# ---- design 1 ----
**src/rtl/mem_dump_reader.sv**
```systemverilog
// Read-only memory dump engine: walks a word-aligned range on a native memory port and streams each word.
// Optional running checksum output is enabled by defining MEM_DUMP_READER_CHECKSUM_EN.
module mem_dump_reader #(
    parameter int ADDR_W = 32,
    parameter int DATA_W = 32,
    parameter int CNT_W  = 16
) (
    input  logic              clk,
    input  logic              rstn,
    input  logic              start,
    input  logic [ADDR_W-1:0] base_addr,
    input  logic [CNT_W-1:0]  word_count,
    output logic              busy,
    output logic              done,
    output logic              mem_valid,
    input  logic              mem_ready,
    output logic [ADDR_W-1:0] mem_addr,
    output logic [3:0]        mem_wstrb,
    input  logic [DATA_W-1:0] mem_rdata,
    output logic              out_valid,
    input  logic              out_ready,
    output logic [DATA_W-1:0] out_data,
    output logic              out_last
`ifdef MEM_DUMP_READER_CHECKSUM_EN
    ,
    output logic [DATA_W-1:0] checksum
`endif
);

    typedef enum logic [1:0] {IDLE, REQ, OUT, FIN} state_t;

    // Masking keeps every base_addr bit in use while forcing word alignment.
    localparam logic [ADDR_W-1:0] ALIGN_MASK = ~ADDR_W'(3);

    state_t            state_q;
    logic              busy_q;
    logic              done_q;
    logic              memValid_q;
    logic              outValid_q;
    logic              outLast_q;
    logic [ADDR_W-1:0] addr_q;
    logic [ADDR_W-1:0] addr_d;
    logic [CNT_W-1:0]  remaining_q;
    logic [CNT_W-1:0]  remaining_d;
    logic [DATA_W-1:0] outData_q;
    logic              memAccept;
    logic              outAccept;

    assign memAccept   = memValid_q & mem_ready;
    assign outAccept   = outValid_q & out_ready;
    assign addr_d      = addr_q + ADDR_W'(4);
    assign remaining_d = remaining_q - CNT_W'(1);

    always_ff @(posedge clk or negedge rstn) begin
        if (!rstn) begin
            state_q     <= IDLE;
            busy_q      <= 1'b0;
            done_q      <= 1'b0;
            memValid_q  <= 1'b0;
            outValid_q  <= 1'b0;
            outLast_q   <= 1'b0;
            addr_q      <= '0;
            remaining_q <= '0;
            outData_q   <= '0;
        end else begin
            done_q <= 1'b0;
            case (state_q)
                IDLE: begin
                    if (start) begin
                        if (word_count != '0) begin
                            addr_q      <= base_addr & ALIGN_MASK;
                            remaining_q <= word_count;
                            busy_q      <= 1'b1;
                            memValid_q  <= 1'b1;
                            state_q     <= REQ;
                        end else begin
                            done_q  <= 1'b1;
                            state_q <= FIN;
                        end
                    end
                end
                REQ: begin
                    if (memAccept) begin
                        outData_q  <= mem_rdata;
                        outLast_q  <= (remaining_q == CNT_W'(1));
                        memValid_q <= 1'b0;
                        outValid_q <= 1'b1;
                        state_q    <= OUT;
                    end
                end
                OUT: begin
                    if (outAccept) begin
                        outValid_q  <= 1'b0;
                        addr_q      <= addr_d;
                        remaining_q <= remaining_d;
                        if (outLast_q) begin
                            outLast_q <= 1'b0;
                            busy_q    <= 1'b0;
                            done_q    <= 1'b1;
                            state_q   <= FIN;
                        end else begin
                            memValid_q <= 1'b1;
                            state_q    <= REQ;
                        end
                    end
                end
                FIN: begin
                    state_q <= IDLE;
                end
                default: begin
                    state_q <= IDLE;
                end
            endcase
        end
    end

    assign busy      = busy_q;
    assign done      = done_q;
    assign mem_valid = memValid_q;
    assign mem_addr  = addr_q;
    assign mem_wstrb = 4'b0000;
    assign out_valid = outValid_q;
    assign out_data  = outData_q;
    assign out_last  = outLast_q;

`ifdef MEM_DUMP_READER_CHECKSUM_EN
    logic [DATA_W-1:0] checksum_q;

    // Sum is only touched on start and on accepted words, so it stays final after done.
    always_ff @(posedge clk or negedge rstn) begin
        if (!rstn) begin
            checksum_q <= '0;
        end else if (state_q == IDLE && start) begin
            checksum_q <= '0;
        end else if (state_q == OUT && outAccept) begin
            checksum_q <= checksum_q + outData_q;
        end
    end

    assign checksum = checksum_q;
`endif

endmodule

```
**config.mk**
```make
export PLATFORM = sky130hd
export DESIGN_NAME = mem_dump_reader
export DESIGN_NICKNAME = d
export VERILOG_FILES = /design/src/rtl/mem_dump_reader.sv
export SDC_FILE = /design/constraint.sdc
export NUM_CORES = 1
export LEC_CHECK = 0
export ABC_AREA = 1
export CAP_MARGIN = 20
export CORE_MARGIN = 2
export CORE_UTILIZATION = 48
export CTS_CLUSTER_DIAMETER = 80
export CTS_CLUSTER_SIZE = 28
export DETAILED_ROUTE_END_ITERATION = 8
export GPL_ROUTABILITY_DRIVEN = 0
export GPL_TIMING_DRIVEN = 0
export PLACE_DENSITY = 0.82
export SLEW_MARGIN = 20
export SYNTH_ARGS = -nofsm -noshare
export SYNTH_HDL_FRONTEND = slang
export SYNTH_SLANG_ARGS = --single-unit
```
**constraint.sdc**
```tcl
create_clock -name clk -period 1.9 [get_ports clk]
set_input_delay 0.38 -clock clk [delete_from_list [all_inputs] [get_ports clk]]
set_output_delay 0.38 -clock clk [all_outputs]
set_load 0.05 [all_outputs]
```
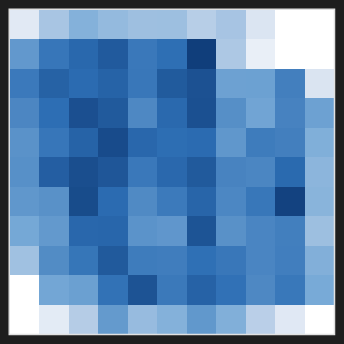
Figure 1: design 1, local utilization.
(3 px per um) The die is cut into 11 by 11 equal tiles; white is low, dark blue is high, 0 to 100% covered.
mean over tiles: 59%
nearly empty tiles: 5.8%
fullest tile: 95%

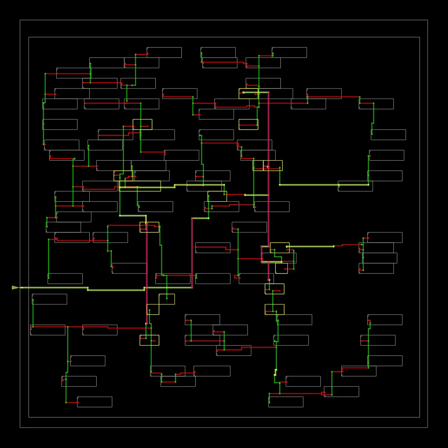
Figure 2: design 1, clock wiring as the flow saved it.
total clock buffers created by CTS: 9
clock insertion delay at the later pin of the skew report: 370 ps

==> summary.txt <==
Physical implementation

The placement report lists the number of port buffers as 149. The clock net sink count is 85. The end of the worst register-to-register path is remaining_q[14]$_DFFE_PN0P_.

The maximum achievable frequency is between 0.5 and 0.6 GHz. The flow ran to the end, and the final reports show no timing, DRC or antenna violations. Pins over their slew limit in the final report were tallied at 0. Across the whole layout, storage elements make up approximately 30% of the cell area. The antenna diode count is 0.

The cell count along the critical path is 1. The post-synthesis chip area from yosys is around 5200 sq um. OpenSTA lists the critical path endpoint as mem_addr[4].

The reported net switching power is 6.959 mW. After Yosys synthesis, XOR and XNOR cells account for 0.3381% of the synthesized area. From left edge to right edge, the die measures 107.9 um.

Looking at the max-slew report, the worst-margin pin has a slew of 529.8 ps. Per the placement report, the placed cell count is between 1k and 1.5k. The critical path maximum fanout is 7.

The complex-gate fraction of the synthesized area is ~5.5%. Counting every instance in the synthesized netlist gives around 800. STA lists the startpoint of the worst hold path as out_data[24]$_DFFE_PN0P_. The highest metal layer carrying signal wires in the routed design is met4. After detailed placement, the total cell area comes to slightly below 7000 sq um. The warning total across the stage logs is 29.

The remaining design rule violation count is 0. The worst VDD IR drop from the latest analysis is 1117 uV. The sum of negative setup slack is 0 ps. CTS built an H-tree with a depth of 3.
-- power groups by stage --
stage | logic (mW) | clock network (mW) | registers, mW
6_report | 7.53 | 1.42 | 3.54
3_3_place_gp | 7.81 | 0 | 3.55
2_1_floorplan | 3.24 | 0 | 5.63
4_1_cts | 7.50 | 1.43 | 3.53
5_1_grt | 8.21 | 1.50 | 3.66
3_5_place_dp | 7.93 | 0 | 3.56
-- synthesized netlist by cell type, drive strengths merged --
| cell type | number |
|---|---|
| a21oi | 7 |
| and3 | 1 |
| buf | 29 |
| clkbuf | 2 |
| conb | 1 |
| dfrtp | 85 |
| ha | 3 |
| inv | 56 |
| nand2 | 348 |
| nand3 | 67 |
| nand3b | 1 |
| nand4 | 5 |
| nor2 | 138 |
| o21ai | 44 |
| o21bai | 1 |
| o31ai | 2 |
| or2 | 4 |
| xor2 | 2 |
-- per-stage QoR --
stage / total power, mW / hold slack, ps / utilization [%]
after floorplan: 8.872 / 84.41 / -
after global placement: 11.37 / 453.7 / 65.87
after detailed placement: 11.49 / 355.1 / 66.11
after CTS: 12.46 / 475.4 / 67.57
after global routing: 13.38 / 505.9 / 67.63
final: 12.50 / 473.4 / 67.63

# ---- design 2 ----
Figure 3. Clock wiring as the flow saved it (design 2).
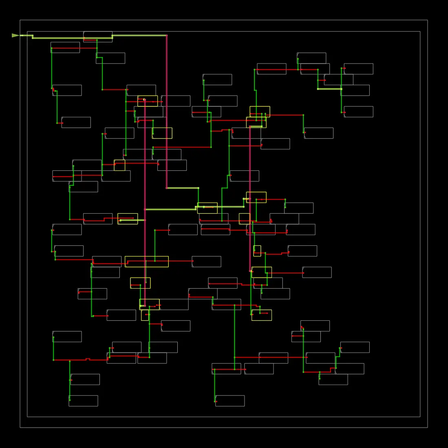
Figure 4. Local utilization (design 2).
(4 px per um) The die is cut into 10 by 10 equal tiles; white is low, dark blue is high, 0 to 100% covered.
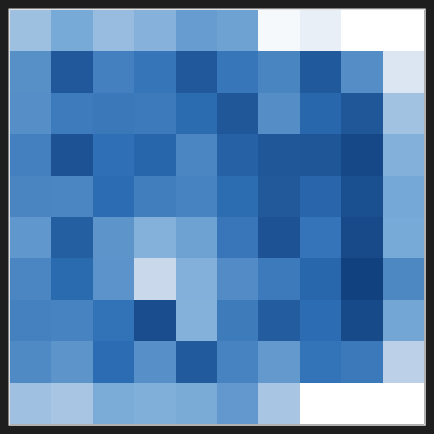
Figure 5. Register map, names as in the netlist (design 2).
(4 px per um)
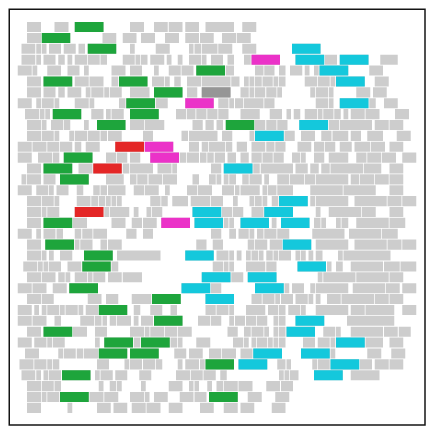
[config.mk]
export PLATFORM = sky130hd
export DESIGN_NAME = rf_wb_scheduler
export DESIGN_NICKNAME = d
export VERILOG_FILES = /design/src/rtl/rf_wb_scheduler.sv
export SDC_FILE = /design/constraint.sdc
export NUM_CORES = 1
export LEC_CHECK = 0
export CAP_MARGIN = 20
export CORE_MARGIN = 1.5
export CORE_UTILIZATION = 45
export DETAILED_ROUTE_END_ITERATION = 10
export PLACE_DENSITY = 0.81
export SYNTH_ARGS = -nofsm -noshare
export SYNTH_HDL_FRONTEND = slang
export SYNTH_SLANG_ARGS = --single-unit
[constraint.sdc]
create_clock -name clk -period 5.1 [get_ports clk]
set_input_delay 1.53 -clock clk [delete_from_list [all_inputs] [get_ports clk]]
set_output_delay 1.53 -clock clk [all_outputs]
set_load 0.05 [all_outputs]
[src/rtl/rf_wb_scheduler.sv]
// rtl/rf_wb_scheduler.sv - register file write-port arbiter with pending-load scoreboard
//
// Purpose: shares the single register file write port between the execute (EXE)
// and load/store (LSU) writeback paths, tracks registers awaiting load data so
// decode can stall on RAW hazards, and keeps EXE off registers with loads in flight.
//
// Ports:
//   clk, rst                         clock, synchronous active-high reset
//   exe_valid_i/exe_ready_o          EXE writeback handshake
//   exe_rd_i, exe_data_i             EXE destination register and data
//   lsu_valid_i/lsu_ready_o          LSU load-return writeback handshake
//   lsu_rd_i, lsu_data_i             LSU destination register and data
//   lsu_issue_i, lsu_issue_rd_i      load issued to memory and its destination
//   rs1_addr_i, rs2_addr_i           decode source register queries
//   rs1_pending_o, rs2_pending_o     source register awaits a load
//   pending_o                        scoreboard bitmap (bit 0 always 0)
//   rf_we_o, rf_rd_addr_o, rf_rd_data_o  registered register file write port
module rf_wb_scheduler #(
  parameter int NUM_REGS   = 32,
  parameter int ADDR_W     = 5,
  parameter int DATA_W     = 32,
  parameter int STARVE_MAX = 4
) (
  input  logic                clk,
  input  logic                rst,
  input  logic                exe_valid_i,
  output logic                exe_ready_o,
  input  logic [ADDR_W-1:0]   exe_rd_i,
  input  logic [DATA_W-1:0]   exe_data_i,
  input  logic                lsu_valid_i,
  output logic                lsu_ready_o,
  input  logic [ADDR_W-1:0]   lsu_rd_i,
  input  logic [DATA_W-1:0]   lsu_data_i,
  input  logic                lsu_issue_i,
  input  logic [ADDR_W-1:0]   lsu_issue_rd_i,
  input  logic [ADDR_W-1:0]   rs1_addr_i,
  input  logic [ADDR_W-1:0]   rs2_addr_i,
  output logic                rs1_pending_o,
  output logic                rs2_pending_o,
  output logic [NUM_REGS-1:0] pending_o,
  output logic                rf_we_o,
  output logic [ADDR_W-1:0]   rf_rd_addr_o,
  output logic [DATA_W-1:0]   rf_rd_data_o
);

  localparam int CNT_W = $clog2(STARVE_MAX + 1);
  localparam logic [CNT_W-1:0] CNT_MAX = CNT_W'(STARVE_MAX);

  logic [NUM_REGS-1:0] pending;
  logic [NUM_REGS-1:0] pending_nxt;
  logic [CNT_W-1:0]    starve_cnt;
  logic                exe_eligible;
  logic                lsu_eligible;
  logic                contested;
  logic                exe_grant;
  logic                lsu_grant;

  // EXE may not overwrite a register whose load is still in flight (WAW),
  // otherwise the late load return would clobber the newer EXE result.
  always_comb begin
    exe_eligible = exe_valid_i & ~pending[exe_rd_i] & ~rst;
    lsu_eligible = lsu_valid_i & ~rst;
    contested    = exe_eligible & lsu_eligible;
    // LSU normally wins contention; EXE is forced through after STARVE_MAX losses.
    exe_grant    = exe_eligible & (~lsu_eligible | (starve_cnt == CNT_MAX));
    lsu_grant    = lsu_eligible & ~exe_grant;
  end

  assign exe_ready_o = exe_grant;
  assign lsu_ready_o = lsu_grant;

  // Clear before set so a same-cycle issue to the returning register keeps it pending.
  always_comb begin
    pending_nxt = pending;
    if (lsu_grant) begin
      pending_nxt[lsu_rd_i] = 1'b0;
    end
    if (lsu_issue_i) begin
      pending_nxt[lsu_issue_rd_i] = 1'b1;
    end
    pending_nxt[0] = 1'b0;
  end

  always_ff @(posedge clk) begin
    // A new load may only target a register whose previous load is retiring now.
    if (!rst && lsu_issue_i && (lsu_issue_rd_i != '0)
        && !(lsu_grant && (lsu_rd_i == lsu_issue_rd_i))) begin
      assert (!pending[lsu_issue_rd_i]);
    end

    if (rst) begin
      rf_we_o      <= 1'b0;
      rf_rd_addr_o <= '0;
      rf_rd_data_o <= '0;
      pending      <= '0;
      starve_cnt   <= '0;
    end else begin
      pending <= pending_nxt;

      if (exe_grant) begin
        rf_we_o      <= (exe_rd_i != '0);
        rf_rd_addr_o <= exe_rd_i;
        rf_rd_data_o <= exe_data_i;
      end else if (lsu_grant) begin
        rf_we_o      <= (lsu_rd_i != '0);
        rf_rd_addr_o <= lsu_rd_i;
        rf_rd_data_o <= lsu_data_i;
      end else begin
        rf_we_o <= 1'b0;
      end

      // Only contested LSU wins count toward starvation; any EXE grant resets it.
      if (exe_grant) begin
        starve_cnt <= '0;
      end else if (lsu_grant && contested && (starve_cnt != CNT_MAX)) begin
        starve_cnt <= starve_cnt + CNT_W'(1);
      end
    end
  end

  assign pending_o     = pending;
  assign rs1_pending_o = pending[rs1_addr_i];
  assign rs2_pending_o = pending[rs2_addr_i];

endmodule

==> summary.txt <==
Physical implementation

For hold timing, the worst endpoint is starve_cnt[1]$_SDFFE_PP0P_. The run finished with clean final reports. The hold-critical path depth is 2. Per STA, the library cell used most along the worst path is sky130_fd_sc_hd__mux4_2. Per the detail_route report, vias per standard cell equal 6.185. The end of the worst register-to-register path is pending_o[8]$_SDFF_PP0_. Setup repair after global routing left no endpoint under its margin. The proportion of layout cells with a drive suffix above 1 is 14.51%. Looking at the max-slew report, the worst-margin pin has a slew of 816.0 ps. The cell with the largest stage delay on the worst path is sky130_fd_sc_hd__clkdlybuf4s50_1.

The maximum achievable frequency is 0.1992 GHz. STA lists the startpoint of the worst hold path as starve_cnt[1]$_SDFFE_PP0P_. Once iteration 0 of detailed routing completed, the report listed about 370 DRC markers.

The iteration count recorded for the first detailed-route pass is 5. The source-to-sink clock delay at the later pin of the worst-skew pair is 350 ps. The count of endpoints failing setup in the final report is 0. Hold-check failures listed in the final report amount to 0. Yosys printed 0 warnings. The number of cells reported by Yosys stat comes to 540. The quantity of hold-fixing buffers added after cts is 0. The biggest area consumer among synthesized cells is sky130_fd_sc_hd__dfxtp_1.

The number of ports placed on the die boundary is about 170. Counting tap cells, the placed design contains a total of 806 instances. The clock root buffer master is sky130_fd_sc_hd__clkbuf_8. The worst setup path is captured at an output port. The source of the worst register-to-register timing path is pending_o[21]$_SDFF_PP0_.
About Figure 3:
Power Clock: 0.476 mW
clock buf count: 11
total clock buffers created by CTS: 9
number of sinks on the clock net: 72
skew final: 11.87 ps

About Figure 4:
densest ninth of the die: east
mean over tiles: 61%
tiles over 75% full: 30%
fullest tile: 93%
nearly empty tiles: 5.0%
core outline area: 9774 sq um
fraction of the core area occupied by cells at floorplan: 46.54%
post-route core utilization: 68.56%

About Figure 5:
legend:
  red:
    netlist_name: starve_cnt
    placed_flops: 3
  green:
    netlist_name: rf_rd_data_o
    placed_flops: 32
  magenta:
    netlist_name: rf_rd_addr_o
    placed_flops: 5
  cyan:
    netlist_name: pending_o
    placed_flops: 31
reported sequential group power: 0.619 mW
FF/Latch Area: 1441 sq um
Seq/total area: 21.51%

==> sequential cells by signal, summed over array words and instances (netlist names) <==
| register | count |
|---|---|
| rf_rd_data_o | 32 |
| pending_o | 31 |
| rf_rd_addr_o | 5 |
| starve_cnt | 3 |
| rf_we_o | 1 |
==> layout make-up <==
cell class | count | area [sq um]
clock buffer | 11 | 151.4
inverter | 20 | 78.83
tap | 133 | 166.4
clock inverter | 5 | 55.05
fill | 767 | 3073
multi-input combinational | 390 | 2810
timing repair buffer | 198 | 1998
sequential | 72 | 1441
==> per-layer routing <==
metal / track usage [%] / wire (um)
met5: 0 / 0
met1: 33.85 / 6115
met3: 9.125 / 1838
met4: 14.68 / 575
met2: 48.62 / 7484
==> worst reg2reg max path: cells and delay by family, from the launching register on <==
family	cells	cell delay, ps
DFF	1	500
muxes	2	370
AOI/OAI and AO/OA	4	950
buffers and inverters	3	720
==> cells by family (layout without fill, tap and decap cells) <==
logic type | count (synthesis) | count (layout) | share of synthesized area [%]
compound gates | 160 | 160 | 28.19
fa+ha+maj | 2 | 2 | 0.5500
buf+inv | 78 | 234 | 7.316
flops | 72 | 72 | 31.68
mux | 30 | 30 | 12.79
other cells | 1 | 1 | 0.08243
simple gates | 197 | 197 | 19.39

# ---- design 3 ----
### src/rtl/d_e_pipe_reg.sv
// ID/EX pipeline register with load-use hazard bubble insertion, hold and flush.
// Optional bubble/hazard counters are enabled by defining DE_BUBBLE_CNT_EN.
module d_e_pipe_reg #(
  parameter int DATA_W = 32,
  parameter int REG_AW = 5
) (
  input  logic              i_clk,
  input  logic              i_rst,
  input  logic              i_hold,
  input  logic              i_flush,
  input  logic              i_d_valid,
  input  logic              i_con_regdst,
  input  logic              i_con_memread,
  input  logic              i_con_memtoreg,
  input  logic              i_con_memwrite,
  input  logic              i_con_alusrc,
  input  logic              i_con_regwrite,
  input  logic              i_con_ifsign,
  input  logic [1:0]        i_con_loadsig,
  input  logic [5:0]        i_con_aluop,
  input  logic [DATA_W-1:0] i_d_rs_data,
  input  logic [DATA_W-1:0] i_d_rt_data,
  input  logic [DATA_W-1:0] i_d_imm,
  input  logic [DATA_W-1:0] i_d_pc4,
  input  logic [REG_AW-1:0] i_d_rs,
  input  logic [REG_AW-1:0] i_d_rt,
  input  logic [REG_AW-1:0] i_d_rd,
  output logic              o_e_valid,
  output logic              o_e_regdst,
  output logic              o_e_memread,
  output logic              o_e_memtoreg,
  output logic              o_e_memwrite,
  output logic              o_e_alusrc,
  output logic              o_e_regwrite,
  output logic              o_e_ifsign,
  output logic [1:0]        o_e_loadsig,
  output logic [5:0]        o_e_aluop,
  output logic [DATA_W-1:0] o_e_rs_data,
  output logic [DATA_W-1:0] o_e_rt_data,
  output logic [DATA_W-1:0] o_e_imm,
  output logic [DATA_W-1:0] o_e_pc4,
  output logic [REG_AW-1:0] o_e_rs,
  output logic [REG_AW-1:0] o_e_rt,
  output logic [REG_AW-1:0] o_e_rd,
  output logic [REG_AW-1:0] o_e_wreg,
`ifdef DE_BUBBLE_CNT_EN
  output logic [15:0]       o_bubble_cnt,
  output logic [15:0]       o_hazard_cnt,
`endif
  output logic              o_d_stall
);

  localparam logic [5:0] ALUOP_LUI = 6'b011111;

  typedef struct packed {
    logic              valid;
    logic              regdst;
    logic              memread;
    logic              memtoreg;
    logic              memwrite;
    logic              alusrc;
    logic              regwrite;
    logic              ifsign;
    logic [1:0]        loadsig;
    logic [5:0]        aluop;
    logic [DATA_W-1:0] rs_data;
    logic [DATA_W-1:0] rt_data;
    logic [DATA_W-1:0] imm;
    logic [DATA_W-1:0] pc4;
    logic [REG_AW-1:0] rs;
    logic [REG_AW-1:0] rt;
    logic [REG_AW-1:0] rd;
    logic [REG_AW-1:0] wreg;
  } e_stage_t;

  typedef enum logic [1:0] {
    UPD_HOLD   = 2'd0,
    UPD_BUBBLE = 2'd1,
    UPD_LOAD   = 2'd2
  } upd_e;

  localparam e_stage_t E_BUBBLE = {$bits(e_stage_t){1'b0}};

  e_stage_t e_r;
  e_stage_t load_s;
  e_stage_t next_s;
  upd_e     upd_s;
  logic     rs_used_s;
  logic     rt_used_s;
  logic     hazard_s;

  // Load-use detection against the load currently sitting in E; $0 is never a hazard.
  always_comb begin
    rs_used_s = i_d_valid & (i_con_aluop != ALUOP_LUI);
    rt_used_s = i_d_valid & (i_con_regdst | i_con_memwrite);
    hazard_s  = e_r.valid & e_r.memread & (e_r.rt != {REG_AW{1'b0}}) &
                ((rs_used_s & (e_r.rt == i_d_rs)) | (rt_used_s & (e_r.rt == i_d_rt)));
  end

  assign o_d_stall = (hazard_s & ~i_flush) | i_hold;

  // Build the capture bundle; an invalid decode slot loads with write/mem controls killed.
  always_comb begin
    load_s          = E_BUBBLE;
    load_s.valid    = i_d_valid;
    load_s.regdst   = i_con_regdst;
    load_s.memread  = i_con_memread & i_d_valid;
    load_s.memtoreg = i_con_memtoreg & i_d_valid;
    load_s.memwrite = i_con_memwrite & i_d_valid;
    load_s.alusrc   = i_con_alusrc;
    load_s.regwrite = i_con_regwrite & i_d_valid;
    load_s.ifsign   = i_con_ifsign;
    load_s.loadsig  = i_con_loadsig;
    load_s.aluop    = i_con_aluop;
    load_s.rs_data  = i_d_rs_data;
    load_s.rt_data  = i_d_rt_data;
    load_s.imm      = i_d_imm;
    load_s.pc4      = i_d_pc4;
    load_s.rs       = i_d_rs;
    load_s.rt       = i_d_rt;
    load_s.rd       = i_d_rd;
    if (!i_d_valid) begin
      load_s.wreg = {REG_AW{1'b0}};
    end else if (i_con_regdst) begin
      load_s.wreg = i_d_rd;
    end else begin
      load_s.wreg = i_d_rt;
    end
  end

  // Update priority: hold, then flush/hazard bubble, then normal load.
  always_comb begin
    upd_s  = UPD_LOAD;
    next_s = load_s;
    if (i_hold) begin
      upd_s = UPD_HOLD;
    end else if (i_flush || hazard_s) begin
      upd_s = UPD_BUBBLE;
    end else begin
      upd_s = UPD_LOAD;
    end
    case (upd_s)
      UPD_HOLD:   next_s = e_r;
      UPD_BUBBLE: next_s = E_BUBBLE;
      UPD_LOAD:   next_s = load_s;
      default:    next_s = E_BUBBLE;
    endcase
  end

  // E-stage register with synchronous reset.
  always_ff @(posedge i_clk) begin
    if (i_rst) begin
      e_r <= E_BUBBLE;
    end else begin
      e_r <= next_s;
    end
  end

  assign o_e_valid    = e_r.valid;
  assign o_e_regdst   = e_r.regdst;
  assign o_e_memread  = e_r.memread;
  assign o_e_memtoreg = e_r.memtoreg;
  assign o_e_memwrite = e_r.memwrite;
  assign o_e_alusrc   = e_r.alusrc;
  assign o_e_regwrite = e_r.regwrite;
  assign o_e_ifsign   = e_r.ifsign;
  assign o_e_loadsig  = e_r.loadsig;
  assign o_e_aluop    = e_r.aluop;
  assign o_e_rs_data  = e_r.rs_data;
  assign o_e_rt_data  = e_r.rt_data;
  assign o_e_imm      = e_r.imm;
  assign o_e_pc4      = e_r.pc4;
  assign o_e_rs       = e_r.rs;
  assign o_e_rt       = e_r.rt;
  assign o_e_rd       = e_r.rd;
  assign o_e_wreg     = e_r.wreg;

`ifdef DE_BUBBLE_CNT_EN
  logic [15:0] bubble_cnt_r;
  logic [15:0] hazard_cnt_r;
  logic        bubble_load_s;
  logic        hazard_bubble_s;

  // Any bubble entering E counts, including an invalid decode slot; hazard bubbles only when not flushed.
  always_comb begin
    bubble_load_s   = (upd_s == UPD_BUBBLE) | ((upd_s == UPD_LOAD) & ~i_d_valid);
    hazard_bubble_s = (upd_s == UPD_BUBBLE) & ~i_flush;
  end

  // Saturating event counters; hold is covered because upd_s is UPD_HOLD then.
  always_ff @(posedge i_clk) begin
    if (i_rst) begin
      bubble_cnt_r <= 16'h0000;
      hazard_cnt_r <= 16'h0000;
    end else begin
      if (bubble_load_s && (bubble_cnt_r != 16'hFFFF)) begin
        bubble_cnt_r <= bubble_cnt_r + 16'h0001;
      end
      if (hazard_bubble_s && (hazard_cnt_r != 16'hFFFF)) begin
        hazard_cnt_r <= hazard_cnt_r + 16'h0001;
      end
    end
  end

  assign o_bubble_cnt = bubble_cnt_r;
  assign o_hazard_cnt = hazard_cnt_r;
`endif

endmodule

### config.mk
export PLATFORM = sky130hd
export DESIGN_NAME = d_e_pipe_reg
export DESIGN_NICKNAME = d
export VERILOG_FILES = /design/src/rtl/d_e_pipe_reg.sv
export SDC_FILE = /design/constraint.sdc
export NUM_CORES = 1
export LEC_CHECK = 0
export CORE_MARGIN = 2
export CORE_UTILIZATION = 45
export CTS_BUF_LIST = sky130_fd_sc_hd__clkbuf_2
export DETAILED_ROUTE_END_ITERATION = 8
export MAX_ROUTING_LAYER = met4
export PLACE_DENSITY = 0.87
export SYNTH_ARGS = -nofsm -noshare
export SYNTH_HDL_FRONTEND = slang
export SYNTH_SLANG_ARGS = --single-unit
### constraint.sdc
create_clock -name i_clk -period 3.72 [get_ports i_clk]
set_clock_uncertainty 0.05 [all_clocks]
set_input_delay 0.372 -clock i_clk [delete_from_list [all_inputs] [get_ports i_clk]]
set_output_delay 0.372 -clock i_clk [all_outputs]
set_load 0.005 [all_outputs]
==> summary.txt <==
Physical implementation

The post-cts repair resize count is 0. The leakage power is 3.469 nW. The flow ran to the end, and the final reports show no timing, DRC or antenna violations. The number of DRC markers after the initial detailed-route iteration is 703. The final max-slew violation count recorded for this run is 0. The number of sequential cells is 164.

RePlAce ended its routability-driven mode at a weighted congestion of 0.7926. The main kind of combinational logic by area is AND-OR/OR-AND gates. Sequential cells were found to cover 47.99% of the synthesized design area. For reference, XOR and XNOR gates occupy 1.280% of the area reported after synthesis. The number of instances in the synthesized netlist is 782. The number of maximum-capacitance violations recorded for the run is 0.

The launching element of the worst setup path is o_e_rt[0]$_SDFFE_PP0P_. Looking at the post-CTS report, the setup buffer insertion count equals 0. The final power report lists total power as roughly 3.7 mW.

Looking at the area split, the leading class of cells is buffers. The tally of non-filler cells in the final layout is roughly 1.2k. The number of buffers inserted by port buffering is 327. In the setup report, the worst path falls into the class register to output port. The most critical hold endpoint after final layout shows a slack of 148.4 ps. In this run the clock root is driven by a sky130_fd_sc_hd__clkbuf_2.

The data arrival time at the worst-slack endpoint is 2660 ps.
worst max-delay path, stage by stage (launching register included):
cell and delay, ps:
sky130_fd_sc_hd__dfxtp_1 430, sky130_fd_sc_hd__or4_1 620, sky130_fd_sc_hd__o21ai_4 190, sky130_fd_sc_hd__nor2_1 60, sky130_fd_sc_hd__a21o_1 170, sky130_fd_sc_hd__clkdlybuf4s50_1 480
worst min path at each step:
| stage | cells past startpoint | slack (ps) | endpoint |
|---|---|---|---|
| 2_1_floorplan | 2 | 410 | o_e_imm[15]$_SDFFE_PP0P_ |
| 3_3_place_gp | 2 | 400 | o_e_rd[3]$_SDFFE_PP0P_ |
| 3_5_place_dp | 2 | 410 | o_e_imm[21]$_SDFFE_PP0P_ |
| 4_1_cts | 3 | 70 | o_e_pc4[19]$_SDFFE_PP0P_ |
| 5_1_grt | 3 | 60 | o_e_pc4[18]$_SDFFE_PP0P_ |
| 6_report | 3 | 150 | o_e_pc4[19]$_SDFFE_PP0P_ |
per-layer routing:
layer / GRT usage (%) / share of wire [%]
met4: 10.41 / 2.5
met5: - / 0
met2: 41.99 / 48
met1: 33.09 / 41
met3: 8.375 / 9.1
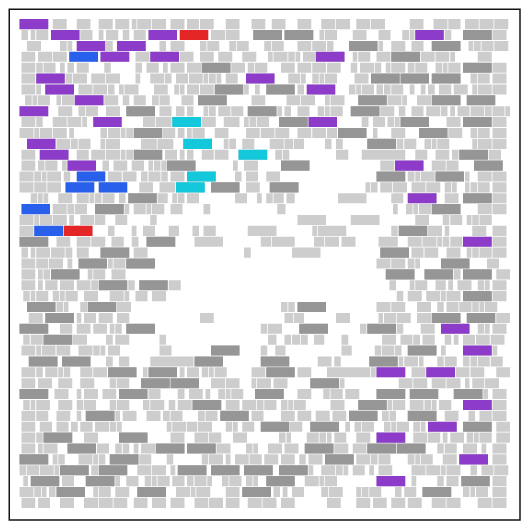
Figure 6: design 3, register map, names as in the netlist.
(4 px per um)
legend:
  purple:
    netlist_name: o_e_rs_data
    placed_flops: 32
    where: all over the die
  cyan:
    netlist_name: o_e_wreg
    placed_flops: 5
  blue:
    netlist_name: o_e_aluop
    placed_flops: 6
  red:
    netlist_name: o_e_loadsig
    placed_flops: 2
not colored: 119
Seq/total area: 31.70%
post-route core utilization: 68.89%
FF/Latch Area: 3283 sq um
reported sequential group power: 1.97 mW

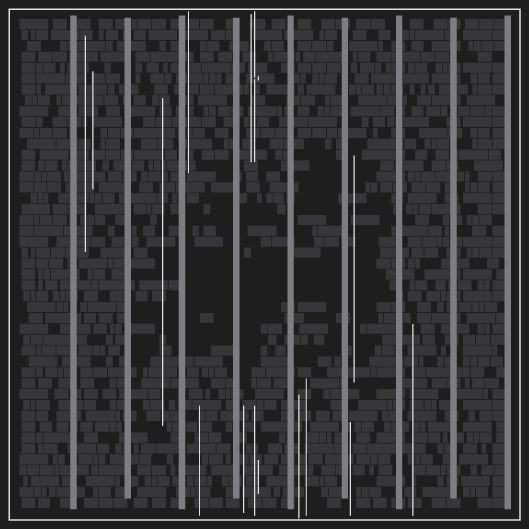
Figure 7: design 3, the metal 4 layer.
(4 px per um) Supply wires on this layer in gray. Cells faint in the background.
share of all routed wire: 2.5%
main direction: vertical
Vias: 7336
wirelength, routed: 22.71 mm

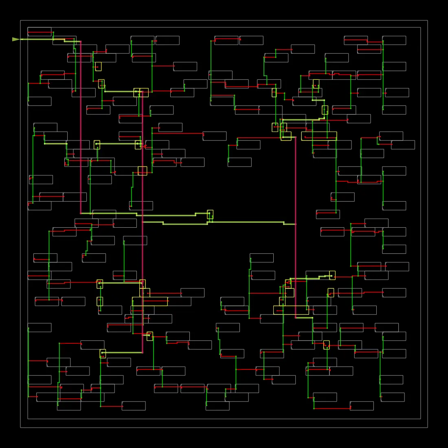
Figure 8: design 3, clock wiring as the flow saved it.
Power Clock: 0.987 mW
total clock buffers created by CTS: 17
clock buf count: 20
clock insertion delay at the later pin of the skew report: 710 ps
number of sinks on the clock net: 164


# ---- design 4 ----
[config.mk]
export PLATFORM = sky130hd
export DESIGN_NAME = mc_control_unit_hs
export DESIGN_NICKNAME = d
export VERILOG_FILES = /design/src/rtl/cpu_pkg.sv /design/src/rtl/mc_bus_wait_timer.sv /design/src/rtl/mc_control_unit_hs.sv
export SDC_FILE = /design/constraint.sdc
export NUM_CORES = 1
export LEC_CHECK = 0
export CORE_MARGIN = 2
export CORE_UTILIZATION = 51
export DETAILED_ROUTE_END_ITERATION = 12
export PLACE_DENSITY = 0.86
export SETUP_SLACK_MARGIN = 0.02
export SYNTH_ARGS = -nofsm -noshare
export SYNTH_HDL_FRONTEND = slang
export SYNTH_SLANG_ARGS = --single-unit
[constraint.sdc]
create_clock -name clk -period 7.15 [get_ports clk]
set_clock_uncertainty 0.05 [all_clocks]
set_input_delay 2.145 -clock clk [delete_from_list [all_inputs] [get_ports clk]]
set_output_delay 2.145 -clock clk [all_outputs]
set_load 0.02 [all_outputs]
[src/rtl/cpu_pkg.sv]
// Shared RV32I multicycle CPU definitions.
// Opcodes, ALU and write-back selects, FSM states, trap causes.
package cpu_pkg;

  localparam logic [6:0] OP_R  = 7'b0110011;
  localparam logic [6:0] OP_I  = 7'b0010011;
  localparam logic [6:0] OP_B  = 7'b1100011;
  localparam logic [6:0] OP_LU = 7'b0110111;
  localparam logic [6:0] OP_AU = 7'b0010111;
  localparam logic [6:0] OP_J  = 7'b1101111;
  localparam logic [6:0] OP_JL = 7'b1100111;
  localparam logic [6:0] OP_S  = 7'b0100011;
  localparam logic [6:0] OP_L  = 7'b0000011;

  localparam logic [6:0] F7_BASE = 7'b0000000;
  localparam logic [6:0] F7_ALT  = 7'b0100000;

  localparam logic [3:0] ALU_ADD = 4'b0000;
  localparam logic [3:0] ALU_SUB = 4'b1000;

  typedef enum logic [2:0] {
    RFWD_ALU   = 3'b000,
    RFWD_LOAD  = 3'b001,
    RFWD_LUI   = 3'b010,
    RFWD_AUIPC = 3'b011,
    RFWD_PC4   = 3'b100
  } rfwd_e;

  typedef enum logic [3:0] {
    FETCH, DECODE,
    R_EXE, I_EXE, B_EXE,
    LU_EXE, AU_EXE,
    J_EXE, JL_EXE,
    S_EXE, S_MEM,
    L_EXE, L_MEM, L_WB,
    TRAP
  } state_e;

  typedef enum logic [1:0] {
    CAUSE_NONE    = 2'b00,
    CAUSE_ILLEGAL = 2'b01,
    CAUSE_TIMEOUT = 2'b10
  } trap_cause_e;

  function automatic state_e decode_state(
    input logic [6:0] op,
    input logic [2:0] f3,
    input logic [6:0] f7,
    input logic       strict
  );
    logic bad;
    bad = 1'b0;
    decode_state = TRAP;
    unique case (1'b1)
      (op == OP_R): begin
        bad = strict && !(f7 == F7_BASE ||
          (f7 == F7_ALT && (f3 == 3'b000 || f3 == 3'b101)));
        decode_state = bad ? TRAP : R_EXE;
      end
      (op == OP_I): begin
        bad = strict && (
          (f3 == 3'b001 && f7 != F7_BASE) ||
          (f3 == 3'b101 && f7 != F7_BASE && f7 != F7_ALT));
        decode_state = bad ? TRAP : I_EXE;
      end
      (op == OP_B):  decode_state = B_EXE;
      (op == OP_LU): decode_state = LU_EXE;
      (op == OP_AU): decode_state = AU_EXE;
      (op == OP_J):  decode_state = J_EXE;
      (op == OP_JL): decode_state = JL_EXE;
      (op == OP_S):  decode_state = S_EXE;
      (op == OP_L):  decode_state = L_EXE;
      default:       decode_state = TRAP;
    endcase
  endfunction

endpackage

[src/rtl/mc_bus_wait_timer.sv]
// Bus wait-state watchdog for the multicycle control FSM.
// expired flags the last allowed not-ready cycle of a wait.
module mc_bus_wait_timer #(
  parameter int TIMEOUT_CYCLES = 15
) (
  input  logic clk,
  input  logic reset,
  input  logic waiting,
  input  logic busReady,
  output logic expired
);

  localparam logic [7:0] LIMIT = 8'(TIMEOUT_CYCLES - 1);

  logic [7:0] cnt_q;

  assign expired = waiting && !busReady && (cnt_q == LIMIT);

  always_ff @(posedge clk or posedge reset) begin
    if (reset) begin
      cnt_q <= '0;
    end else if (!waiting || busReady) begin
      cnt_q <= '0;
    end else if (!expired) begin
      cnt_q <= cnt_q + 8'd1;
    end
  end

endmodule

[src/rtl/mc_control_unit_hs.sv]
// Multicycle RV32I control FSM with handshaked memory access,
// illegal/timeout trapping and a retired-instruction counter.
module mc_control_unit_hs
  import cpu_pkg::*;
#(
  parameter int TIMEOUT_CYCLES = 15,
  parameter int CNT_W          = 32,
  parameter int STRICT_DECODE  = 1
) (
  input  logic             clk,
  input  logic             reset,
  input  logic [31:0]      instrCode,
  input  logic             busReady,
  output logic             PCEn,
  output logic             irWe,
  output logic             regFileWe,
  output logic [3:0]       aluControl,
  output logic             aluSrcMuxSel,
  output logic             busRe,
  output logic             busWe,
  output logic [2:0]       RFWDSrcMuxSel,
  output logic             branch,
  output logic             jal,
  output logic             jalr,
  output logic [1:0]       LSControl,
  output logic             SignControl,
  output logic             trap,
  output logic [1:0]       trapCause,
  output logic [CNT_W-1:0] retiredCnt
);

  state_e      state_q, state_d;
  trap_cause_e cause_q, cause_d;
  rfwd_e       rfwd;
  logic        waiting, expired;

  logic [6:0] op, f7;
  logic [2:0] f3;
  logic       unused_bits;

  assign op = instrCode[6:0];
  assign f3 = instrCode[14:12];
  assign f7 = instrCode[31:25];
  assign unused_bits = ^{instrCode[24:15], instrCode[11:7]};

  assign LSControl     = instrCode[13:12];
  assign SignControl   = instrCode[14];
  assign RFWDSrcMuxSel = rfwd;
  assign trapCause     = cause_q;

  assign waiting = (state_q == FETCH) ||
                   (state_q == S_MEM) ||
                   (state_q == L_MEM);

  mc_bus_wait_timer #(
    .TIMEOUT_CYCLES(TIMEOUT_CYCLES)
  ) u_timer (
    .clk     (clk),
    .reset   (reset),
    .waiting (waiting),
    .busReady(busReady),
    .expired (expired)
  );

  always_ff @(posedge clk or posedge reset) begin
    if (reset) begin
      state_q    <= FETCH;
      cause_q    <= CAUSE_NONE;
      retiredCnt <= '0;
    end else begin
      state_q <= state_d;
      if (state_q != TRAP && state_d == TRAP) begin
        cause_q <= cause_d;
      end
      if (state_q != FETCH && state_d == FETCH) begin
        retiredCnt <= retiredCnt + CNT_W'(1);
      end
    end
  end

  always_comb begin
    state_d      = state_q;
    cause_d      = CAUSE_NONE;
    PCEn         = 1'b0;
    irWe         = 1'b0;
    regFileWe    = 1'b0;
    aluControl   = ALU_ADD;
    aluSrcMuxSel = 1'b0;
    busRe        = 1'b0;
    busWe        = 1'b0;
    rfwd         = RFWD_ALU;
    branch       = 1'b0;
    jal          = 1'b0;
    jalr         = 1'b0;
    trap         = 1'b0;
    unique case (state_q)
      FETCH: begin
        busRe = 1'b1;
        if (busReady) begin
          irWe    = 1'b1;
          PCEn    = 1'b1;
          state_d = DECODE;
        end else if (expired) begin
          state_d = TRAP;
          cause_d = CAUSE_TIMEOUT;
        end
      end
      DECODE: begin
        state_d = decode_state(op, f3, f7,
                               STRICT_DECODE != 0);
        if (state_d == TRAP) cause_d = CAUSE_ILLEGAL;
      end
      R_EXE: begin
        regFileWe  = 1'b1;
        aluControl = {instrCode[30], f3};
        state_d    = FETCH;
      end
      I_EXE: begin
        regFileWe    = 1'b1;
        aluSrcMuxSel = 1'b1;
        // only shifts carry the arithmetic bit in the immediate
        aluControl   = (f3 == 3'b101) ?
                       {instrCode[30], f3} : {1'b0, f3};
        state_d      = FETCH;
      end
      B_EXE: begin
        branch     = 1'b1;
        aluControl = {instrCode[30], f3};
        state_d    = FETCH;
      end
      LU_EXE: begin
        regFileWe = 1'b1;
        rfwd      = RFWD_LUI;
        state_d   = FETCH;
      end
      AU_EXE: begin
        regFileWe = 1'b1;
        rfwd      = RFWD_AUIPC;
        state_d   = FETCH;
      end
      J_EXE: begin
        regFileWe = 1'b1;
        rfwd      = RFWD_PC4;
        jal       = 1'b1;
        state_d   = FETCH;
      end
      JL_EXE: begin
        regFileWe = 1'b1;
        rfwd      = RFWD_PC4;
        jal       = 1'b1;
        jalr      = 1'b1;
        state_d   = FETCH;
      end
      S_EXE: begin
        aluSrcMuxSel = 1'b1;
        state_d      = S_MEM;
      end
      S_MEM: begin
        aluSrcMuxSel = 1'b1;
        busWe        = 1'b1;
        if (busReady) begin
          state_d = FETCH;
        end else if (expired) begin
          state_d = TRAP;
          cause_d = CAUSE_TIMEOUT;
        end
      end
      L_EXE: begin
        aluSrcMuxSel = 1'b1;
        rfwd         = RFWD_LOAD;
        state_d      = L_MEM;
      end
      L_MEM: begin
        busRe = 1'b1;
        if (busReady) begin
          state_d = L_WB;
        end else if (expired) begin
          state_d = TRAP;
          cause_d = CAUSE_TIMEOUT;
        end
      end
      L_WB: begin
        regFileWe    = 1'b1;
        aluSrcMuxSel = 1'b1;
        rfwd         = RFWD_LOAD;
        state_d      = FETCH;
      end
      TRAP: begin
        trap = 1'b1;
      end
      default: begin
        state_d = FETCH;
      end
    endcase
  end

endmodule

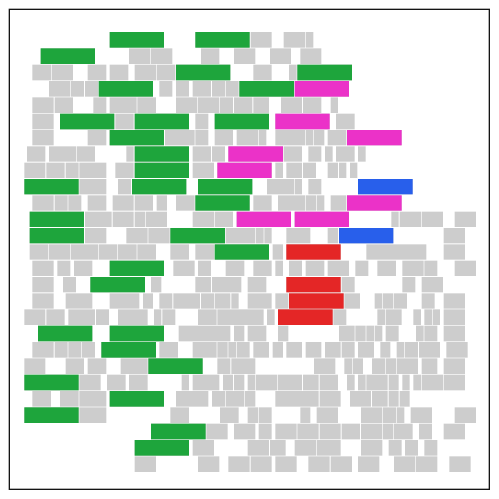
Figure 9: design 4, register map, names as in the netlist.
(6 px per um)
legend:
  green:
    netlist_name: retiredCnt
    placed_flops: 32
  red:
    netlist_name: state_q
    placed_flops: 4
  blue:
    netlist_name: trapCause
    placed_flops: 2
  magenta:
    netlist_name: u_timer.cnt_q
    placed_flops: 8
FF/Latch Area: 1151 sq um
reported sequential group power: 0.344 mW
post-route core utilization: 67.84%
Seq/total area: 30.63%

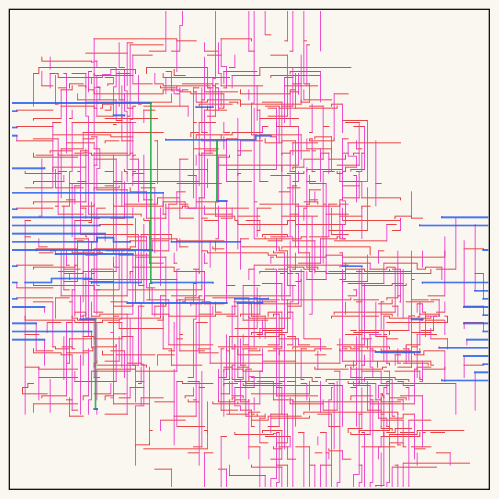
Figure 10: design 4, signal wires by layer.
(6 px per um)
legend:
  green:
    layer: met4
    wire_length: 55.1 um
  blue:
    layer: met3
    wire_length: 368 um
  magenta:
    layer: met2
    wire_length: 3100 um
  red:
    layer: met1
    wire_length: 2750 um

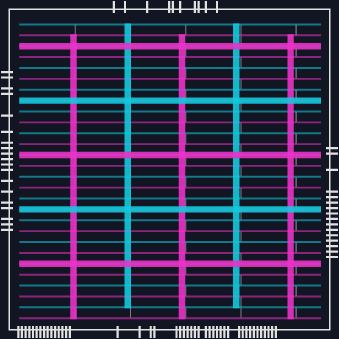
Figure 11: design 4, PDN straps and rails.
(4 px per um) Pins as bars on the die edge. Tap cells in gray.
legend:
  cyan:
    net: VDD
  magenta:
    net: VSS
tap cells: 72
met4 straps: 5
Vert. Die Dim: 79.77 um
core outline area: 5540 sq um

==> summary.txt <==
Physical implementation

The final layout report lists a non-clock inverter count of 7. The power share of the combinational group is 51.2%. The detailed placer's ending HPWL is 4.564 mm. STA classifies the critical path endpoint as an output port. The commonest cells after synthesis are 46 x sky130_fd_sc_hd__dfrtp_1, 32 x sky130_fd_sc_hd__xnor2_1, 17 x sky130_fd_sc_hd__nor2_1, 13 x sky130_fd_sc_hd__nand2_1, 12 x sky130_fd_sc_hd__and3_1. Each instance of the synthesized netlist takes up on average 10.20 sq um.

For the worst setup path, the data arrival time is 4020 ps. The clock net in this run drives a total of 46 sinks. Dividing total power by cell area gives a power density of 278.7 nW/um^2. The run finished with clean final reports. The first global-routing pass estimated 10.54 mm of wire. The fraction of the core area occupied by cells at floorplan is 52.85%.

The share of total power in the clock network is 16.0%. The xor/xnor share of the synthesized area is between 10% and 20%. The cell count after synthesis came out at about 290.
final timing paths:
path / from / end / slack (ps) / depth (start not counted)
min reg2reg: trapCause[1]$_DFFE_PP0P_ / trapCause[1]$_DFFE_PP0P_ / 450 / 1
max in group asynchronous: reset / retiredCnt[20]$_DFFE_PP0P_ / 4160 / 2
max: instrCode[12] / aluControl[3] / 940 / 7
min: trapCause[1]$_DFFE_PP0P_ / trapCause[1]$_DFFE_PP0P_ / 450 / 1
min in group asynchronous: reset / retiredCnt[9]$_DFFE_PP0P_ / 2310 / 2
max reg2reg: state_q[3]$_DFF_PP0_ / retiredCnt[20]$_DFFE_PP0P_ / 4140 / 6
stage by stage:
stage          hold WS, ps  setup WS [ps]  utilization, %  std cells  power (mW)
2_1_floorplan        455.6           1879               -        287      0.7365
3_3_place_gp         426.2          955.6           66.12        417      0.8728
3_5_place_dp         431.3          925.3           66.12        417      0.8857
4_1_cts              450.1          919.0           67.84        425       1.054
6_report             447.1          936.1           67.84        425       1.048
5_1_grt              458.2          784.4           67.84        425       1.114
flip-flops by register name, indices dropped and copies added (netlist names):
| name | cells |
|---|---|
| state_q | 4 |
| u_timer.cnt_q | 8 |
| retiredCnt | 32 |
| trapCause | 2 |

# ---- design 5 ----
Figure 12. Clock wiring as the flow saved it (design 5).
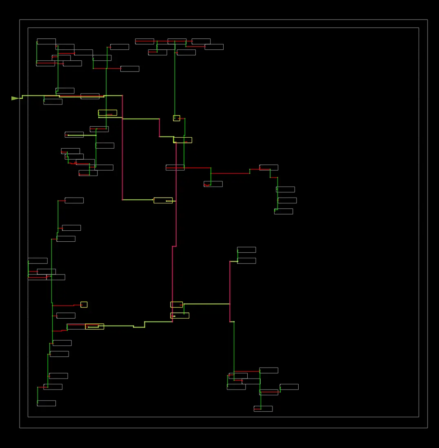
Figure 13. The metal 4 layer (design 5).
(3 px per um) Supply wires on this layer in gray. Cells faint in the background.
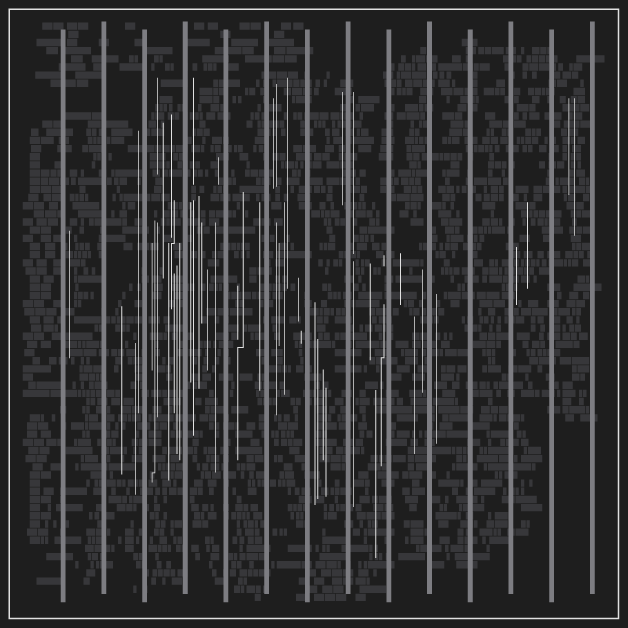
Figure 14. Signal wires by layer (design 5).
(2 px per um)
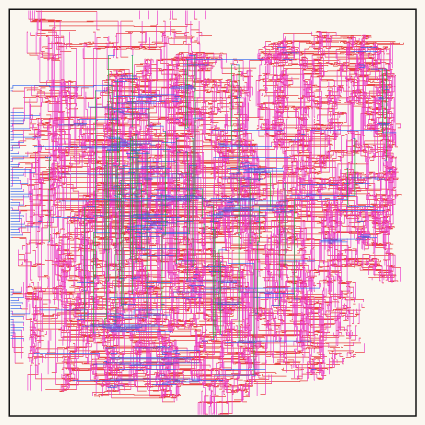
<file path="src/rtl/fpu_sched_pkg.sv">
// Shared definitions for the float scheduler: op codes, FSM states and
// bfloat16-style field helpers (sign bit 15, exponent 14:7, mantissa 6:0).
package fpu_sched_pkg;
  localparam logic [2:0] FOP_ADD = 3'd0;
  localparam logic [2:0] FOP_SUB = 3'd1;
  localparam logic [2:0] FOP_MUL = 3'd2;
  localparam logic [2:0] FOP_DIV = 3'd3;
  localparam logic [2:0] FOP_SLT = 3'd4;
  localparam logic [2:0] FOP_I2F = 3'd5;
  localparam logic [2:0] FOP_F2I = 3'd6;
  localparam logic [2:0] FOP_RSV = 3'd7;

  localparam int FSIGN = 15;

  typedef enum logic [1:0] {S_IDLE, S_EXEC1, S_EXEC2, S_RESP} state_t;

  function automatic logic [15:0] fneg(input logic [15:0] x);
    return {~x[FSIGN], x[FSIGN-1:0]};
  endfunction
endpackage

</file>
<file path="src/rtl/fpu_sched_if.sv">
// Request/response bundle between two requesters and the shared float unit.
// Handshake: a transfer happens on a rising edge where valid && ready; the
// source holds valid and payload stable until then, and ready may depend on valid.
interface fpu_sched_if;
  logic        req0_valid;
  logic        req0_ready;
  logic [2:0]  req0_op;
  logic [15:0] req0_a;
  logic [15:0] req0_b;
  logic        req1_valid;
  logic        req1_ready;
  logic [2:0]  req1_op;
  logic [15:0] req1_a;
  logic [15:0] req1_b;
  logic        resp_valid;
  logic        resp_ready;
  logic        resp_id;
  logic [15:0] resp_data;
  logic        resp_err;

  modport master (
    output req0_valid, req0_op, req0_a, req0_b,
    output req1_valid, req1_op, req1_a, req1_b,
    output resp_ready,
    input  req0_ready, req1_ready, resp_valid, resp_id, resp_data, resp_err
  );

  modport slave (
    input  req0_valid, req0_op, req0_a, req0_b,
    input  req1_valid, req1_op, req1_a, req1_b,
    input  resp_ready,
    output req0_ready, req1_ready, resp_valid, resp_id, resp_data, resp_err
  );
endinterface

</file>
<file path="src/rtl/fpu_sched_datapath.sv">
// Combinational float datapath: one instance of each float primitive, muxed by
// op and step. Arithmetic truncates, ignores NaN/Inf and treats exponent 0 as zero.
module fpu_datapath
  import fpu_sched_pkg::*;
(
  input  logic [2:0]  op,
  input  logic        step,
  input  logic [15:0] a,
  input  logic [15:0] b,
  output logic [15:0] result
);
  logic [15:0] add_y, mul_y, rcp_y, i2f_y, f2i_y;
  logic        slt_y;

  fadd   u_fadd   (.a(a), .b(b), .y(add_y));
  fmul   u_fmul   (.a(a), .b(b), .y(mul_y));
  frecip u_frecip (.b(b), .y(rcp_y));
  fslt   u_fslt   (.a(a), .b(b), .lt(slt_y));
  i2f    u_i2f    (.a(a), .y(i2f_y));
  f2i    u_f2i    (.a(a), .y(f2i_y));

  // Division is recip(b) on the first step, then a * recip(b) on the second.
  always_comb begin
    result = 16'h0000;
    case (op)
      FOP_ADD, FOP_SUB: result = add_y;
      FOP_MUL:          result = mul_y;
      FOP_DIV:          result = step ? mul_y : rcp_y;
      FOP_SLT:          result = {15'd0, slt_y};
      FOP_I2F:          result = i2f_y;
      FOP_F2I:          result = f2i_y;
      default:          result = 16'h0000;
    endcase
  end
endmodule

module fadd (
  input  logic [15:0] a,
  input  logic [15:0] b,
  output logic [15:0] y
);
  logic [15:0] big, sml;
  logic [7:0]  mb, ms, ms_sh, diff, sh;
  logic [8:0]  sum;
  logic [3:0]  lz;
  logic [6:0]  norm;

  always_comb begin
    if (a[14:0] >= b[14:0]) begin
      big = a; sml = b;
    end else begin
      big = b; sml = a;
    end
    mb    = (big[14:7] == 8'd0) ? 8'd0 : {1'b1, big[6:0]};
    ms    = (sml[14:7] == 8'd0) ? 8'd0 : {1'b1, sml[6:0]};
    sh    = big[14:7] - sml[14:7];
    ms_sh = (sh > 8'd7) ? 8'd0 : (ms >> sh[2:0]);
    sum   = {1'b0, mb} + {1'b0, ms_sh};
    diff  = mb - ms_sh;
    lz    = 4'd0;
    for (int i = 0; i < 8; i++) if (diff[i]) lz = 4'(7 - i);
    norm  = 7'(diff << lz);
    y = 16'h0000;
    if (big[15] == sml[15]) begin
      if (sum[8])
        y = (big[14:7] >= 8'hFE) ? {big[15], 8'hFE, 7'h7F} : {big[15], big[14:7] + 8'd1, sum[7:1]};
      else if (sum[7])
        y = {big[15], big[14:7], sum[6:0]};
    end else if (diff != 8'd0 && {1'b0, big[14:7]} > {5'd0, lz}) begin
      y = {big[15], big[14:7] - {4'd0, lz}, norm};
    end
  end
endmodule

module fmul (
  input  logic [15:0] a,
  input  logic [15:0] b,
  output logic [15:0] y
);
  logic [8:0] ph;
  logic [9:0] e;
  logic [6:0] m;

  always_comb begin
    ph = 9'(({8'd0, 1'b1, a[6:0]} * {8'd0, 1'b1, b[6:0]}) >> 7);
    e  = {2'b0, a[14:7]} + {2'b0, b[14:7]} + {9'd0, ph[8]};
    m  = ph[8] ? ph[7:1] : ph[6:0];
    y  = 16'h0000;
    if (a[14:7] != 8'd0 && b[14:7] != 8'd0) begin
      if (e > 10'd127 && e < 10'd382) y = {a[15] ^ b[15], 8'(e - 10'd127), m};
      else if (e >= 10'd382)          y = {a[15] ^ b[15], 8'hFE, 7'h7F};
    end
  end
endmodule

module frecip (
  input  logic [15:0] b,
  output logic [15:0] y
);
  // Inverse mantissa table; look(0) = 0 because 1/1.0 is an exact power of two.
  function automatic logic [6:0] look(input logic [6:0] m);
    if (m == 7'd0) return 7'd0;
    return 7'(16'd32768 / {8'd0, 1'b1, m});
  endfunction

  always_comb begin
    y = 16'h0000;
    if (b[14:7] != 8'd0) begin
      if (b[6:0] == 7'd0 && b[14:7] < 8'd254)
        y = {b[15], 8'd254 - b[14:7], 7'd0};
      else if (b[6:0] != 7'd0 && b[14:7] < 8'd253)
        y = {b[15], 8'd253 - b[14:7], look(b[6:0])};
    end
  end
endmodule

module fslt (
  input  logic [15:0] a,
  input  logic [15:0] b,
  output logic        lt
);
  logic [14:0] ma, mb;

  always_comb begin
    ma = (a[14:7] == 8'd0) ? 15'd0 : a[14:0];
    mb = (b[14:7] == 8'd0) ? 15'd0 : b[14:0];
    if (ma == 15'd0 && mb == 15'd0) lt = 1'b0;
    else if (a[15] != b[15])        lt = a[15];
    else if (a[15])                 lt = ma > mb;
    else                            lt = ma < mb;
  end
endmodule

module i2f (
  input  logic [15:0] a,
  output logic [15:0] y
);
  logic [15:0] mag;
  logic [3:0]  pos;
  logic [6:0]  mant;

  always_comb begin
    mag = a[15] ? (~a + 16'd1) : a;
    pos = 4'd0;
    for (int i = 0; i < 16; i++) if (mag[i]) pos = 4'(i);
    mant = 7'((mag << (4'd15 - pos)) >> 8);
    y = (mag == 16'd0) ? 16'h0000 : {a[15], 8'd127 + {4'd0, pos}, mant};
  end
endmodule

module f2i (
  input  logic [15:0] a,
  output logic [15:0] y
);
  logic [15:0] mag;
  logic [7:0]  sh;

  always_comb begin
    sh  = a[14:7] - 8'd127;
    mag = 16'd0;
    y   = 16'd0;
    if (a[14:7] >= 8'd142) begin
      y = a[15] ? 16'h8000 : 16'h7FFF;
    end else if (a[14:7] >= 8'd127) begin
      mag = (sh < 8'd7) ? ({8'd0, 1'b1, a[6:0]} >> (8'd7 - sh))
                        : ({8'd0, 1'b1, a[6:0]} << (sh - 8'd7));
      y = a[15] ? (~mag + 16'd1) : mag;
    end
  end
endmodule

</file>
<file path="src/rtl/fpu_sched.sv">
// Round-robin scheduler sharing one float datapath between two requesters;
// captures operands, sequences two-step divide and returns one response per op.
module fpu_sched
  import fpu_sched_pkg::*;
#(
  parameter bit RR_INIT = 1'b1,
  parameter bit DIV_EN  = 1'b1
) (
  input  logic         clk,
  input  logic         reset,
  fpu_sched_if.slave   bus,
  output logic         busy,
  output state_t       dbg_state
);
  state_t      state_q, state_d;
  logic        last_grant_q, last_grant_d;
  logic        id_q, id_d;
  logic        resp_err_q, resp_err_d;
  logic [2:0]  op_q, op_d;
  logic [15:0] a_q, a_d, b_q, b_d, resp_data_q, resp_data_d;
  logic [15:0] dp_result, sel_a, sel_b;
  logic [2:0]  sel_op;
  logic        gnt_valid, gnt_id, accept, op_err;

  fpu_datapath u_dp (
    .op     (op_q),
    .step   (state_q == S_EXEC2),
    .a      (a_q),
    .b      (b_q),
    .result (dp_result)
  );

  // On a tie the requester that did not win last time goes first.
  always_comb begin
    gnt_valid      = bus.req0_valid | bus.req1_valid;
    gnt_id         = (bus.req0_valid && bus.req1_valid) ? ~last_grant_q : bus.req1_valid;
    bus.req0_ready = (state_q == S_IDLE) && gnt_valid && !gnt_id;
    bus.req1_ready = (state_q == S_IDLE) && gnt_valid && gnt_id;
    accept         = (bus.req0_valid && bus.req0_ready) || (bus.req1_valid && bus.req1_ready);
    sel_op         = gnt_id ? bus.req1_op : bus.req0_op;
    sel_a          = gnt_id ? bus.req1_a  : bus.req0_a;
    sel_b          = gnt_id ? bus.req1_b  : bus.req0_b;
    op_err         = (op_q == FOP_RSV) || (op_q == FOP_DIV && !DIV_EN);
  end

  always_comb begin
    state_d      = state_q;
    last_grant_d = last_grant_q;
    id_d         = id_q;
    op_d         = op_q;
    a_d          = a_q;
    b_d          = b_q;
    resp_data_d  = resp_data_q;
    resp_err_d   = resp_err_q;
    case (state_q)
      S_IDLE: begin
        if (accept) begin
          op_d         = sel_op;
          a_d          = sel_a;
          b_d          = (sel_op == FOP_SUB) ? fneg(sel_b) : sel_b;
          id_d         = gnt_id;
          last_grant_d = gnt_id;
          state_d      = S_EXEC1;
        end
      end
      S_EXEC1: begin
        if (op_err) begin
          resp_data_d = 16'h0000;
          resp_err_d  = 1'b1;
          state_d     = S_RESP;
        end else if (op_q == FOP_DIV) begin
          // b is reused to hold recip(b) for the second step.
          b_d     = dp_result;
          state_d = S_EXEC2;
        end else begin
          resp_data_d = dp_result;
          resp_err_d  = 1'b0;
          state_d     = S_RESP;
        end
      end
      S_EXEC2: begin
        resp_data_d = dp_result;
        state_d     = S_RESP;
      end
      S_RESP: begin
        if (bus.resp_ready) begin
          resp_err_d = 1'b0;
          state_d    = S_IDLE;
        end
      end
      default: state_d = S_IDLE;
    endcase
  end

  always_ff @(posedge clk or negedge reset) begin
    if (!reset) begin
      state_q      <= S_IDLE;
      last_grant_q <= RR_INIT;
      id_q         <= 1'b0;
      op_q         <= 3'd0;
      a_q          <= 16'h0000;
      b_q          <= 16'h0000;
      resp_data_q  <= 16'h0000;
      resp_err_q   <= 1'b0;
    end else begin
      state_q      <= state_d;
      last_grant_q <= last_grant_d;
      id_q         <= id_d;
      op_q         <= op_d;
      a_q          <= a_d;
      b_q          <= b_d;
      resp_data_q  <= resp_data_d;
      resp_err_q   <= resp_err_d;
    end
  end

  assign bus.resp_valid = (state_q == S_RESP);
  assign bus.resp_id    = id_q;
  assign bus.resp_data  = resp_data_q;
  assign bus.resp_err   = resp_err_q;
  assign busy           = (state_q != S_IDLE);
  assign dbg_state      = state_q;
endmodule
</file>
<file path="src/flat_wrapper.sv">
// flat-port wrapper written by rule: the top's interface ports become plain ports
module fpu_sched_flat import fpu_sched_pkg::*;
#(
  parameter bit RR_INIT = 1'b1,
  parameter bit DIV_EN  = 1'b1
)
  (clk, reset, busy, dbg_state, bus_req0_valid, bus_req0_op, bus_req0_a, bus_req0_b, bus_req1_valid, bus_req1_op, bus_req1_a, bus_req1_b, bus_resp_ready, bus_req0_ready, bus_req1_ready, bus_resp_valid, bus_resp_id, bus_resp_data, bus_resp_err);
  fpu_sched_if bus_i ();
  input  logic clk;
  input  logic reset;
  output logic busy;
  output state_t dbg_state;
  input wire logic [$bits(bus_i.req0_valid)-1:0] bus_req0_valid;
  input wire logic [$bits(bus_i.req0_op)-1:0] bus_req0_op;
  input wire logic [$bits(bus_i.req0_a)-1:0] bus_req0_a;
  input wire logic [$bits(bus_i.req0_b)-1:0] bus_req0_b;
  input wire logic [$bits(bus_i.req1_valid)-1:0] bus_req1_valid;
  input wire logic [$bits(bus_i.req1_op)-1:0] bus_req1_op;
  input wire logic [$bits(bus_i.req1_a)-1:0] bus_req1_a;
  input wire logic [$bits(bus_i.req1_b)-1:0] bus_req1_b;
  input wire logic [$bits(bus_i.resp_ready)-1:0] bus_resp_ready;
  output wire logic [$bits(bus_i.req0_ready)-1:0] bus_req0_ready;
  output wire logic [$bits(bus_i.req1_ready)-1:0] bus_req1_ready;
  output wire logic [$bits(bus_i.resp_valid)-1:0] bus_resp_valid;
  output wire logic [$bits(bus_i.resp_id)-1:0] bus_resp_id;
  output wire logic [$bits(bus_i.resp_data)-1:0] bus_resp_data;
  output wire logic [$bits(bus_i.resp_err)-1:0] bus_resp_err;
  assign bus_i.req0_valid = bus_req0_valid;
  assign bus_i.req0_op = bus_req0_op;
  assign bus_i.req0_a = bus_req0_a;
  assign bus_i.req0_b = bus_req0_b;
  assign bus_i.req1_valid = bus_req1_valid;
  assign bus_i.req1_op = bus_req1_op;
  assign bus_i.req1_a = bus_req1_a;
  assign bus_i.req1_b = bus_req1_b;
  assign bus_i.resp_ready = bus_resp_ready;
  assign bus_req0_ready = bus_i.req0_ready;
  assign bus_req1_ready = bus_i.req1_ready;
  assign bus_resp_valid = bus_i.resp_valid;
  assign bus_resp_id = bus_i.resp_id;
  assign bus_resp_data = bus_i.resp_data;
  assign bus_resp_err = bus_i.resp_err;
  fpu_sched #(.RR_INIT(RR_INIT), .DIV_EN(DIV_EN)) u_core (.clk(clk), .reset(reset), .bus(bus_i), .busy(busy), .dbg_state(dbg_state));
endmodule
</file>
<file path="config.mk">
export PLATFORM = sky130hd
export DESIGN_NAME = fpu_sched_flat
export DESIGN_NICKNAME = d
export VERILOG_FILES = /design/src/rtl/fpu_sched_pkg.sv /design/src/rtl/fpu_sched_if.sv /design/src/rtl/fpu_sched_datapath.sv /design/src/rtl/fpu_sched.sv /design/src/flat_wrapper.sv
export SDC_FILE = /design/constraint.sdc
export NUM_CORES = 1
export LEC_CHECK = 0
export CAP_MARGIN = 10
export CORE_MARGIN = 4
export CORE_UTILIZATION = 40
export DETAILED_ROUTE_END_ITERATION = 10
export GPL_TIMING_DRIVEN = 0
export PLACE_DENSITY = 0.59
export SLEW_MARGIN = 40
export SYNTH_ARGS = -nofsm -noshare
export SYNTH_HDL_FRONTEND = slang
export SYNTH_SLANG_ARGS = --single-unit
</file>
<file path="constraint.sdc">
create_clock -name clk -period 24.9 [get_ports clk]
set_input_delay 4.98 -clock clk [delete_from_list [all_inputs] [get_ports clk]]
set_output_delay 4.98 -clock clk [all_outputs]
set_load 0.02 [all_outputs]
</file>
==> summary.txt <==
Physical implementation

Per the repair_timing log after CTS, setup buffers inserted total 0. The number of buffers on the longest clock path is 2. The routed wire length on met2 is approximately 27 mm. The die is between 200 and 250 um tall. The total overflow left after global routing is 0. The detailed placer's ending HPWL is 47.54 mm. The flow ran to the end, and the final reports show no timing, DRC or antenna violations. The most frequent cell after synthesis is sky130_fd_sc_hd__nor2_1. The number of inverters outside the clock class in the layout is 130.

The number of cell instances after yosys synthesis is 2111. The initial utilization of the core area, before any placement, comes to around two fifths. The OpenROAD report gives the critical path a data arrival time of 22470 ps. TritonCTS built the clock tree. The post-cts repair resize count is 0.

Notes on Figure 12 above:
clock insertion delay at the later pin of the skew report: 330 ps
Seq cells: 56
total clock buffers created by CTS: 5
number of sinks on the clock net: 56

Notes on Figure 13 above:
main direction: vertical
share of all routed wire: 4.3%
longest straight run: 93.8 um
wire length on this layer: 2520 um
nets with wire on the layer: 48

Notes on Figure 14 above:
legend:
  magenta:
    layer: met2
    wire_length: 27.2 mm
  red:
    layer: met1
    wire_length: 24.8 mm
  blue:
    layer: met3
    wire_length: 3620 um
  green:
    layer: met4
    wire_length: 2520 um
average detailed-routed wire length per instance: 21.31 um
Vias: 16.43k
wirelength, routed: 58.20 mm

-- cell families after synthesis --
group / after synthesis / share of synthesized area [%]
adder cells (fa/ha/maj): 205 / 18.92
buffers and inverters: 245 / 6.195
flip-flops: 56 / 9.260
AND/OR/NAND/NOR: 756 / 24.03
XOR/XNOR: 122 / 7.145
other: 1 / 0.02476
multiplexers: 97 / 7.170
AND-OR/OR-AND: 629 / 27.26
-- how the worst max path moves through the flow --
stage | endpoint | cells past startpoint | slack [ps] | start
after floorplan | u_core.b_q[0]$_DFFE_PN0P_ | 92 | 7630 | u_core.b_q[0]$_DFFE_PN0P_
after detailed placement | u_core.b_q[0]$_DFFE_PN0P_ | 93 | 2930 | u_core.b_q[0]$_DFFE_PN0P_
final | u_core.b_q[0]$_DFFE_PN0P_ | 94 | 2620 | u_core.b_q[0]$_DFFE_PN0P_
after CTS | u_core.b_q[0]$_DFFE_PN0P_ | 93 | 2830 | u_core.b_q[0]$_DFFE_PN0P_
after global placement | u_core.b_q[0]$_DFFE_PN0P_ | 93 | 3300 | u_core.b_q[0]$_DFFE_PN0P_
after global routing | u_core.b_q[0]$_DFFE_PN0P_ | 94 | 1020 | u_core.b_q[0]$_DFFE_PN0P_

# ---- design 6 ----
===== config.mk =====
export PLATFORM = sky130hd
export DESIGN_NAME = mc_ctrl_fsm
export DESIGN_NICKNAME = d
export VERILOG_FILES = /design/src/rtl/mc_ctrl_fsm.sv
export SDC_FILE = /design/constraint.sdc
export NUM_CORES = 1
export LEC_CHECK = 0
export ABC_AREA = 0
export CORE_MARGIN = 5
export CORE_UTILIZATION = 45
export DETAILED_ROUTE_END_ITERATION = 7
export GPL_TIMING_DRIVEN = 0
export PLACE_DENSITY = 0.77
export SYNTH_ARGS = -nofsm -noshare
export SYNTH_HDL_FRONTEND = slang
export SYNTH_SLANG_ARGS = --single-unit

===== constraint.sdc =====
create_clock -name clk -period 3.25 [get_ports clk]
set_input_delay 0.8125 -clock clk [delete_from_list [all_inputs] [get_ports clk]]
set_output_delay 0.8125 -clock clk [all_outputs]
set_load 0.01 [all_outputs]

===== src/rtl/mc_ctrl_fsm.sv =====
// Multicycle CPU control unit: Moore FSM sequencing PC/IR/memory/ALU/regfile plus a retired-instruction counter.
// Optional feature macro MC_ILLEGAL_TRAP_EN: unknown opcodes enter a sticky TRAP state instead of retiring as NOPs.
module mc_ctrl_fsm #(
  parameter int unsigned CNT_W = 32
) (
  input  logic             clk,
  input  logic             rst_n,
  input  logic [5:0]       op,
  input  logic             mem_rdy,
  output logic             pc_write,
  output logic             pc_write_cond,
  output logic             i_or_d,
  output logic             mem_read,
  output logic             mem_write,
  output logic             ir_write,
  output logic             mem_to_reg,
  output logic             reg_dst,
  output logic             reg_write,
  output logic             alu_src_a,
  output logic [1:0]       alu_src_b,
  output logic [1:0]       alu_op,
  output logic [1:0]       pc_source,
  output logic [3:0]       state,
  output logic [CNT_W-1:0] instr_cnt,
  output logic             illegal
);

  localparam logic [5:0] OP_RTYPE = 6'b000000;
  localparam logic [5:0] OP_LW    = 6'b100011;
  localparam logic [5:0] OP_SW    = 6'b101011;
  localparam logic [5:0] OP_BEQ   = 6'b000100;
  localparam logic [5:0] OP_J     = 6'b000010;
  localparam logic [5:0] OP_ADDI  = 6'b001000;

  typedef enum logic [3:0] {
    S_IDLE   = 4'd0,
    S_FETCH  = 4'd1,
    S_DECODE = 4'd2,
    S_MEMADR = 4'd3,
    S_MEMRD  = 4'd4,
    S_MEMWB  = 4'd5,
    S_MEMWR  = 4'd6,
    S_EXEC   = 4'd7,
    S_ALUWB  = 4'd8,
    S_BRANCH = 4'd9,
    S_JUMP   = 4'd10,
    S_ADDIEX = 4'd11,
    S_ADDIWB = 4'd12,
    S_TRAP   = 4'd13
  } state_e;

  state_e           state_q, state_d;
  logic [CNT_W-1:0] cnt_q, cnt_d;
  logic             retire_c;

  // State and retirement counter registers
  always_ff @(posedge clk or negedge rst_n) begin
    if (!rst_n) begin
      state_q <= S_IDLE;
      cnt_q   <= '0;
    end else begin
      state_q <= state_d;
      cnt_q   <= cnt_d;
    end
  end

  // Next-state logic; retire_c marks instruction completion on the return to FETCH
  always_comb begin
    state_d  = S_IDLE;
    retire_c = 1'b0;
    case (state_q)
      S_IDLE:   state_d = S_FETCH;
      S_FETCH:  state_d = mem_rdy ? S_DECODE : S_FETCH;
      S_DECODE: begin
        case (op)
          OP_RTYPE:     state_d = S_EXEC;
          OP_LW, OP_SW: state_d = S_MEMADR;
          OP_BEQ:       state_d = S_BRANCH;
          OP_J:         state_d = S_JUMP;
          OP_ADDI:      state_d = S_ADDIEX;
          default: begin
`ifdef MC_ILLEGAL_TRAP_EN
            state_d = S_TRAP;
`else
            state_d  = S_FETCH;
            retire_c = 1'b1;
`endif
          end
        endcase
      end
      S_MEMADR: state_d = (op == OP_SW) ? S_MEMWR : S_MEMRD;
      S_MEMRD:  state_d = mem_rdy ? S_MEMWB : S_MEMRD;
      S_MEMWB: begin
        state_d  = S_FETCH;
        retire_c = 1'b1;
      end
      S_MEMWR: begin
        state_d  = mem_rdy ? S_FETCH : S_MEMWR;
        retire_c = mem_rdy;
      end
      S_EXEC:   state_d = S_ALUWB;
      S_ALUWB, S_BRANCH, S_JUMP, S_ADDIWB: begin
        state_d  = S_FETCH;
        retire_c = 1'b1;
      end
      S_ADDIEX: state_d = S_ADDIWB;
`ifdef MC_ILLEGAL_TRAP_EN
      S_TRAP:   state_d = S_TRAP;
`endif
      default:  state_d = S_IDLE;
    endcase
  end

  always_comb begin
    cnt_d = retire_c ? cnt_q + CNT_W'(1) : cnt_q;
  end

  // Moore output decode; FETCH gates PC/IR loads with mem_rdy so a stall leaves them untouched
  always_comb begin
    pc_write      = 1'b0;
    pc_write_cond = 1'b0;
    i_or_d        = 1'b0;
    mem_read      = 1'b0;
    mem_write     = 1'b0;
    ir_write      = 1'b0;
    mem_to_reg    = 1'b0;
    reg_dst       = 1'b0;
    reg_write     = 1'b0;
    alu_src_a     = 1'b0;
    alu_src_b     = 2'b00;
    alu_op        = 2'b00;
    pc_source     = 2'b00;
    illegal       = 1'b0;
    case (state_q)
      S_FETCH: begin
        mem_read  = 1'b1;
        alu_src_b = 2'b01;
        pc_write  = mem_rdy;
        ir_write  = mem_rdy;
      end
      S_DECODE: alu_src_b = 2'b11;
      S_MEMADR, S_ADDIEX: begin
        alu_src_a = 1'b1;
        alu_src_b = 2'b10;
      end
      S_MEMRD: begin
        mem_read = 1'b1;
        i_or_d   = 1'b1;
      end
      S_MEMWB: begin
        reg_write  = 1'b1;
        mem_to_reg = 1'b1;
      end
      S_MEMWR: begin
        mem_write = 1'b1;
        i_or_d    = 1'b1;
      end
      S_EXEC: begin
        alu_src_a = 1'b1;
        alu_op    = 2'b10;
      end
      S_ALUWB: begin
        reg_write = 1'b1;
        reg_dst   = 1'b1;
      end
      S_BRANCH: begin
        alu_src_a     = 1'b1;
        alu_op        = 2'b01;
        pc_write_cond = 1'b1;
        pc_source     = 2'b01;
      end
      S_JUMP: begin
        pc_write  = 1'b1;
        pc_source = 2'b10;
      end
      S_ADDIWB: reg_write = 1'b1;
`ifdef MC_ILLEGAL_TRAP_EN
      S_TRAP:   illegal = 1'b1;
`endif
      default: ;
    endcase
  end

  assign state     = state_q;
  assign instr_cnt = cnt_q;

endmodule


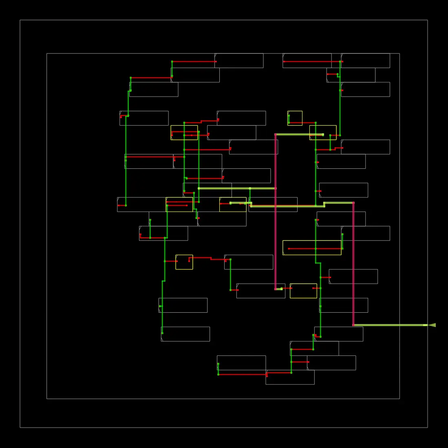
Figure 15: design 6, clock wiring as the flow saved it.
Seq cells: 36
clock buf count: 5
total clock buffers created by CTS: 5

==> summary.txt <==
Physical implementation

The post-cts repair resize count is 0. The post-layout period usage of the worst path is 98.17%. The cell count along the critical path is 5. OpenSTA lists the critical path startpoint as mem_rdy. The flow ran to the end, and the final reports show no timing, DRC or antenna violations. CTS placed an instance of sky130_fd_sc_hd__clkbuf_8 at the clock tree root. The post-synthesis chip area from yosys is between 2000 and 2500 sq um. The clock input transition at the sequential cells of the worst setup and hold paths is 80 ps. Derived from the worst setup path, the maximum achievable clock frequency is 0.3134 GHz.

The routed wire length on met2 is 2.349 mm. The combinational logic power is 0.750 mW. Per the OpenROAD power report, leakage power amounts to around 1.1 nW. The script logs the mean routed wire length per placed instance as 14.68 um.

Entering global routing, the biggest net connects 37 pins. The number of antenna violations at the first check in global routing is 0. The final hold violation count recorded for this run is 0. The met1 track demand over resource is 21.25%. The number of global-route vias before repair is around 1.7k.
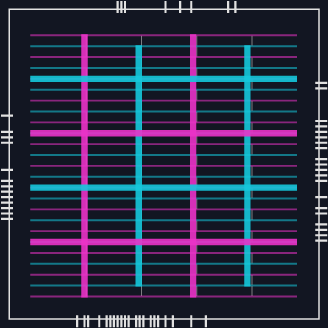
Figure 16: design 6, PDN straps and rails.
(4 px per um) Pins as bars on the die edge. Tap cells in gray.
legend:
  magenta:
    net: VSS
  cyan:
    net: VDD
met5 straps: 4
met1 rails: 25
rows: 24
signal pins: 62
tap cells: 52
core outline area: 4354 sq um
Die Width: 77.05 um

[state kept, by name, summed over array words and instances (netlist names)]
register,flops
instr_cnt,32
state,4
[through the flow]
| step | total power, mW | utilization, % | instance area (sq um) |
|---|---|---|---|
| finish | 1.724 | 64.34 | 2801 |
| global route | 1.818 | 64.34 | 2801 |
| CTS | 1.737 | 64.28 | 2799 |
| detailed placement | 1.329 | 61.64 | 2684 |
| global placement | 1.320 | 61.75 | 2689 |
| floorplan | 0.9864 | - | 2023 |
[area by class of cell]
type	count	area, sq um
well taps	52	65.06
clock inverters	3	46.29
plain buffers	11	77.57
multi-input cells	161	1033
repair buffers	60	598.1
fillers	371	1553
clock buffers	5	68.82
inverters	3	11.26
flip-flops and latches	36	900.9
[cell usage in the layout (no fill, tap or decap), drive strengths merged, types with 2 or more instances in the layout]
cell           instances
a2111oi                2
a21oi                  4
a31oi                  2
and3                   5
and4                   2
buf                    9
clkbuf                 8
clkdlybuf4s50         58
dfrtp                 36
inv                    4
nand2                 22
nand2b                 5
nand3                  7
nand4                 11
nor2                  19
nor2b                  4
nor3                  10
nor3b                  3
nor4                   6
nor4b                  2
o21ai                  4
o22ai                  2
or2                    2
xnor2                 16
xor2                  17

# ---- design 7 ----
File: config.mk
export PLATFORM = sky130hd
export DESIGN_NAME = pulse_interval_meter
export DESIGN_NICKNAME = d
export VERILOG_FILES = /design/src/rtl/pulse_interval_meter.sv
export SDC_FILE = /design/constraint.sdc
export NUM_CORES = 1
export LEC_CHECK = 0
export ABC_CLOCK_PERIOD_IN_PS = 4550
export CORE_ASPECT_RATIO = 0.75
export CORE_MARGIN = 4
export CORE_UTILIZATION = 27
export DETAILED_ROUTE_END_ITERATION = 12
export GPL_ROUTABILITY_DRIVEN = 0
export SYNTH_ARGS = -nofsm -noshare
export SYNTH_HDL_FRONTEND = slang
export SYNTH_SLANG_ARGS = --single-unit
File: constraint.sdc
create_clock -name CLOCK_50 -period 4.55 [get_ports CLOCK_50]
set_input_delay 1.365 -clock CLOCK_50 [delete_from_list [all_inputs] [get_ports CLOCK_50]]
set_output_delay 1.365 -clock CLOCK_50 [all_outputs]
set_load 0.05 [all_outputs]
File: src/rtl/pulse_interval_meter.sv
// rtl/pulse_interval_meter.sv - measures the period of a GPIO pulse in prescaled ticks, reported as two BCD digits
module pulse_interval_meter #(
  parameter int unsigned TICK_DIV = 50000000,
  parameter logic [7:0]  MAX_BCD  = 8'h99
) (
  input  logic       CLOCK_50,
  input  logic       reset,
  input  logic       pulse_in,
  input  logic       clear,
  output logic [7:0] count_bcd,
  output logic       valid,
  output logic       overflow,
  output logic       new_sample
);

  localparam logic [27:0] PRESC_LAST = 28'(TICK_DIV - 1);

  typedef enum logic {
    ST_IDLE    = 1'b0,
    ST_MEASURE = 1'b1
  } state_t;

  state_t      r_state;
  state_t      w_state_nx;
  logic        r_sync1;
  logic        r_sync2;
  logic        r_sync_prev;
  logic [1:0]  r_settle;
  logic [27:0] r_presc;
  logic [27:0] w_presc_nx;
  logic [7:0]  r_count;
  logic [7:0]  w_count_nx;
  logic        r_overrun;
  logic        w_overrun_nx;
  logic [7:0]  r_count_bcd;
  logic [7:0]  w_count_bcd_nx;
  logic        r_valid;
  logic        w_valid_nx;
  logic        r_overflow;
  logic        w_overflow_nx;
  logic        r_new_sample;
  logic        w_new_sample_nx;
  logic        w_edge;
  logic        w_tick;

  // BCD increment; the tens digit wraps rather than leaving the legal 0-9 range
  function automatic logic [7:0] bcd_inc(input logic [7:0] v);
    logic [7:0] res;
    if (v[3:0] >= 4'd9) begin
      res[3:0] = 4'd0;
      res[7:4] = (v[7:4] >= 4'd9) ? 4'd0 : v[7:4] + 4'd1;
    end else begin
      res[3:0] = v[3:0] + 4'd1;
      res[7:4] = v[7:4];
    end
    return res;
  endfunction

  // Two-flop synchronizer, previous-value flop for edge detect, and a settle
  // counter that keeps the edge detector blind until the history flop holds a
  // real post-reset sample (so a pin held high through reset is not an edge)
  always_ff @(posedge CLOCK_50) begin
    if (reset) begin
      r_sync1     <= 1'b0;
      r_sync2     <= 1'b0;
      r_sync_prev <= 1'b0;
      r_settle    <= 2'd0;
    end else begin
      r_sync1     <= pulse_in;
      r_sync2     <= r_sync1;
      r_sync_prev <= r_sync2;
      if (r_settle != 2'd3) begin
        r_settle <= r_settle + 2'd1;
      end
    end
  end

  assign w_edge = r_sync2 & ~r_sync_prev & (r_settle == 2'd3);
  assign w_tick = (r_state == ST_MEASURE) && (r_presc == PRESC_LAST);

  // State, counters and registered outputs
  always_ff @(posedge CLOCK_50) begin
    if (reset) begin
      r_state      <= ST_IDLE;
      r_presc      <= 28'd0;
      r_count      <= 8'h00;
      r_overrun    <= 1'b0;
      r_count_bcd  <= 8'h00;
      r_valid      <= 1'b0;
      r_overflow   <= 1'b0;
      r_new_sample <= 1'b0;
    end else begin
      r_state      <= w_state_nx;
      r_presc      <= w_presc_nx;
      r_count      <= w_count_nx;
      r_overrun    <= w_overrun_nx;
      r_count_bcd  <= w_count_bcd_nx;
      r_valid      <= w_valid_nx;
      r_overflow   <= w_overflow_nx;
      r_new_sample <= w_new_sample_nx;
    end
  end

  // Next-state and datapath: clear beats edge, edge beats tick. The edge
  // cycle itself is prescaler count 0 of the new interval, so the restarted
  // prescaler holds 1 in the following cycle; an interval of N*TICK_DIV
  // cycles then reports exactly N ticks.
  always_comb begin
    w_state_nx      = r_state;
    w_presc_nx      = r_presc;
    w_count_nx      = r_count;
    w_overrun_nx    = r_overrun;
    w_count_bcd_nx  = r_count_bcd;
    w_valid_nx      = r_valid;
    w_overflow_nx   = r_overflow;
    w_new_sample_nx = 1'b0;
    if (clear) begin
      w_state_nx     = ST_IDLE;
      w_presc_nx     = 28'd0;
      w_count_nx     = 8'h00;
      w_overrun_nx   = 1'b0;
      w_count_bcd_nx = 8'h00;
      w_valid_nx     = 1'b0;
      w_overflow_nx  = 1'b0;
    end else begin
      case (r_state)
        ST_IDLE: begin
          w_presc_nx   = 28'd0;
          w_count_nx   = 8'h00;
          w_overrun_nx = 1'b0;
          if (w_edge) begin
            w_state_nx = ST_MEASURE;
            w_presc_nx = 28'd1;
          end
        end
        ST_MEASURE: begin
          if (w_edge) begin
            w_count_bcd_nx  = r_count;
            w_valid_nx      = 1'b1;
            w_overflow_nx   = r_overrun;
            w_new_sample_nx = 1'b1;
            w_presc_nx      = 28'd1;
            w_count_nx      = 8'h00;
            w_overrun_nx    = 1'b0;
          end else if (w_tick) begin
            w_presc_nx = 28'd0;
            if (r_count == MAX_BCD) begin
              w_overrun_nx = 1'b1;
            end else begin
              w_count_nx = bcd_inc(r_count);
            end
          end else begin
            w_presc_nx = r_presc + 28'd1;
          end
        end
        default: begin
          w_state_nx = ST_IDLE;
        end
      endcase
    end
  end

  assign count_bcd  = r_count_bcd;
  assign valid      = r_valid;
  assign overflow   = r_overflow;
  assign new_sample = r_new_sample;

endmodule

==> summary.txt <==
Physical implementation

The number of non-clock buffers in the layout is 15. Setup repair after global routing left no endpoint under its margin. The sort of element at the end of the critical path is a register.

In this run the critical path is formed by clkdlybuf4s50_1 -> or2_0 -> nor3b_2 -> buf_4 -> nand2_1 -> nor2_1. The shortest clock period the worst path allows after layout is roughly 3400 ps. The number of buffers inserted by port buffering is 14. The report puts the cell count of the worst reg-to-reg path at 6.

The final layout report lists a filler cell count of 864. The number of nets handed over by synthesis was roughly 300. Per the placement report, the placed cell count is between 300 and 400. The data arrival time at the worst-slack endpoint is 3510 ps. Summing the areas of all xor and xnor instances in the mapped netlist gives 9.134% of the synthesized area. The launch point of the critical path was reported as reset. The number of flip-flops and latches in the synthesized netlist is ~54. The critical path's slowest stage uses the library cell sky130_fd_sc_hd__or2_0. Per the slew report, the remaining headroom to the max-slew limit stands at 46.24%. The yosys warning tally is 0.

Post-CTS repair ended up resizing 0 cells. The number of nets at the end of the flow is 308. The end of the worst register-to-register path is r_presc[25]$_SDFF_PP0_. The run finished with clean final reports. The overall power of the completed layout is 0.8882 mW. The layout summary lists the proportion of cells stronger than drive strength 1 as 5.387%. Entering global routing, the biggest net connects 22 pins.
where the power goes:
group / leakage, nW / switching (mW) / total, mW / internal (mW)
clock network: 0.0735 / 0.171 / 0.392 / 0.221
registers: 0.436 / 0.00267 / 0.480 / 0.477
logic: 0.367 / 0.00776 / 0.0162 / 0.00847
cells in the mapped netlist (6+ instances only):
| library cell | instances |
|---|---|
| sky130_fd_sc_hd__dfxtp_1 | 54 |
| sky130_fd_sc_hd__nor2_1 | 45 |
| sky130_fd_sc_hd__nand2_1 | 35 |
| sky130_fd_sc_hd__xnor2_1 | 16 |
| sky130_fd_sc_hd__nand3_1 | 14 |
| sky130_fd_sc_hd__a21oi_1 | 13 |
| sky130_fd_sc_hd__inv_1 | 9 |
| sky130_fd_sc_hd__xor2_1 | 9 |
| sky130_fd_sc_hd__clkbuf_1 | 8 |
| sky130_fd_sc_hd__ha_1 | 8 |
| sky130_fd_sc_hd__nand4_1 | 7 |
| sky130_fd_sc_hd__nor3_1 | 7 |
| sky130_fd_sc_hd__and3_1 | 6 |
layer usage:
metal / share of wire (%) / track usage, %
met4: 0.22 / 2.500
met2: 39 / 13.32
met1: 58 / 14.21
met3: 2.7 / 2.009
met5: 0 / 0
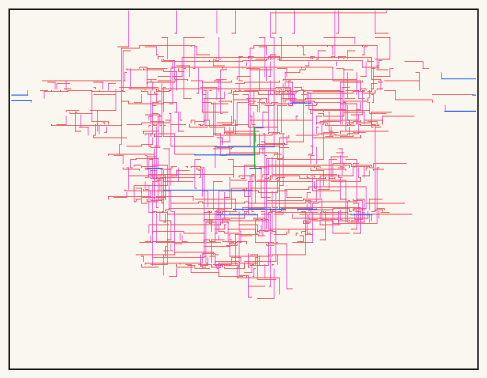
Figure 17: design 7, signal wires by layer.
(4 px per um)
legend:
  magenta:
    layer: met2
    wire_length: 1750 um
  blue:
    layer: met3
    wire_length: 124 um
  red:
    layer: met1
    wire_length: 2600 um
  green:
    layer: met4
    wire_length: 10.2 um

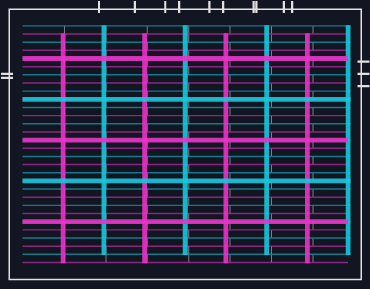
Figure 18: design 7, PDN straps and rails.
(3 px per um) Pins as bars on the die edge. Tap cells in gray.
legend:
  magenta:
    net: VSS
  cyan:
    net: VDD
met1 rails: 30
signal pins: 15
rows: 29
Vert. Die Dim: 89.61 um
worst ir drop on vdd: 174.9 uV
Die Width: 116.8 um


# ---- design 8 ----
## config.mk

```make
export PLATFORM = sky130hd
export DESIGN_NAME = io_bus_arbiter
export DESIGN_NICKNAME = d
export VERILOG_FILES = /design/src/rtl/io_bus_arbiter.sv
export SDC_FILE = /design/constraint.sdc
export NUM_CORES = 1
export LEC_CHECK = 0
export CAP_MARGIN = 20
export CORE_ASPECT_RATIO = 1.1
export CORE_UTILIZATION = 38
export CTS_CLUSTER_DIAMETER = 150
export CTS_CLUSTER_SIZE = 40
export DETAILED_ROUTE_END_ITERATION = 10
export PLACE_DENSITY = 0.82
export SYNTH_ARGS = -nofsm -noshare
export SYNTH_HDL_FRONTEND = slang
export SYNTH_SLANG_ARGS = --single-unit
```

## constraint.sdc

```tcl
create_clock -name clk -period 3.1 [get_ports clk]
set_clock_uncertainty 0.15 [all_clocks]
set_input_delay 0.465 -clock clk [delete_from_list [all_inputs] [get_ports clk]]
set_output_delay 0.465 -clock clk [all_outputs]
set_load 0.02 [all_outputs]
```

## src/rtl/io_bus_arbiter.sv

```systemverilog
// Round-robin arbiter muxing one of NREQ requesters onto a shared output bus.
// Optional hold limit (forced rotation) is compiled in with ARB_HOLD_LIMIT_EN.
//
// state | meaning
// IDLE  | no owner, bus undriven, waiting for a request
// GRANT | one requester owns the bus
// TURN  | one-cycle idle gap between owners
module io_bus_arbiter #(
  parameter int NREQ     = 4,
  parameter int DW       = 8,
  parameter int MAX_HOLD = 8
) (
  input  logic                    clk,
  input  logic                    rst_n,
  input  logic                    ena,
  input  logic [NREQ-1:0]         req,
  input  logic [NREQ*DW-1:0]      data_in,
  output logic [NREQ-1:0]         grant,
  output logic [$clog2(NREQ)-1:0] owner,
  output logic [DW-1:0]           bus_out,
  output logic                    bus_oe,
  output logic                    busy
);

  localparam int OW = $clog2(NREQ);

  if (NREQ < 2 || NREQ > 8 || MAX_HOLD < 2) begin : g_param_check
    $error("io_bus_arbiter: NREQ must be 2..8 and MAX_HOLD >= 2");
  end

  typedef enum logic [1:0] {
    IDLE  = 2'd0,
    GRANT = 2'd1,
    TURN  = 2'd2
  } state_t;

  state_t          state_q, state_d;
  logic [NREQ-1:0] grant_q, grant_d;
  logic [OW-1:0]   owner_q, owner_d;
  logic [OW-1:0]   ptr_q, ptr_d;
  logic [OW-1:0]   win;
  logic            found;
  logic            preempt;
  logic [OW-1:0]   owner_inc;

`ifdef ARB_HOLD_LIMIT_EN
  localparam int HW = $clog2(MAX_HOLD);
  logic [HW-1:0] hold_cnt_q, hold_cnt_d;
`endif

  // Two passes give the first requester at or after ptr, wrapping without a modulo.
  always_comb begin
    found = 1'b0;
    win   = ptr_q;
    for (int i = 0; i < NREQ; i++) begin
      if (!found && (i >= int'(ptr_q)) && req[i]) begin
        found = 1'b1;
        win   = OW'(i);
      end
    end
    for (int i = 0; i < NREQ; i++) begin
      if (!found && (i < int'(ptr_q)) && req[i]) begin
        found = 1'b1;
        win   = OW'(i);
      end
    end
  end

  assign owner_inc = (owner_q == OW'(NREQ - 1)) ? '0 : owner_q + 1'b1;

  always_comb begin
    preempt = 1'b0;
`ifdef ARB_HOLD_LIMIT_EN
    preempt = (hold_cnt_q == HW'(MAX_HOLD - 1)) && (|(req & ~grant_q));
`endif
  end

  always_comb begin
    state_d = state_q;
    grant_d = grant_q;
    owner_d = owner_q;
    ptr_d   = ptr_q;
`ifdef ARB_HOLD_LIMIT_EN
    hold_cnt_d = hold_cnt_q;
`endif
    if (!ena) begin
      state_d = IDLE;
      grant_d = '0;
    end else begin
      case (state_q)
        IDLE, TURN: begin
          if (found) begin
            state_d = GRANT;
            grant_d = NREQ'(1) << win;
            owner_d = win;
`ifdef ARB_HOLD_LIMIT_EN
            hold_cnt_d = '0;
`endif
          end else begin
            state_d = IDLE;
            grant_d = '0;
          end
        end
        GRANT: begin
          if (!req[owner_q] || preempt) begin
            state_d = TURN;
            grant_d = '0;
            ptr_d   = owner_inc;
          end
`ifdef ARB_HOLD_LIMIT_EN
          else if (hold_cnt_q != HW'(MAX_HOLD - 1)) begin
            hold_cnt_d = hold_cnt_q + 1'b1;
          end
`endif
        end
        default: begin
          state_d = IDLE;
          grant_d = '0;
        end
      endcase
    end
  end

  always_ff @(posedge clk or negedge rst_n) begin
    if (!rst_n) begin
      state_q <= IDLE;
      grant_q <= '0;
      owner_q <= '0;
      ptr_q   <= '0;
`ifdef ARB_HOLD_LIMIT_EN
      hold_cnt_q <= '0;
`endif
    end else begin
      state_q <= state_d;
      grant_q <= grant_d;
      owner_q <= owner_d;
      ptr_q   <= ptr_d;
`ifdef ARB_HOLD_LIMIT_EN
      hold_cnt_q <= hold_cnt_d;
`endif
    end
  end

  // Grant is one-hot, so OR-ing the selected slices is a plain mux.
  always_comb begin
    bus_out = '0;
    for (int i = 0; i < NREQ; i++) begin
      if (grant_q[i]) begin
        bus_out = bus_out | data_in[i*DW +: DW];
      end
    end
  end

  assign grant  = grant_q;
  assign owner  = owner_q;
  assign bus_oe = |grant_q;
  assign busy   = (state_q == GRANT) || (state_q == TURN);

endmodule

```

==> summary.txt <==
Physical implementation

The sort of element at the end of the critical path is an output port. The number of antenna violations at the first check in global routing is 0. The chip area is 2412 sq um.

The number of flip-flops under the largest register name is 4. The total routing resource utilization after global routing is 20.54%. The run finished with clean final reports.

The final report lists the setup-violating endpoint count as 0. The number of flip-flops and latches in the synthesized netlist is 10. Per the timing report, the most critical flop-to-flop path finishes at grant[3]$_DFFE_PN0P_. The top cell types in the final layout, fill and taps aside, are 54 x sky130_fd_sc_hd__clkdlybuf4s50_1, 16 x sky130_fd_sc_hd__a22oi_1, 15 x sky130_fd_sc_hd__nand2_1. The overall power of the completed layout is 0.9380 mW. The number of instances in the synthesized netlist is 96. The data arrival time at the worst-slack endpoint is 1880 ps. The number of ports placed on the die boundary is about 55. The number of slew-limit violations in the final report is 0. The clock input transition at the sequential cells of the worst setup and hold paths is 70 ps. The warning total across the stage logs is 29. The post-synthesis average cell area is 8.784 sq um.

The classification of the worst-slack hold path is input pin to async pin. The sequential area share after synthesis is 29.67%. The final tally of hold violations is 0. The number of buffers on the longest clock path is 2.
[through the flow]
stage               hold slack (ps)  instance area, sq um
finish                        360.4                  1406
global route                  398.5                  1406
CTS                           371.1                  1406
detailed placement            373.1                  1370
global placement              360.2                  1370
floorplan                     19.41                 843.3
[final cells by class]
class / count / area (sq um)
Timing Repair Buffer: 54 / 540.5
Inverter: 3 / 11.26
Clock buffer: 4 / 36.28
Fill cell: 173 / 635.6
Tap cell: 28 / 35.03
Multi-Input combinational cell: 76 / 533.0
Sequential cell: 10 / 250.2
[worst max-delay path, cell delays in order, from the launching register on]
cell                              delay, ps
sky130_fd_sc_hd__dfrtp_1                510
sky130_fd_sc_hd__or4_1                  550
sky130_fd_sc_hd__clkdlybuf4s50_1        550
[metal layers]
metal / routed length, um / GRT usage, % / vias to the layer above
li1: - / - / 466
met2: 1133 / 37.27 / 58
met1: 937 / 22.57 / 449
met5: 0 / 0 / -
met3: 327 / 4.947 / 4
met4: 19 / 6.190 / 0
[power breakdown]
part,switching [mW],leakage (nW),internal (mW)
registers,0.0820,0.130,0.174
clock network,0.0455,0.0210,0.0712
logic,0.265,0.421,0.300
total,0.393,0.573,0.545
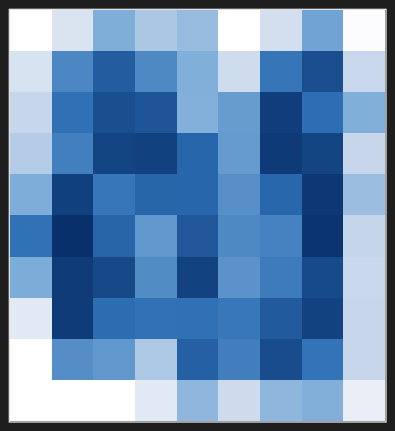
Figure 19: design 8, local utilization.
(8 px per um) The die is cut into 9 by 10 equal tiles; white is low, dark blue is high, 0 to 100% covered.
tiles over 75% full: 33%
emptiest ninth of the die: south-west
nearly empty tiles: 7.8%
fullest tile: 100%
core outline area: 2042 sq um
fraction of the core area occupied by cells at floorplan: 41.30%
post-route core utilization: 68.87%


# ---- design 9 ----
Figure 20. The metal 4 layer (design 9).
(6 px per um) Supply wires on this layer in gray. Cells faint in the background.
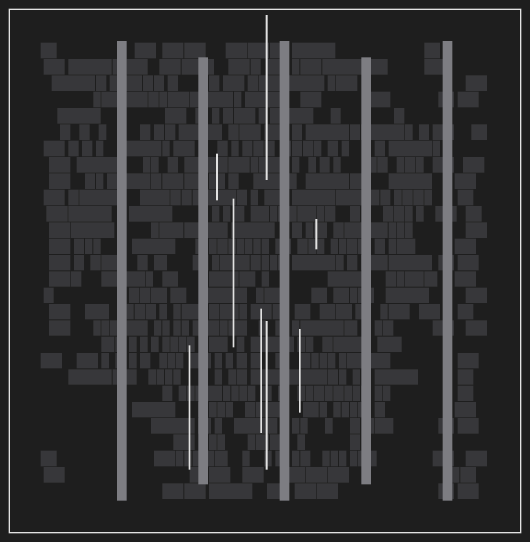
Figure 21. Clock wiring as the flow saved it (design 9).
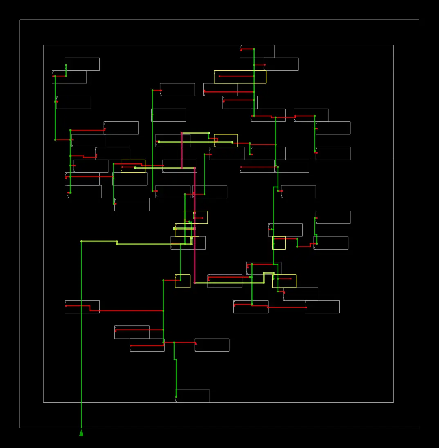
## config.mk

```make
export PLATFORM = sky130hd
export DESIGN_NAME = clut_loader
export DESIGN_NICKNAME = d
export VERILOG_FILES = /design/src/rtl/clut_loader.sv
export SDC_FILE = /design/constraint.sdc
export NUM_CORES = 1
export LEC_CHECK = 0
export ABC_AREA = 1
export ABC_CLOCK_PERIOD_IN_PS = 3200
export CAP_MARGIN = 20
export CORE_AREA = 5 5 80 82
export CTS_CLUSTER_DIAMETER = 60
export DETAILED_ROUTE_END_ITERATION = 10
export DIE_AREA = 0 0 85 87
export GPL_ROUTABILITY_DRIVEN = 0
export GPL_TIMING_DRIVEN = 0
export HOLD_SLACK_MARGIN = 0.1
export PLACE_DENSITY = 0.83
export SYNTH_ARGS = -nofsm -noshare
export SYNTH_HDL_FRONTEND = slang
export SYNTH_SLANG_ARGS = --single-unit
```

## constraint.sdc

```tcl
create_clock -name clk_sys -period 3.2 [get_ports clk_sys]
set_input_delay 0.64 -clock clk_sys [delete_from_list [all_inputs] [get_ports clk_sys]]
set_output_delay 0.64 -clock clk_sys [all_outputs]
set_load 0.02 [all_outputs]
```

## src/rtl/clut_loader.sv

```systemverilog
// CLUT palette transfer engine: bulk load (s_* stream -> CLUT) or dump (CLUT -> m_* stream) over the CLUT system port; load 1 entry/cycle, dump 1 entry/2 cycles.
// Stalls on s_valid low / m_ready low. Define CLUT_LOADER_VBLANK_EN to hold loads until the next frame_start strobe.
module clut_loader #(
  parameter int ADDRW = 8,
  parameter int DATAW = 15
) (
  input  logic             clk_sys,
  input  logic             rst_sys,
  input  logic             start,
  input  logic             mode,
  input  logic [ADDRW-1:0] base,
  input  logic [ADDRW:0]   len,
  input  logic             frame_start,
  output logic             busy,
  output logic             done,
  input  logic [DATAW-1:0] s_data,
  input  logic             s_valid,
  output logic             s_ready,
  output logic [DATAW-1:0] m_data,
  output logic             m_valid,
  input  logic             m_ready,
  output logic             clut_we,
  output logic             clut_re,
  output logic [ADDRW-1:0] clut_addr,
  output logic [DATAW-1:0] clut_din,
  input  logic [DATAW-1:0] clut_dout
);

  typedef enum logic [2:0] {
    IDLE,
    WAIT_VBL,
    LOAD,
    FLUSH,
    READ,
    RESP,
    DONE
  } state_t;

  localparam logic [ADDRW:0] REM_ONE = {{ADDRW{1'b0}}, 1'b1};

  state_t           state;
  state_t           state_nxt;
  logic [ADDRW-1:0] addr;
  logic [ADDRW:0]   remaining;
  logic             we_q;
  logic [ADDRW-1:0] wr_addr_q;
  logic [DATAW-1:0] wr_din_q;
  logic             load_beat;
  logic             dump_beat;

  always_comb begin
    state_nxt = state;
    busy      = 1'b1;
    done      = 1'b0;
    s_ready   = 1'b0;
    m_valid   = 1'b0;
    clut_re   = 1'b0;
    load_beat = 1'b0;
    dump_beat = 1'b0;
    case (state)
      IDLE: begin
        busy = 1'b0;
        if (start) begin
          if (len == '0)
            state_nxt = DONE;
          else if (mode)
            state_nxt = READ;
          else
`ifdef CLUT_LOADER_VBLANK_EN
            state_nxt = WAIT_VBL;
`else
            state_nxt = LOAD;
`endif
        end
      end
      // Only reachable when vblank gating is built in; frame_start in IDLE never counts.
      WAIT_VBL: begin
        if (frame_start)
          state_nxt = LOAD;
      end
      LOAD: begin
        s_ready = 1'b1;
        if (s_valid) begin
          load_beat = 1'b1;
          if (remaining == REM_ONE)
            state_nxt = FLUSH;
        end
      end
      FLUSH: begin
        state_nxt = DONE;
      end
      READ: begin
        clut_re   = 1'b1;
        state_nxt = RESP;
      end
      RESP: begin
        m_valid = 1'b1;
        if (m_ready) begin
          dump_beat = 1'b1;
          state_nxt = (remaining == REM_ONE) ? DONE : READ;
        end
      end
      DONE: begin
        busy      = 1'b0;
        done      = 1'b1;
        state_nxt = IDLE;
      end
      default: begin
        state_nxt = IDLE;
      end
    endcase
  end

  // clut_dout holds while clut_re is low, so RESP can pass it straight through.
  assign m_data    = clut_dout;
  assign clut_we   = we_q;
  assign clut_din  = wr_din_q;
  assign clut_addr = (state == READ) ? addr : wr_addr_q;

  always_ff @(posedge clk_sys) begin
    if (rst_sys) begin
      state     <= IDLE;
      addr      <= '0;
      remaining <= '0;
      we_q      <= 1'b0;
      wr_addr_q <= '0;
      wr_din_q  <= '0;
    end else begin
      state <= state_nxt;
      we_q  <= load_beat;
      if (state == IDLE && start) begin
        addr      <= base;
        remaining <= len;
      end
      if (load_beat) begin
        wr_addr_q <= addr;
        wr_din_q  <= s_data;
      end
      // Address wraps naturally at DEPTH through the ADDRW-bit counter.
      if (load_beat || dump_beat) begin
        addr      <= addr + 1'b1;
        remaining <= remaining - 1'b1;
      end
    end
  end

endmodule

```

==> summary.txt <==
Physical implementation

The commonest cells after synthesis are 99 x sky130_fd_sc_hd__nand2_1, 44 x sky130_fd_sc_hd__dfxtp_1, 35 x sky130_fd_sc_hd__a21oi_1, 35 x sky130_fd_sc_hd__inv_1, 33 x sky130_fd_sc_hd__nand3_1. The classification of the worst-slack hold path is register to register. The count of endpoints failing setup in the final report is 0.

The setup path with the least slack is of type register to output port. For this run, the number of Yosys warnings is 0. Among all stages on the critical path, the largest delay is contributed by sky130_fd_sc_hd__clkdlybuf4s50_1. The top fanout value on the critical path is 10. The chip area is 7395 sq um. The flow ran to the end, and the final reports show no timing, DRC or antenna violations. The post-synthesis average cell area is 6.774 sq um. The detailed placer's ending HPWL is 5.404 mm.

The sort of element at the start of the critical path is a register. The tool flagged a number of max-cap violations equal to 0. The global route total overflow is 0.

Per the CTS log, the maximum H-tree level is 2. After clock tree synthesis, the repair step resized 0 gates. The synthesized design contains 0 enable-type register cells. The total routing resource utilization after global routing is 19.46%.

The clock input transition at the sequential cells of the worst setup and hold paths is 90 ps.
About Figure 20:
wire length on this layer: 143 um
longest straight run: 27.2 um
share of all routed wire: 2.0%
nets with wire on the layer: 7
main direction: vertical
wirelength, routed: 7.094 mm
Vias: 2688

About Figure 21:
number of sinks on the clock net: 44
Power Clock: 0.448 mW
clock insertion delay at the later pin of the skew report: 310 ps
skew final: 5.792 ps

## path summary, 6_finish.rpt
check	startpoint	end	slack (ps)	depth (start not counted)
setup reg to reg	state[0]$_SDFFE_PP0P_	remaining[8]$_SDFFE_PP0P_	1650	9
setup / recovery	state[1]$_SDFFE_PP0P_	clut_addr[6]	290	7
hold reg to reg	wr_addr_q[0]$_SDFFE_PP0P_	wr_addr_q[0]$_SDFFE_PP0P_	450	2
hold / removal	wr_addr_q[0]$_SDFFE_PP0P_	wr_addr_q[0]$_SDFFE_PP0P_	450	2
## kinds of logic after synthesis
group	count (synthesis)	share of synthesized area, %
simple gates	181	33.12
buf+inv	71	14.00
mux	1	0.3972
flops	44	34.96
fa+ha+maj	3	1.490
xor+xnor	4	1.391
compound gates	68	14.65
## metal layers
layer,GRT usage (%),vias up,wire [um]
met1,23.02,1202,2839
met5,0,-,0
met4,6.619,0,142
li1,-,1346,-
met3,4.730,18,621
met2,34.39,122,3490
## power by group
group          switching, mW  leakage (nW)  internal (mW)  total (mW)
combinational          0.930          1.03          0.622        1.55
clock                  0.212        0.0548          0.235       0.448
sequential             0.130         0.360          0.704       0.834

# ---- design 10 ----
Figure 22. PDN straps and rails (design 10).
(3 px per um) Pins as bars on the die edge. Tap cells in gray.
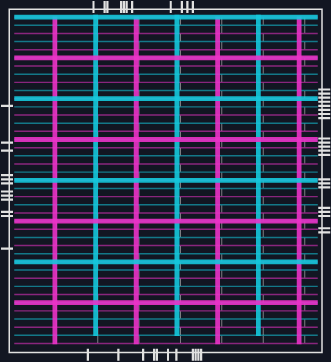
### src/rtl/lzc_pkg.sv
// Shared types and elaboration helpers for the pipelined leading-count unit.
package lzc_pkg;

    typedef enum logic [1:0] {
        LZ  = 2'd0,
        LO  = 2'd1,
        RUN = 2'd2
    } lzc_mode_e;

    localparam int unsigned LZC_CW = 16;

    typedef struct packed {
        logic              v;
        logic [LZC_CW-1:0] c;
    } lzc_node_t;

    function automatic int unsigned clog2_p(input int unsigned width);
        int unsigned r;
        r = 0;
        while ((32'd1 << r) < width) r++;
        return r;
    endfunction

    // Tree levels completed by the end of stage s; earlier stages absorb the remainder.
    function automatic int unsigned lvl_end(input int unsigned nl, input int unsigned stages,
                                            input int unsigned s);
        int unsigned base;
        int unsigned extra;
        base  = nl / stages;
        extra = nl % stages;
        return (s + 1) * base + (((s + 1) < extra) ? (s + 1) : extra);
    endfunction

    // Stage whose register sits after tree level l, or stages when level l is combinational.
    function automatic int unsigned cut_stage(input int unsigned nl, input int unsigned stages,
                                              input int unsigned l);
        int unsigned r;
        r = stages;
        for (int unsigned s = 0; s + 1 < stages; s++)
            if (lvl_end(nl, stages, s) == l) r = s;
        return r;
    endfunction

endpackage

### src/rtl/lzc_merge.sv
// Radix-2 leading-count node: combines left/right subtrees of 2**LVL leaves each.
module lzc_merge
    import lzc_pkg::*;
#(
    parameter int unsigned LVL = 0
) (
    input  lzc_node_t left,
    input  lzc_node_t right,
    output lzc_node_t parent
);

    always_comb begin
        parent.v = left.v | right.v;
        parent.c = left.v ? left.c : (right.c | (LZC_CW'(1) << LVL));
    end

endmodule

### src/rtl/lzc_pipe.sv
// Elastic pipelined leading zero/one/regime-run counter with tag passthrough.
// Define LZC_NORM_EN to add the o_norm output (operand shifted left by the count).
module lzc_pipe
    import lzc_pkg::*;
#(
    parameter int unsigned WIDTH  = 32,
    parameter int unsigned STAGES = 2,
    parameter int unsigned TAG_W  = 4
) (
    input  logic                    clk,
    input  logic                    rst_n,
    input  logic                    i_valid,
    output logic                    o_ready,
    input  logic [WIDTH-1:0]        i_data,
    input  logic [1:0]              i_mode,
    input  logic [TAG_W-1:0]        i_tag,
    output logic                    o_valid,
    input  logic                    i_ready,
    output logic [clog2_p(WIDTH):0] o_cnt,
    output logic                    o_all,
`ifdef LZC_NORM_EN
    output logic [TAG_W-1:0]        o_tag,
    output logic [WIDTH-1:0]        o_norm
`else
    output logic [TAG_W-1:0]        o_tag
`endif
);

    localparam int unsigned NL = clog2_p(WIDTH);
    localparam int unsigned P  = 1 << NL;
    localparam int unsigned NN = 2 * P - 1;
    localparam int unsigned CW = NL + 1;

    lzc_mode_e        mode;
    logic [WIDTH-1:0] x;
    logic [P-1:0]     op;
    logic             vin  [0:STAGES];
    logic             take [0:STAGES];
    logic [TAG_W-1:0] tag_in [0:STAGES-1];
`ifdef LZC_NORM_EN
    logic [WIDTH-1:0] dat_in [0:STAGES-1];
`endif
    lzc_node_t        node [0:NN-1];
    lzc_node_t        mrg  [0:P-2];
    lzc_node_t        root;
    logic [CW-1:0]    cnt_f;
    logic             all_f;

    assign mode = lzc_mode_e'(i_mode);

    // LSB-side padding with 1s keeps the count saturated at WIDTH for non-pow2 widths.
    always_comb begin
        case (mode)
            LO:      x = ~i_data;
            RUN:     x = i_data ^ {WIDTH{i_data[WIDTH-1]}};
            default: x = i_data;
        endcase
        op = '1;
        op[P-1 -: WIDTH] = x;
    end

    for (genvar i = 0; i < P; i++) begin : g_leaf
        assign node[i] = '{v: op[P-1-i], c: '0};
    end

    assign vin[0]       = i_valid;
    assign take[STAGES] = i_ready;
    assign tag_in[0]    = i_tag;
`ifdef LZC_NORM_EN
    assign dat_in[0]    = i_data;
`endif
    assign o_ready      = take[0];
    assign o_valid      = vin[STAGES];

    for (genvar s = 0; s < STAGES; s++) begin : g_stg
        logic v_q;
        always_ff @(posedge clk or negedge rst_n) begin
            if (!rst_n)       v_q <= 1'b0;
            else if (take[s]) v_q <= vin[s];
        end
        assign vin[s+1] = v_q;
        assign take[s]  = !v_q | take[s+1];

        if (s < STAGES - 1) begin : g_mid
            logic [TAG_W-1:0] tag_q;
`ifdef LZC_NORM_EN
            logic [WIDTH-1:0] dat_q;
            always_ff @(posedge clk) if (take[s]) dat_q <= dat_in[s];
            assign dat_in[s+1] = dat_q;
`endif
            always_ff @(posedge clk) if (take[s]) tag_q <= tag_in[s];
            assign tag_in[s+1] = tag_q;
        end
    end

    // Node storage is flattened level by level: level l starts at 2P - 2*(P >> l).
    for (genvar l = 1; l <= NL; l++) begin : g_lvl
        localparam int unsigned N  = P >> l;
        localparam int unsigned OI = 2 * P - 2 * (P >> (l - 1));
        localparam int unsigned OO = 2 * P - 2 * N;
        localparam int unsigned CS = cut_stage(NL, STAGES, l);

        for (genvar i = 0; i < N; i++) begin : g_node
            lzc_merge #(.LVL(l - 1)) u_merge (
                .left  (node[OI+2*i]),
                .right (node[OI+2*i+1]),
                .parent(mrg[OO-P+i])
            );
        end

        if (CS < STAGES) begin : g_cut
            lzc_node_t q [0:N-1];
            always_ff @(posedge clk)
                if (take[CS])
                    for (int unsigned i = 0; i < N; i++) q[i] <= mrg[OO-P+i];
            for (genvar i = 0; i < N; i++) begin : g_o
                assign node[OO+i] = q[i];
            end
        end else begin : g_comb
            for (genvar i = 0; i < N; i++) begin : g_o
                assign node[OO+i] = mrg[OO-P+i];
            end
        end
    end

    assign root = node[NN-1];

    always_comb begin
        cnt_f = root.v ? root.c[CW-1:0] : CW'(P);
        all_f = (cnt_f == CW'(WIDTH));
    end

    always_ff @(posedge clk or negedge rst_n) begin
        if (!rst_n) begin
            o_cnt  <= '0;
            o_all  <= 1'b0;
            o_tag  <= '0;
`ifdef LZC_NORM_EN
            o_norm <= '0;
`endif
        end else if (take[STAGES-1] && vin[STAGES-1]) begin
            o_cnt  <= cnt_f;
            o_all  <= all_f;
            o_tag  <= tag_in[STAGES-1];
`ifdef LZC_NORM_EN
            o_norm <= dat_in[STAGES-1] << cnt_f;
`endif
        end
    end

endmodule

### config.mk
export PLATFORM = sky130hd
export DESIGN_NAME = lzc_pipe
export DESIGN_NICKNAME = d
export VERILOG_FILES = /design/src/rtl/lzc_pkg.sv /design/src/rtl/lzc_merge.sv /design/src/rtl/lzc_pipe.sv
export SDC_FILE = /design/constraint.sdc
export NUM_CORES = 1
export LEC_CHECK = 0
export ABC_AREA = 1
export ABC_CLOCK_PERIOD_IN_PS = 3300
export CORE_ASPECT_RATIO = 1.1
export CORE_UTILIZATION = 46
export DETAILED_ROUTE_END_ITERATION = 8
export GPL_TIMING_DRIVEN = 0
export PLACE_DENSITY = 0.66
export SLEW_MARGIN = 20
export SYNTH_ARGS = -nofsm -noshare
export SYNTH_HDL_FRONTEND = slang
export SYNTH_HIERARCHICAL = 1
export SYNTH_SLANG_ARGS = --single-unit
export TNS_END_PERCENT = 5
### constraint.sdc
create_clock -name clk -period 3.3 [get_ports clk]
set_input_delay 0.66 -clock clk [delete_from_list [all_inputs] [get_ports clk]]
set_output_delay 0.66 -clock clk [all_outputs]
set_load 0.01 [all_outputs]
==> summary.txt <==
Physical implementation

OpenROAD emitted warnings numbering 27. The number of iterations in the first detailed-routing pass is 4. The source of the worst register-to-register timing path is g_lvl[3].g_cut.q[0][16]$_DFFE_PP_.

After the first detailed-routing iteration, the DRC count stood at roughly 110. The final weighted congestion recorded by global placement is 0.7755. The number of buffers and inverters on the critical path is 6.

The detailed placer's ending HPWL is roughly 7.6 mm. Post-CTS timing repair inserted 0 buffers for setup. Clock tree synthesis selected as its root buffer the cell sky130_fd_sc_hd__clkbuf_16.

The flow ran to the end, and the final reports show no timing, DRC or antenna violations. The critical path class is input pin to register. The hold path startpoint is g_stg[0].g_mid.tag_q[2]$_DFFE_PP_.

Among logic cells in the layout, the one with the most instances is sky130_fd_sc_hd__nand2_1. The clock input transition at the sequential cells of the worst setup and hold paths is 50 ps. The number of slew-limit violations in the final report is 0. The region available for standard cell placement spans 11010 sq um. On the final layout, the worst hold slack is 443.4 ps. The overall routed net length is 8.826 mm. The yosys warning tally is 6.

The post-synthesis average cell area is 7.103 sq um. Counting every instance in the synthesized netlist gives approximately 740. The flow measured a signed area growth from synthesis to layout of 25.00%.

The setup slack on the worst flop-to-flop path is 1620 ps. The post-layout worst setup margin is 161.4 ps.
About Figure 22:
legend:
  magenta:
    net: VSS
  cyan:
    net: VDD
signal pins: 55
met1 rails: 41
met4 straps: 7
tap cells: 147
rows: 40

[through the flow]
step,cells,TNS [ps],utilization (%)
2_1_floorplan,848,0,-
3_3_place_gp,1049,-796.3,57.91
3_5_place_dp,1049,-715.1,57.95
4_1_cts,1057,0,59.43
5_1_grt,1057,0,59.43
6_report,1057,0,59.43
[per-layer routing]
metal | track usage, % | share of wire, % | vias up
met5 | 0 | 0 | -
met4 | 2.571 | 0.57 | 0
met3 | 1.657 | 1.9 | 5
met2 | 32.53 | 53 | 45
met1 | 18.68 | 45 | 1778
li1 | - | - | 2371
[sequential cells by signal, summed over array words and instances (netlist names)]
signal             flops
g_lvl.g_cut.q         24
g_stg.g_mid.tag_q      4
g_stg.v_q              1
o_all                  1
o_cnt                  6
o_tag                  4
o_valid                1
[report_power, final]
group          internal [mW]  switching, mW  leakage (nW)  total [mW]
Sequential             0.677         0.0382         0.438       0.715
Combinational          0.645          0.552          3.23        1.20
Clock                  0.354          0.174        0.0785       0.528
[cell type report]
class	instances	share of cell area, %
Sequential cell	41	17.82
Timing Repair Buffer	54	8.260
Clock inverter	2	0.5163
Buffer	103	21.47
Clock buffer	6	1.969
Multi-Input combinational cell	603	38.99
Inverter	101	8.164
Tap cell	147	2.811

# ---- design 11 ----
Figure 23. The metal 4 layer (design 11).
(4 px per um) Supply wires on this layer in gray. Cells faint in the background.
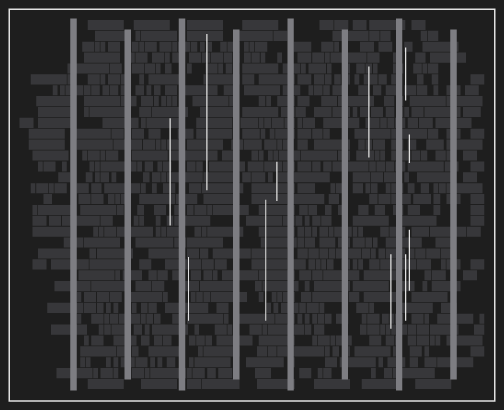
Figure 24. Clock wiring as the flow saved it (design 11).
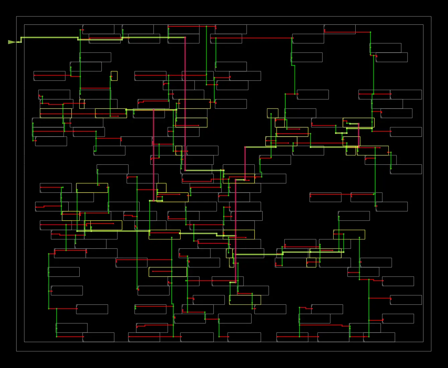
Figure 25. Signal wires by layer (design 11).
(4 px per um)
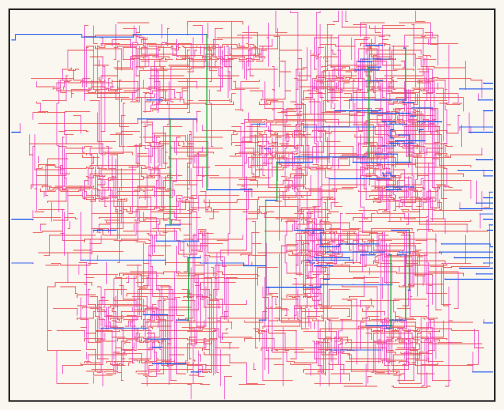
==> config.mk <==
export PLATFORM = sky130hd
export DESIGN_NAME = sig_gen_ctrl
export DESIGN_NICKNAME = d
export VERILOG_FILES = /design/src/rtl/sig_gen_ctrl.sv
export SDC_FILE = /design/constraint.sdc
export NUM_CORES = 1
export LEC_CHECK = 0
export CAP_MARGIN = 20
export CORE_ASPECT_RATIO = 0.8
export CORE_MARGIN = 2
export CORE_UTILIZATION = 60
export CTS_CLUSTER_SIZE = 25
export DETAILED_ROUTE_END_ITERATION = 10
export PLACE_DENSITY = 0.77
export SYNTH_ARGS = -nofsm -noshare
export SYNTH_HDL_FRONTEND = slang
export SYNTH_SLANG_ARGS = --single-unit
==> constraint.sdc <==
create_clock -name clk -period 2.3 [get_ports clk]
set_input_delay 0.46 -clock clk [delete_from_list [all_inputs] [get_ports clk]]
set_output_delay 0.46 -clock clk [all_outputs]
set_load 0.05 [all_outputs]
==> src/rtl/sig_gen_ctrl.sv <==
// Front-panel control for a signal generator: four raw keys are synchronized
// and debounced, press events drive the field/value state and run/stop, and
// all outputs are registered with a one-cycle cfg_upd notification.
module sig_gen_ctrl #(
  parameter int unsigned DEBOUNCE_CYCLES = 500000,
  parameter int unsigned PARAM_MAX       = 9
) (
  input  logic       clk,
  input  logic       rst_n,
  input  logic       key_sel_n,
  input  logic       key_up_n,
  input  logic       key_dn_n,
  input  logic       key_run_n,
  output logic [4:0] state,
  output logic [7:0] state_freq,
  output logic [7:0] state_amp,
  output logic [7:0] state_phase,
  output logic [1:0] field,
  output logic       running,
  output logic       cfg_upd
);

  localparam int unsigned    NKEYS     = 4;
  localparam int unsigned    K_SEL     = 0;
  localparam int unsigned    K_UP      = 1;
  localparam int unsigned    K_DN      = 2;
  localparam int unsigned    K_RUN     = 3;
  localparam int unsigned    CW        = (DEBOUNCE_CYCLES > 1) ? $clog2(DEBOUNCE_CYCLES) : 1;
  localparam logic [CW-1:0]  CNT_LAST  = CW'(DEBOUNCE_CYCLES - 1);
  localparam logic [7:0]     CODE_MAX  = 8'(PARAM_MAX);
  localparam logic [2:0]     WAVE_LAST = 3'd4;
  localparam logic [4:0]     STATE_OFF = 5'd10;

  typedef enum logic [1:0] {
    FLD_WAVE  = 2'd0,
    FLD_FREQ  = 2'd1,
    FLD_AMP   = 2'd2,
    FLD_PHASE = 2'd3
  } field_e;

  logic [NKEYS-1:0] key_raw;
  logic [NKEYS-1:0] sync1_q;
  logic [NKEYS-1:0] sync2_q;
  logic [NKEYS-1:0] acc_q;
  logic [NKEYS-1:0] acc_d;
  logic [NKEYS-1:0] press_q;
  logic [NKEYS-1:0] press_d;
  logic [CW-1:0]    cnt_q [NKEYS];
  logic [CW-1:0]    cnt_d [NKEYS];

  field_e     field_q, field_d;
  logic [2:0] wave_q, wave_d;
  logic [7:0] freq_q, freq_d;
  logic [7:0] amp_q, amp_d;
  logic [7:0] phase_q, phase_d;
  logic       running_q, running_d;
  logic [4:0] state_q, state_d;
  logic       chg_q, chg_d;
  logic       cfg_upd_q, cfg_upd_d;

  logic sel_ev, up_ev, dn_ev, run_ev;

  assign key_raw = {key_run_n, key_dn_n, key_up_n, key_sel_n};

  // Saturating one-step move of a setting code within 0..CODE_MAX.
  function automatic logic [7:0] sat_step(input logic [7:0] v, input logic inc);
    logic [7:0] r;
    r = v;
    if (inc) begin
      if (v < CODE_MAX) r = v + 8'd1;
    end else begin
      if (v != 8'd0) r = v - 8'd1;
    end
    return r;
  endfunction

  // Per-key debounce: count while the synced level disagrees, accept on the last count.
  always_comb begin
    for (int unsigned i = 0; i < NKEYS; i++) begin
      acc_d[i] = acc_q[i];
      cnt_d[i] = '0;
      if (sync2_q[i] != acc_q[i]) begin
        if (cnt_q[i] == CNT_LAST) begin
          acc_d[i] = sync2_q[i];
        end else begin
          cnt_d[i] = cnt_q[i] + 1'b1;
        end
      end
      press_d[i] = acc_q[i] & ~acc_d[i];
    end
  end

  // Synchronizer, debounce and press-event flops.
  always_ff @(posedge clk or negedge rst_n) begin
    if (!rst_n) begin
      sync1_q <= '1;
      sync2_q <= '1;
      acc_q   <= '1;
      press_q <= '0;
      for (int unsigned i = 0; i < NKEYS; i++) begin
        cnt_q[i] <= '0;
      end
    end else begin
      sync1_q <= key_raw;
      sync2_q <= sync1_q;
      acc_q   <= acc_d;
      press_q <= press_d;
      for (int unsigned i = 0; i < NKEYS; i++) begin
        cnt_q[i] <= cnt_d[i];
      end
    end
  end

  assign sel_ev = press_q[K_SEL];
  assign up_ev  = press_q[K_UP];
  assign dn_ev  = press_q[K_DN];
  assign run_ev = press_q[K_RUN];

  // Event handling: sel > up > dn share one slot, run toggles independently.
  always_comb begin
    field_d   = field_q;
    wave_d    = wave_q;
    freq_d    = freq_q;
    amp_d     = amp_q;
    phase_d   = phase_q;
    running_d = running_q;

    if (sel_ev) begin
      case (field_q)
        FLD_WAVE:  field_d = FLD_FREQ;
        FLD_FREQ:  field_d = FLD_AMP;
        FLD_AMP:   field_d = FLD_PHASE;
        default:   field_d = FLD_WAVE;
      endcase
    end else if (up_ev || dn_ev) begin
      case (field_q)
        FLD_WAVE: begin
          if (up_ev) begin
            wave_d = (wave_q >= WAVE_LAST) ? 3'd0 : wave_q + 3'd1;
          end else begin
            wave_d = (wave_q == 3'd0) ? WAVE_LAST : wave_q - 3'd1;
          end
        end
        FLD_FREQ:  freq_d  = sat_step(freq_q, up_ev);
        FLD_AMP:   amp_d   = sat_step(amp_q, up_ev);
        default:   phase_d = sat_step(phase_q, up_ev);
      endcase
    end

    if (run_ev) begin
      running_d = ~running_q;
    end

    state_d = running_d ? {2'b00, wave_d} : STATE_OFF;

    // Change is flagged first and echoed on cfg_upd one cycle after the outputs move.
    chg_d = (state_d != state_q) || (freq_d != freq_q) ||
            (amp_d != amp_q) || (phase_d != phase_q);
    cfg_upd_d = chg_q;
  end

  // Control state and registered outputs.
  always_ff @(posedge clk or negedge rst_n) begin
    if (!rst_n) begin
      field_q   <= FLD_WAVE;
      wave_q    <= '0;
      freq_q    <= '0;
      amp_q     <= '0;
      phase_q   <= '0;
      running_q <= 1'b1;
      state_q   <= '0;
      chg_q     <= 1'b0;
      cfg_upd_q <= 1'b0;
    end else begin
      field_q   <= field_d;
      wave_q    <= wave_d;
      freq_q    <= freq_d;
      amp_q     <= amp_d;
      phase_q   <= phase_d;
      running_q <= running_d;
      state_q   <= state_d;
      chg_q     <= chg_d;
      cfg_upd_q <= cfg_upd_d;
    end
  end

  assign state       = state_q;
  assign state_freq  = freq_q;
  assign state_amp   = amp_q;
  assign state_phase = phase_q;
  assign field       = field_q;
  assign running     = running_q;
  assign cfg_upd     = cfg_upd_q;

endmodule
==> summary.txt <==
Physical implementation

The number of antenna violations at the first check in global routing is 0. Looking at the reg2reg group, the worst path starts from state_phase[1]$_DFF_PN0_. Routing resource usage on met1 recorded by global route was 34.74%. The floorplan step set the die width to 121.0 um. The sort of element at the end of the critical path is an output port. The overall power of the completed layout is 4.918 mW. The number of global-route vias before repair came to around 5k. The script extracted a total leakage power of around 3.4 nW. The global routing's busiest layer is met2. The pre-antenna-repair detailed-routing pass consisted of 5 iterations. Total global-route track usage over all layers is 24.67%. The flow ran to the end, and the final reports show no timing, DRC or antenna violations. The post-layout worst setup margin is 56.48 ps. The area of the core is 10760 sq um. For this run, the script counts the antenna cells in the layout as 0. The final critical path takes up 97.54% of the cycle.

The launching element of the worst setup path is state_phase[2]$_DFF_PN0_. The kind of cell with the highest combined delay along the critical path is buffers and inverters. The end of the worst register-to-register path is state_phase[2]$_DFF_PN0_.
Notes on Figure 23 above:
wire length on this layer: 212 um
nets with wire on the layer: 8
share of all routed wire: 1.6%
main direction: vertical
longest straight run: 38.8 um

Notes on Figure 24 above:
clock insertion delay at the later pin of the skew report: 410 ps
clock buf count: 21

Notes on Figure 25 above:
legend:
  blue:
    layer: met3
    wire_length: 684 um
  green:
    layer: met4
    wire_length: 212 um
  magenta:
    layer: met2
    wire_length: 6230 um
  red:
    layer: met1
    wire_length: 6280 um

[final cells by class]
type,count,area share [%]
clock inverters,10,1.155
clock buffers,21,5.988
inverters,25,1.220
repair buffers,50,6.508
well taps,144,2.343
flip-flops and latches,128,41.86
multi-input cells,492,40.92
[kinds of logic after synthesis]
group	count (synthesis)	share of synthesized area (%)
other	1	0.05709
and+or+nand+nor	307	23.81
buffers and inverters	45	3.086
muxes	14	2.286
adders and majority gates	21	4.000
DFF	128	49.01
xor gates and xnor gates	75	10.00
AOI/OAI and AO/OA	74	7.753
[state kept, by name, summed over array words and instances (netlist names)]
name / count
state_amp: 8
state_phase: 8
cfg_upd_d: 1
sync1_q: 4
field: 2
acc_q: 4
press_q: 4
running: 1
state_freq: 8
sync2_q: 4
cfg_upd: 1
wave_q: 3
state: 4
cnt_q: 76
[power by group through the flow]
stage	registers (mW)	clock network [mW]	logic, mW
global placement	2.34	0	0.126
detailed placement	2.34	0	0.130
CTS	2.31	2.52	0.132
global route	2.31	2.64	0.150
finish	2.31	2.48	0.128
floorplan	2.34	0	0.0595


==> layout pictures side by side <==
Clock wiring as the flow saved it.
shot_01.png
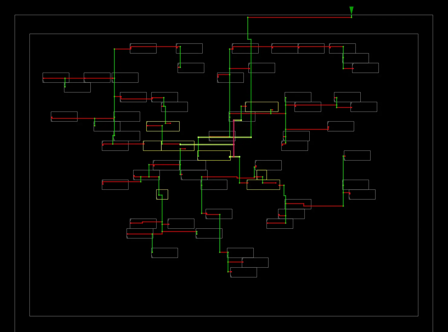
shot_02.png
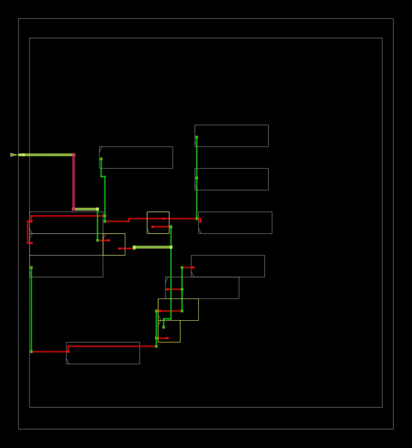
shot_03.png
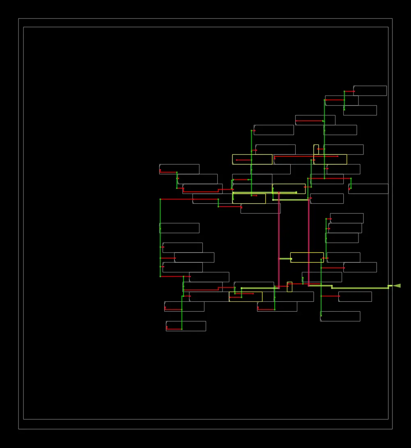
shot_04.png
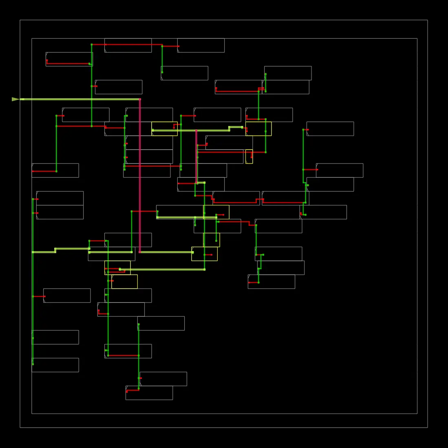
For design 8, see shot_02.png.
For design 7, see shot_01.png.
For design 10, see shot_03.png.
For design 4, see shot_04.png.
- fewest sequential cells: shot_02.png


==> layout pictures side by side <==
Local utilization.
(a)
(4 px per um) The die is cut into 8 by 9 equal tiles; white is low, dark blue is high, 0 to 100% covered.
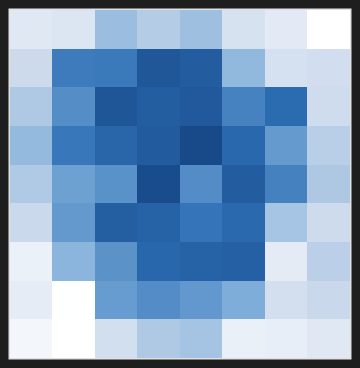
(b)
(3 px per um) The die is cut into 13 by 13 equal tiles; white is low, dark blue is high, 0 to 100% covered.
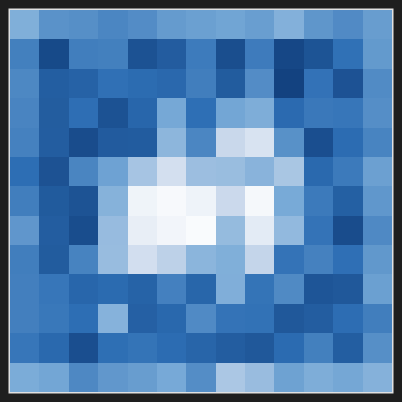
(c)
(4 px per um) The die is cut into 8 by 8 equal tiles; white is low, dark blue is high, 0 to 100% covered.
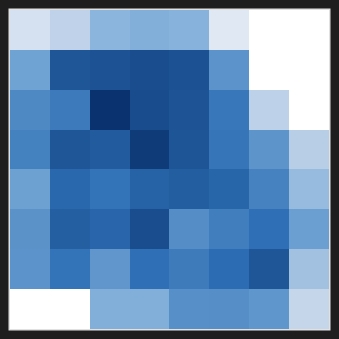
(d)
(3 px per um) The die is cut into 10 by 11 equal tiles; white is low, dark blue is high, 0 to 100% covered.
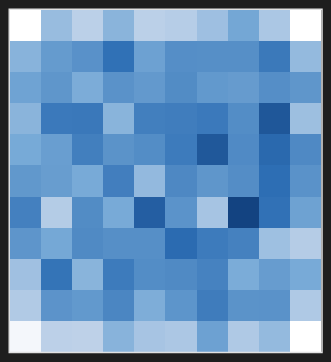
(e)
(3 px per um) The die is cut into 12 by 10 equal tiles; white is low, dark blue is high, 0 to 100% covered.
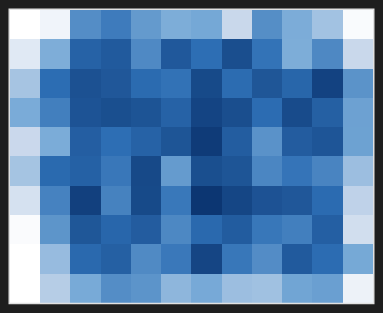
(f)
(4 px per um) The die is cut into 8 by 8 equal tiles; white is low, dark blue is high, 0 to 100% covered.
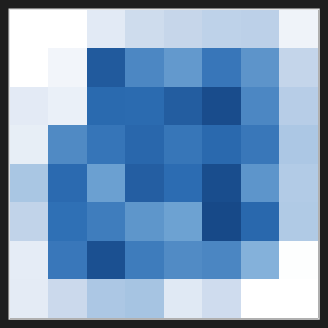
| from | picture |
|---|---|
| design 3 | (b) |
| design 11 | (e) |
| design 4 | (c) |
| design 6 | (f) |
| design 9 | (a) |
| design 10 | (d) |
Of these, largest die: (b)

Power is estimated from default activity; no workload was simulated.
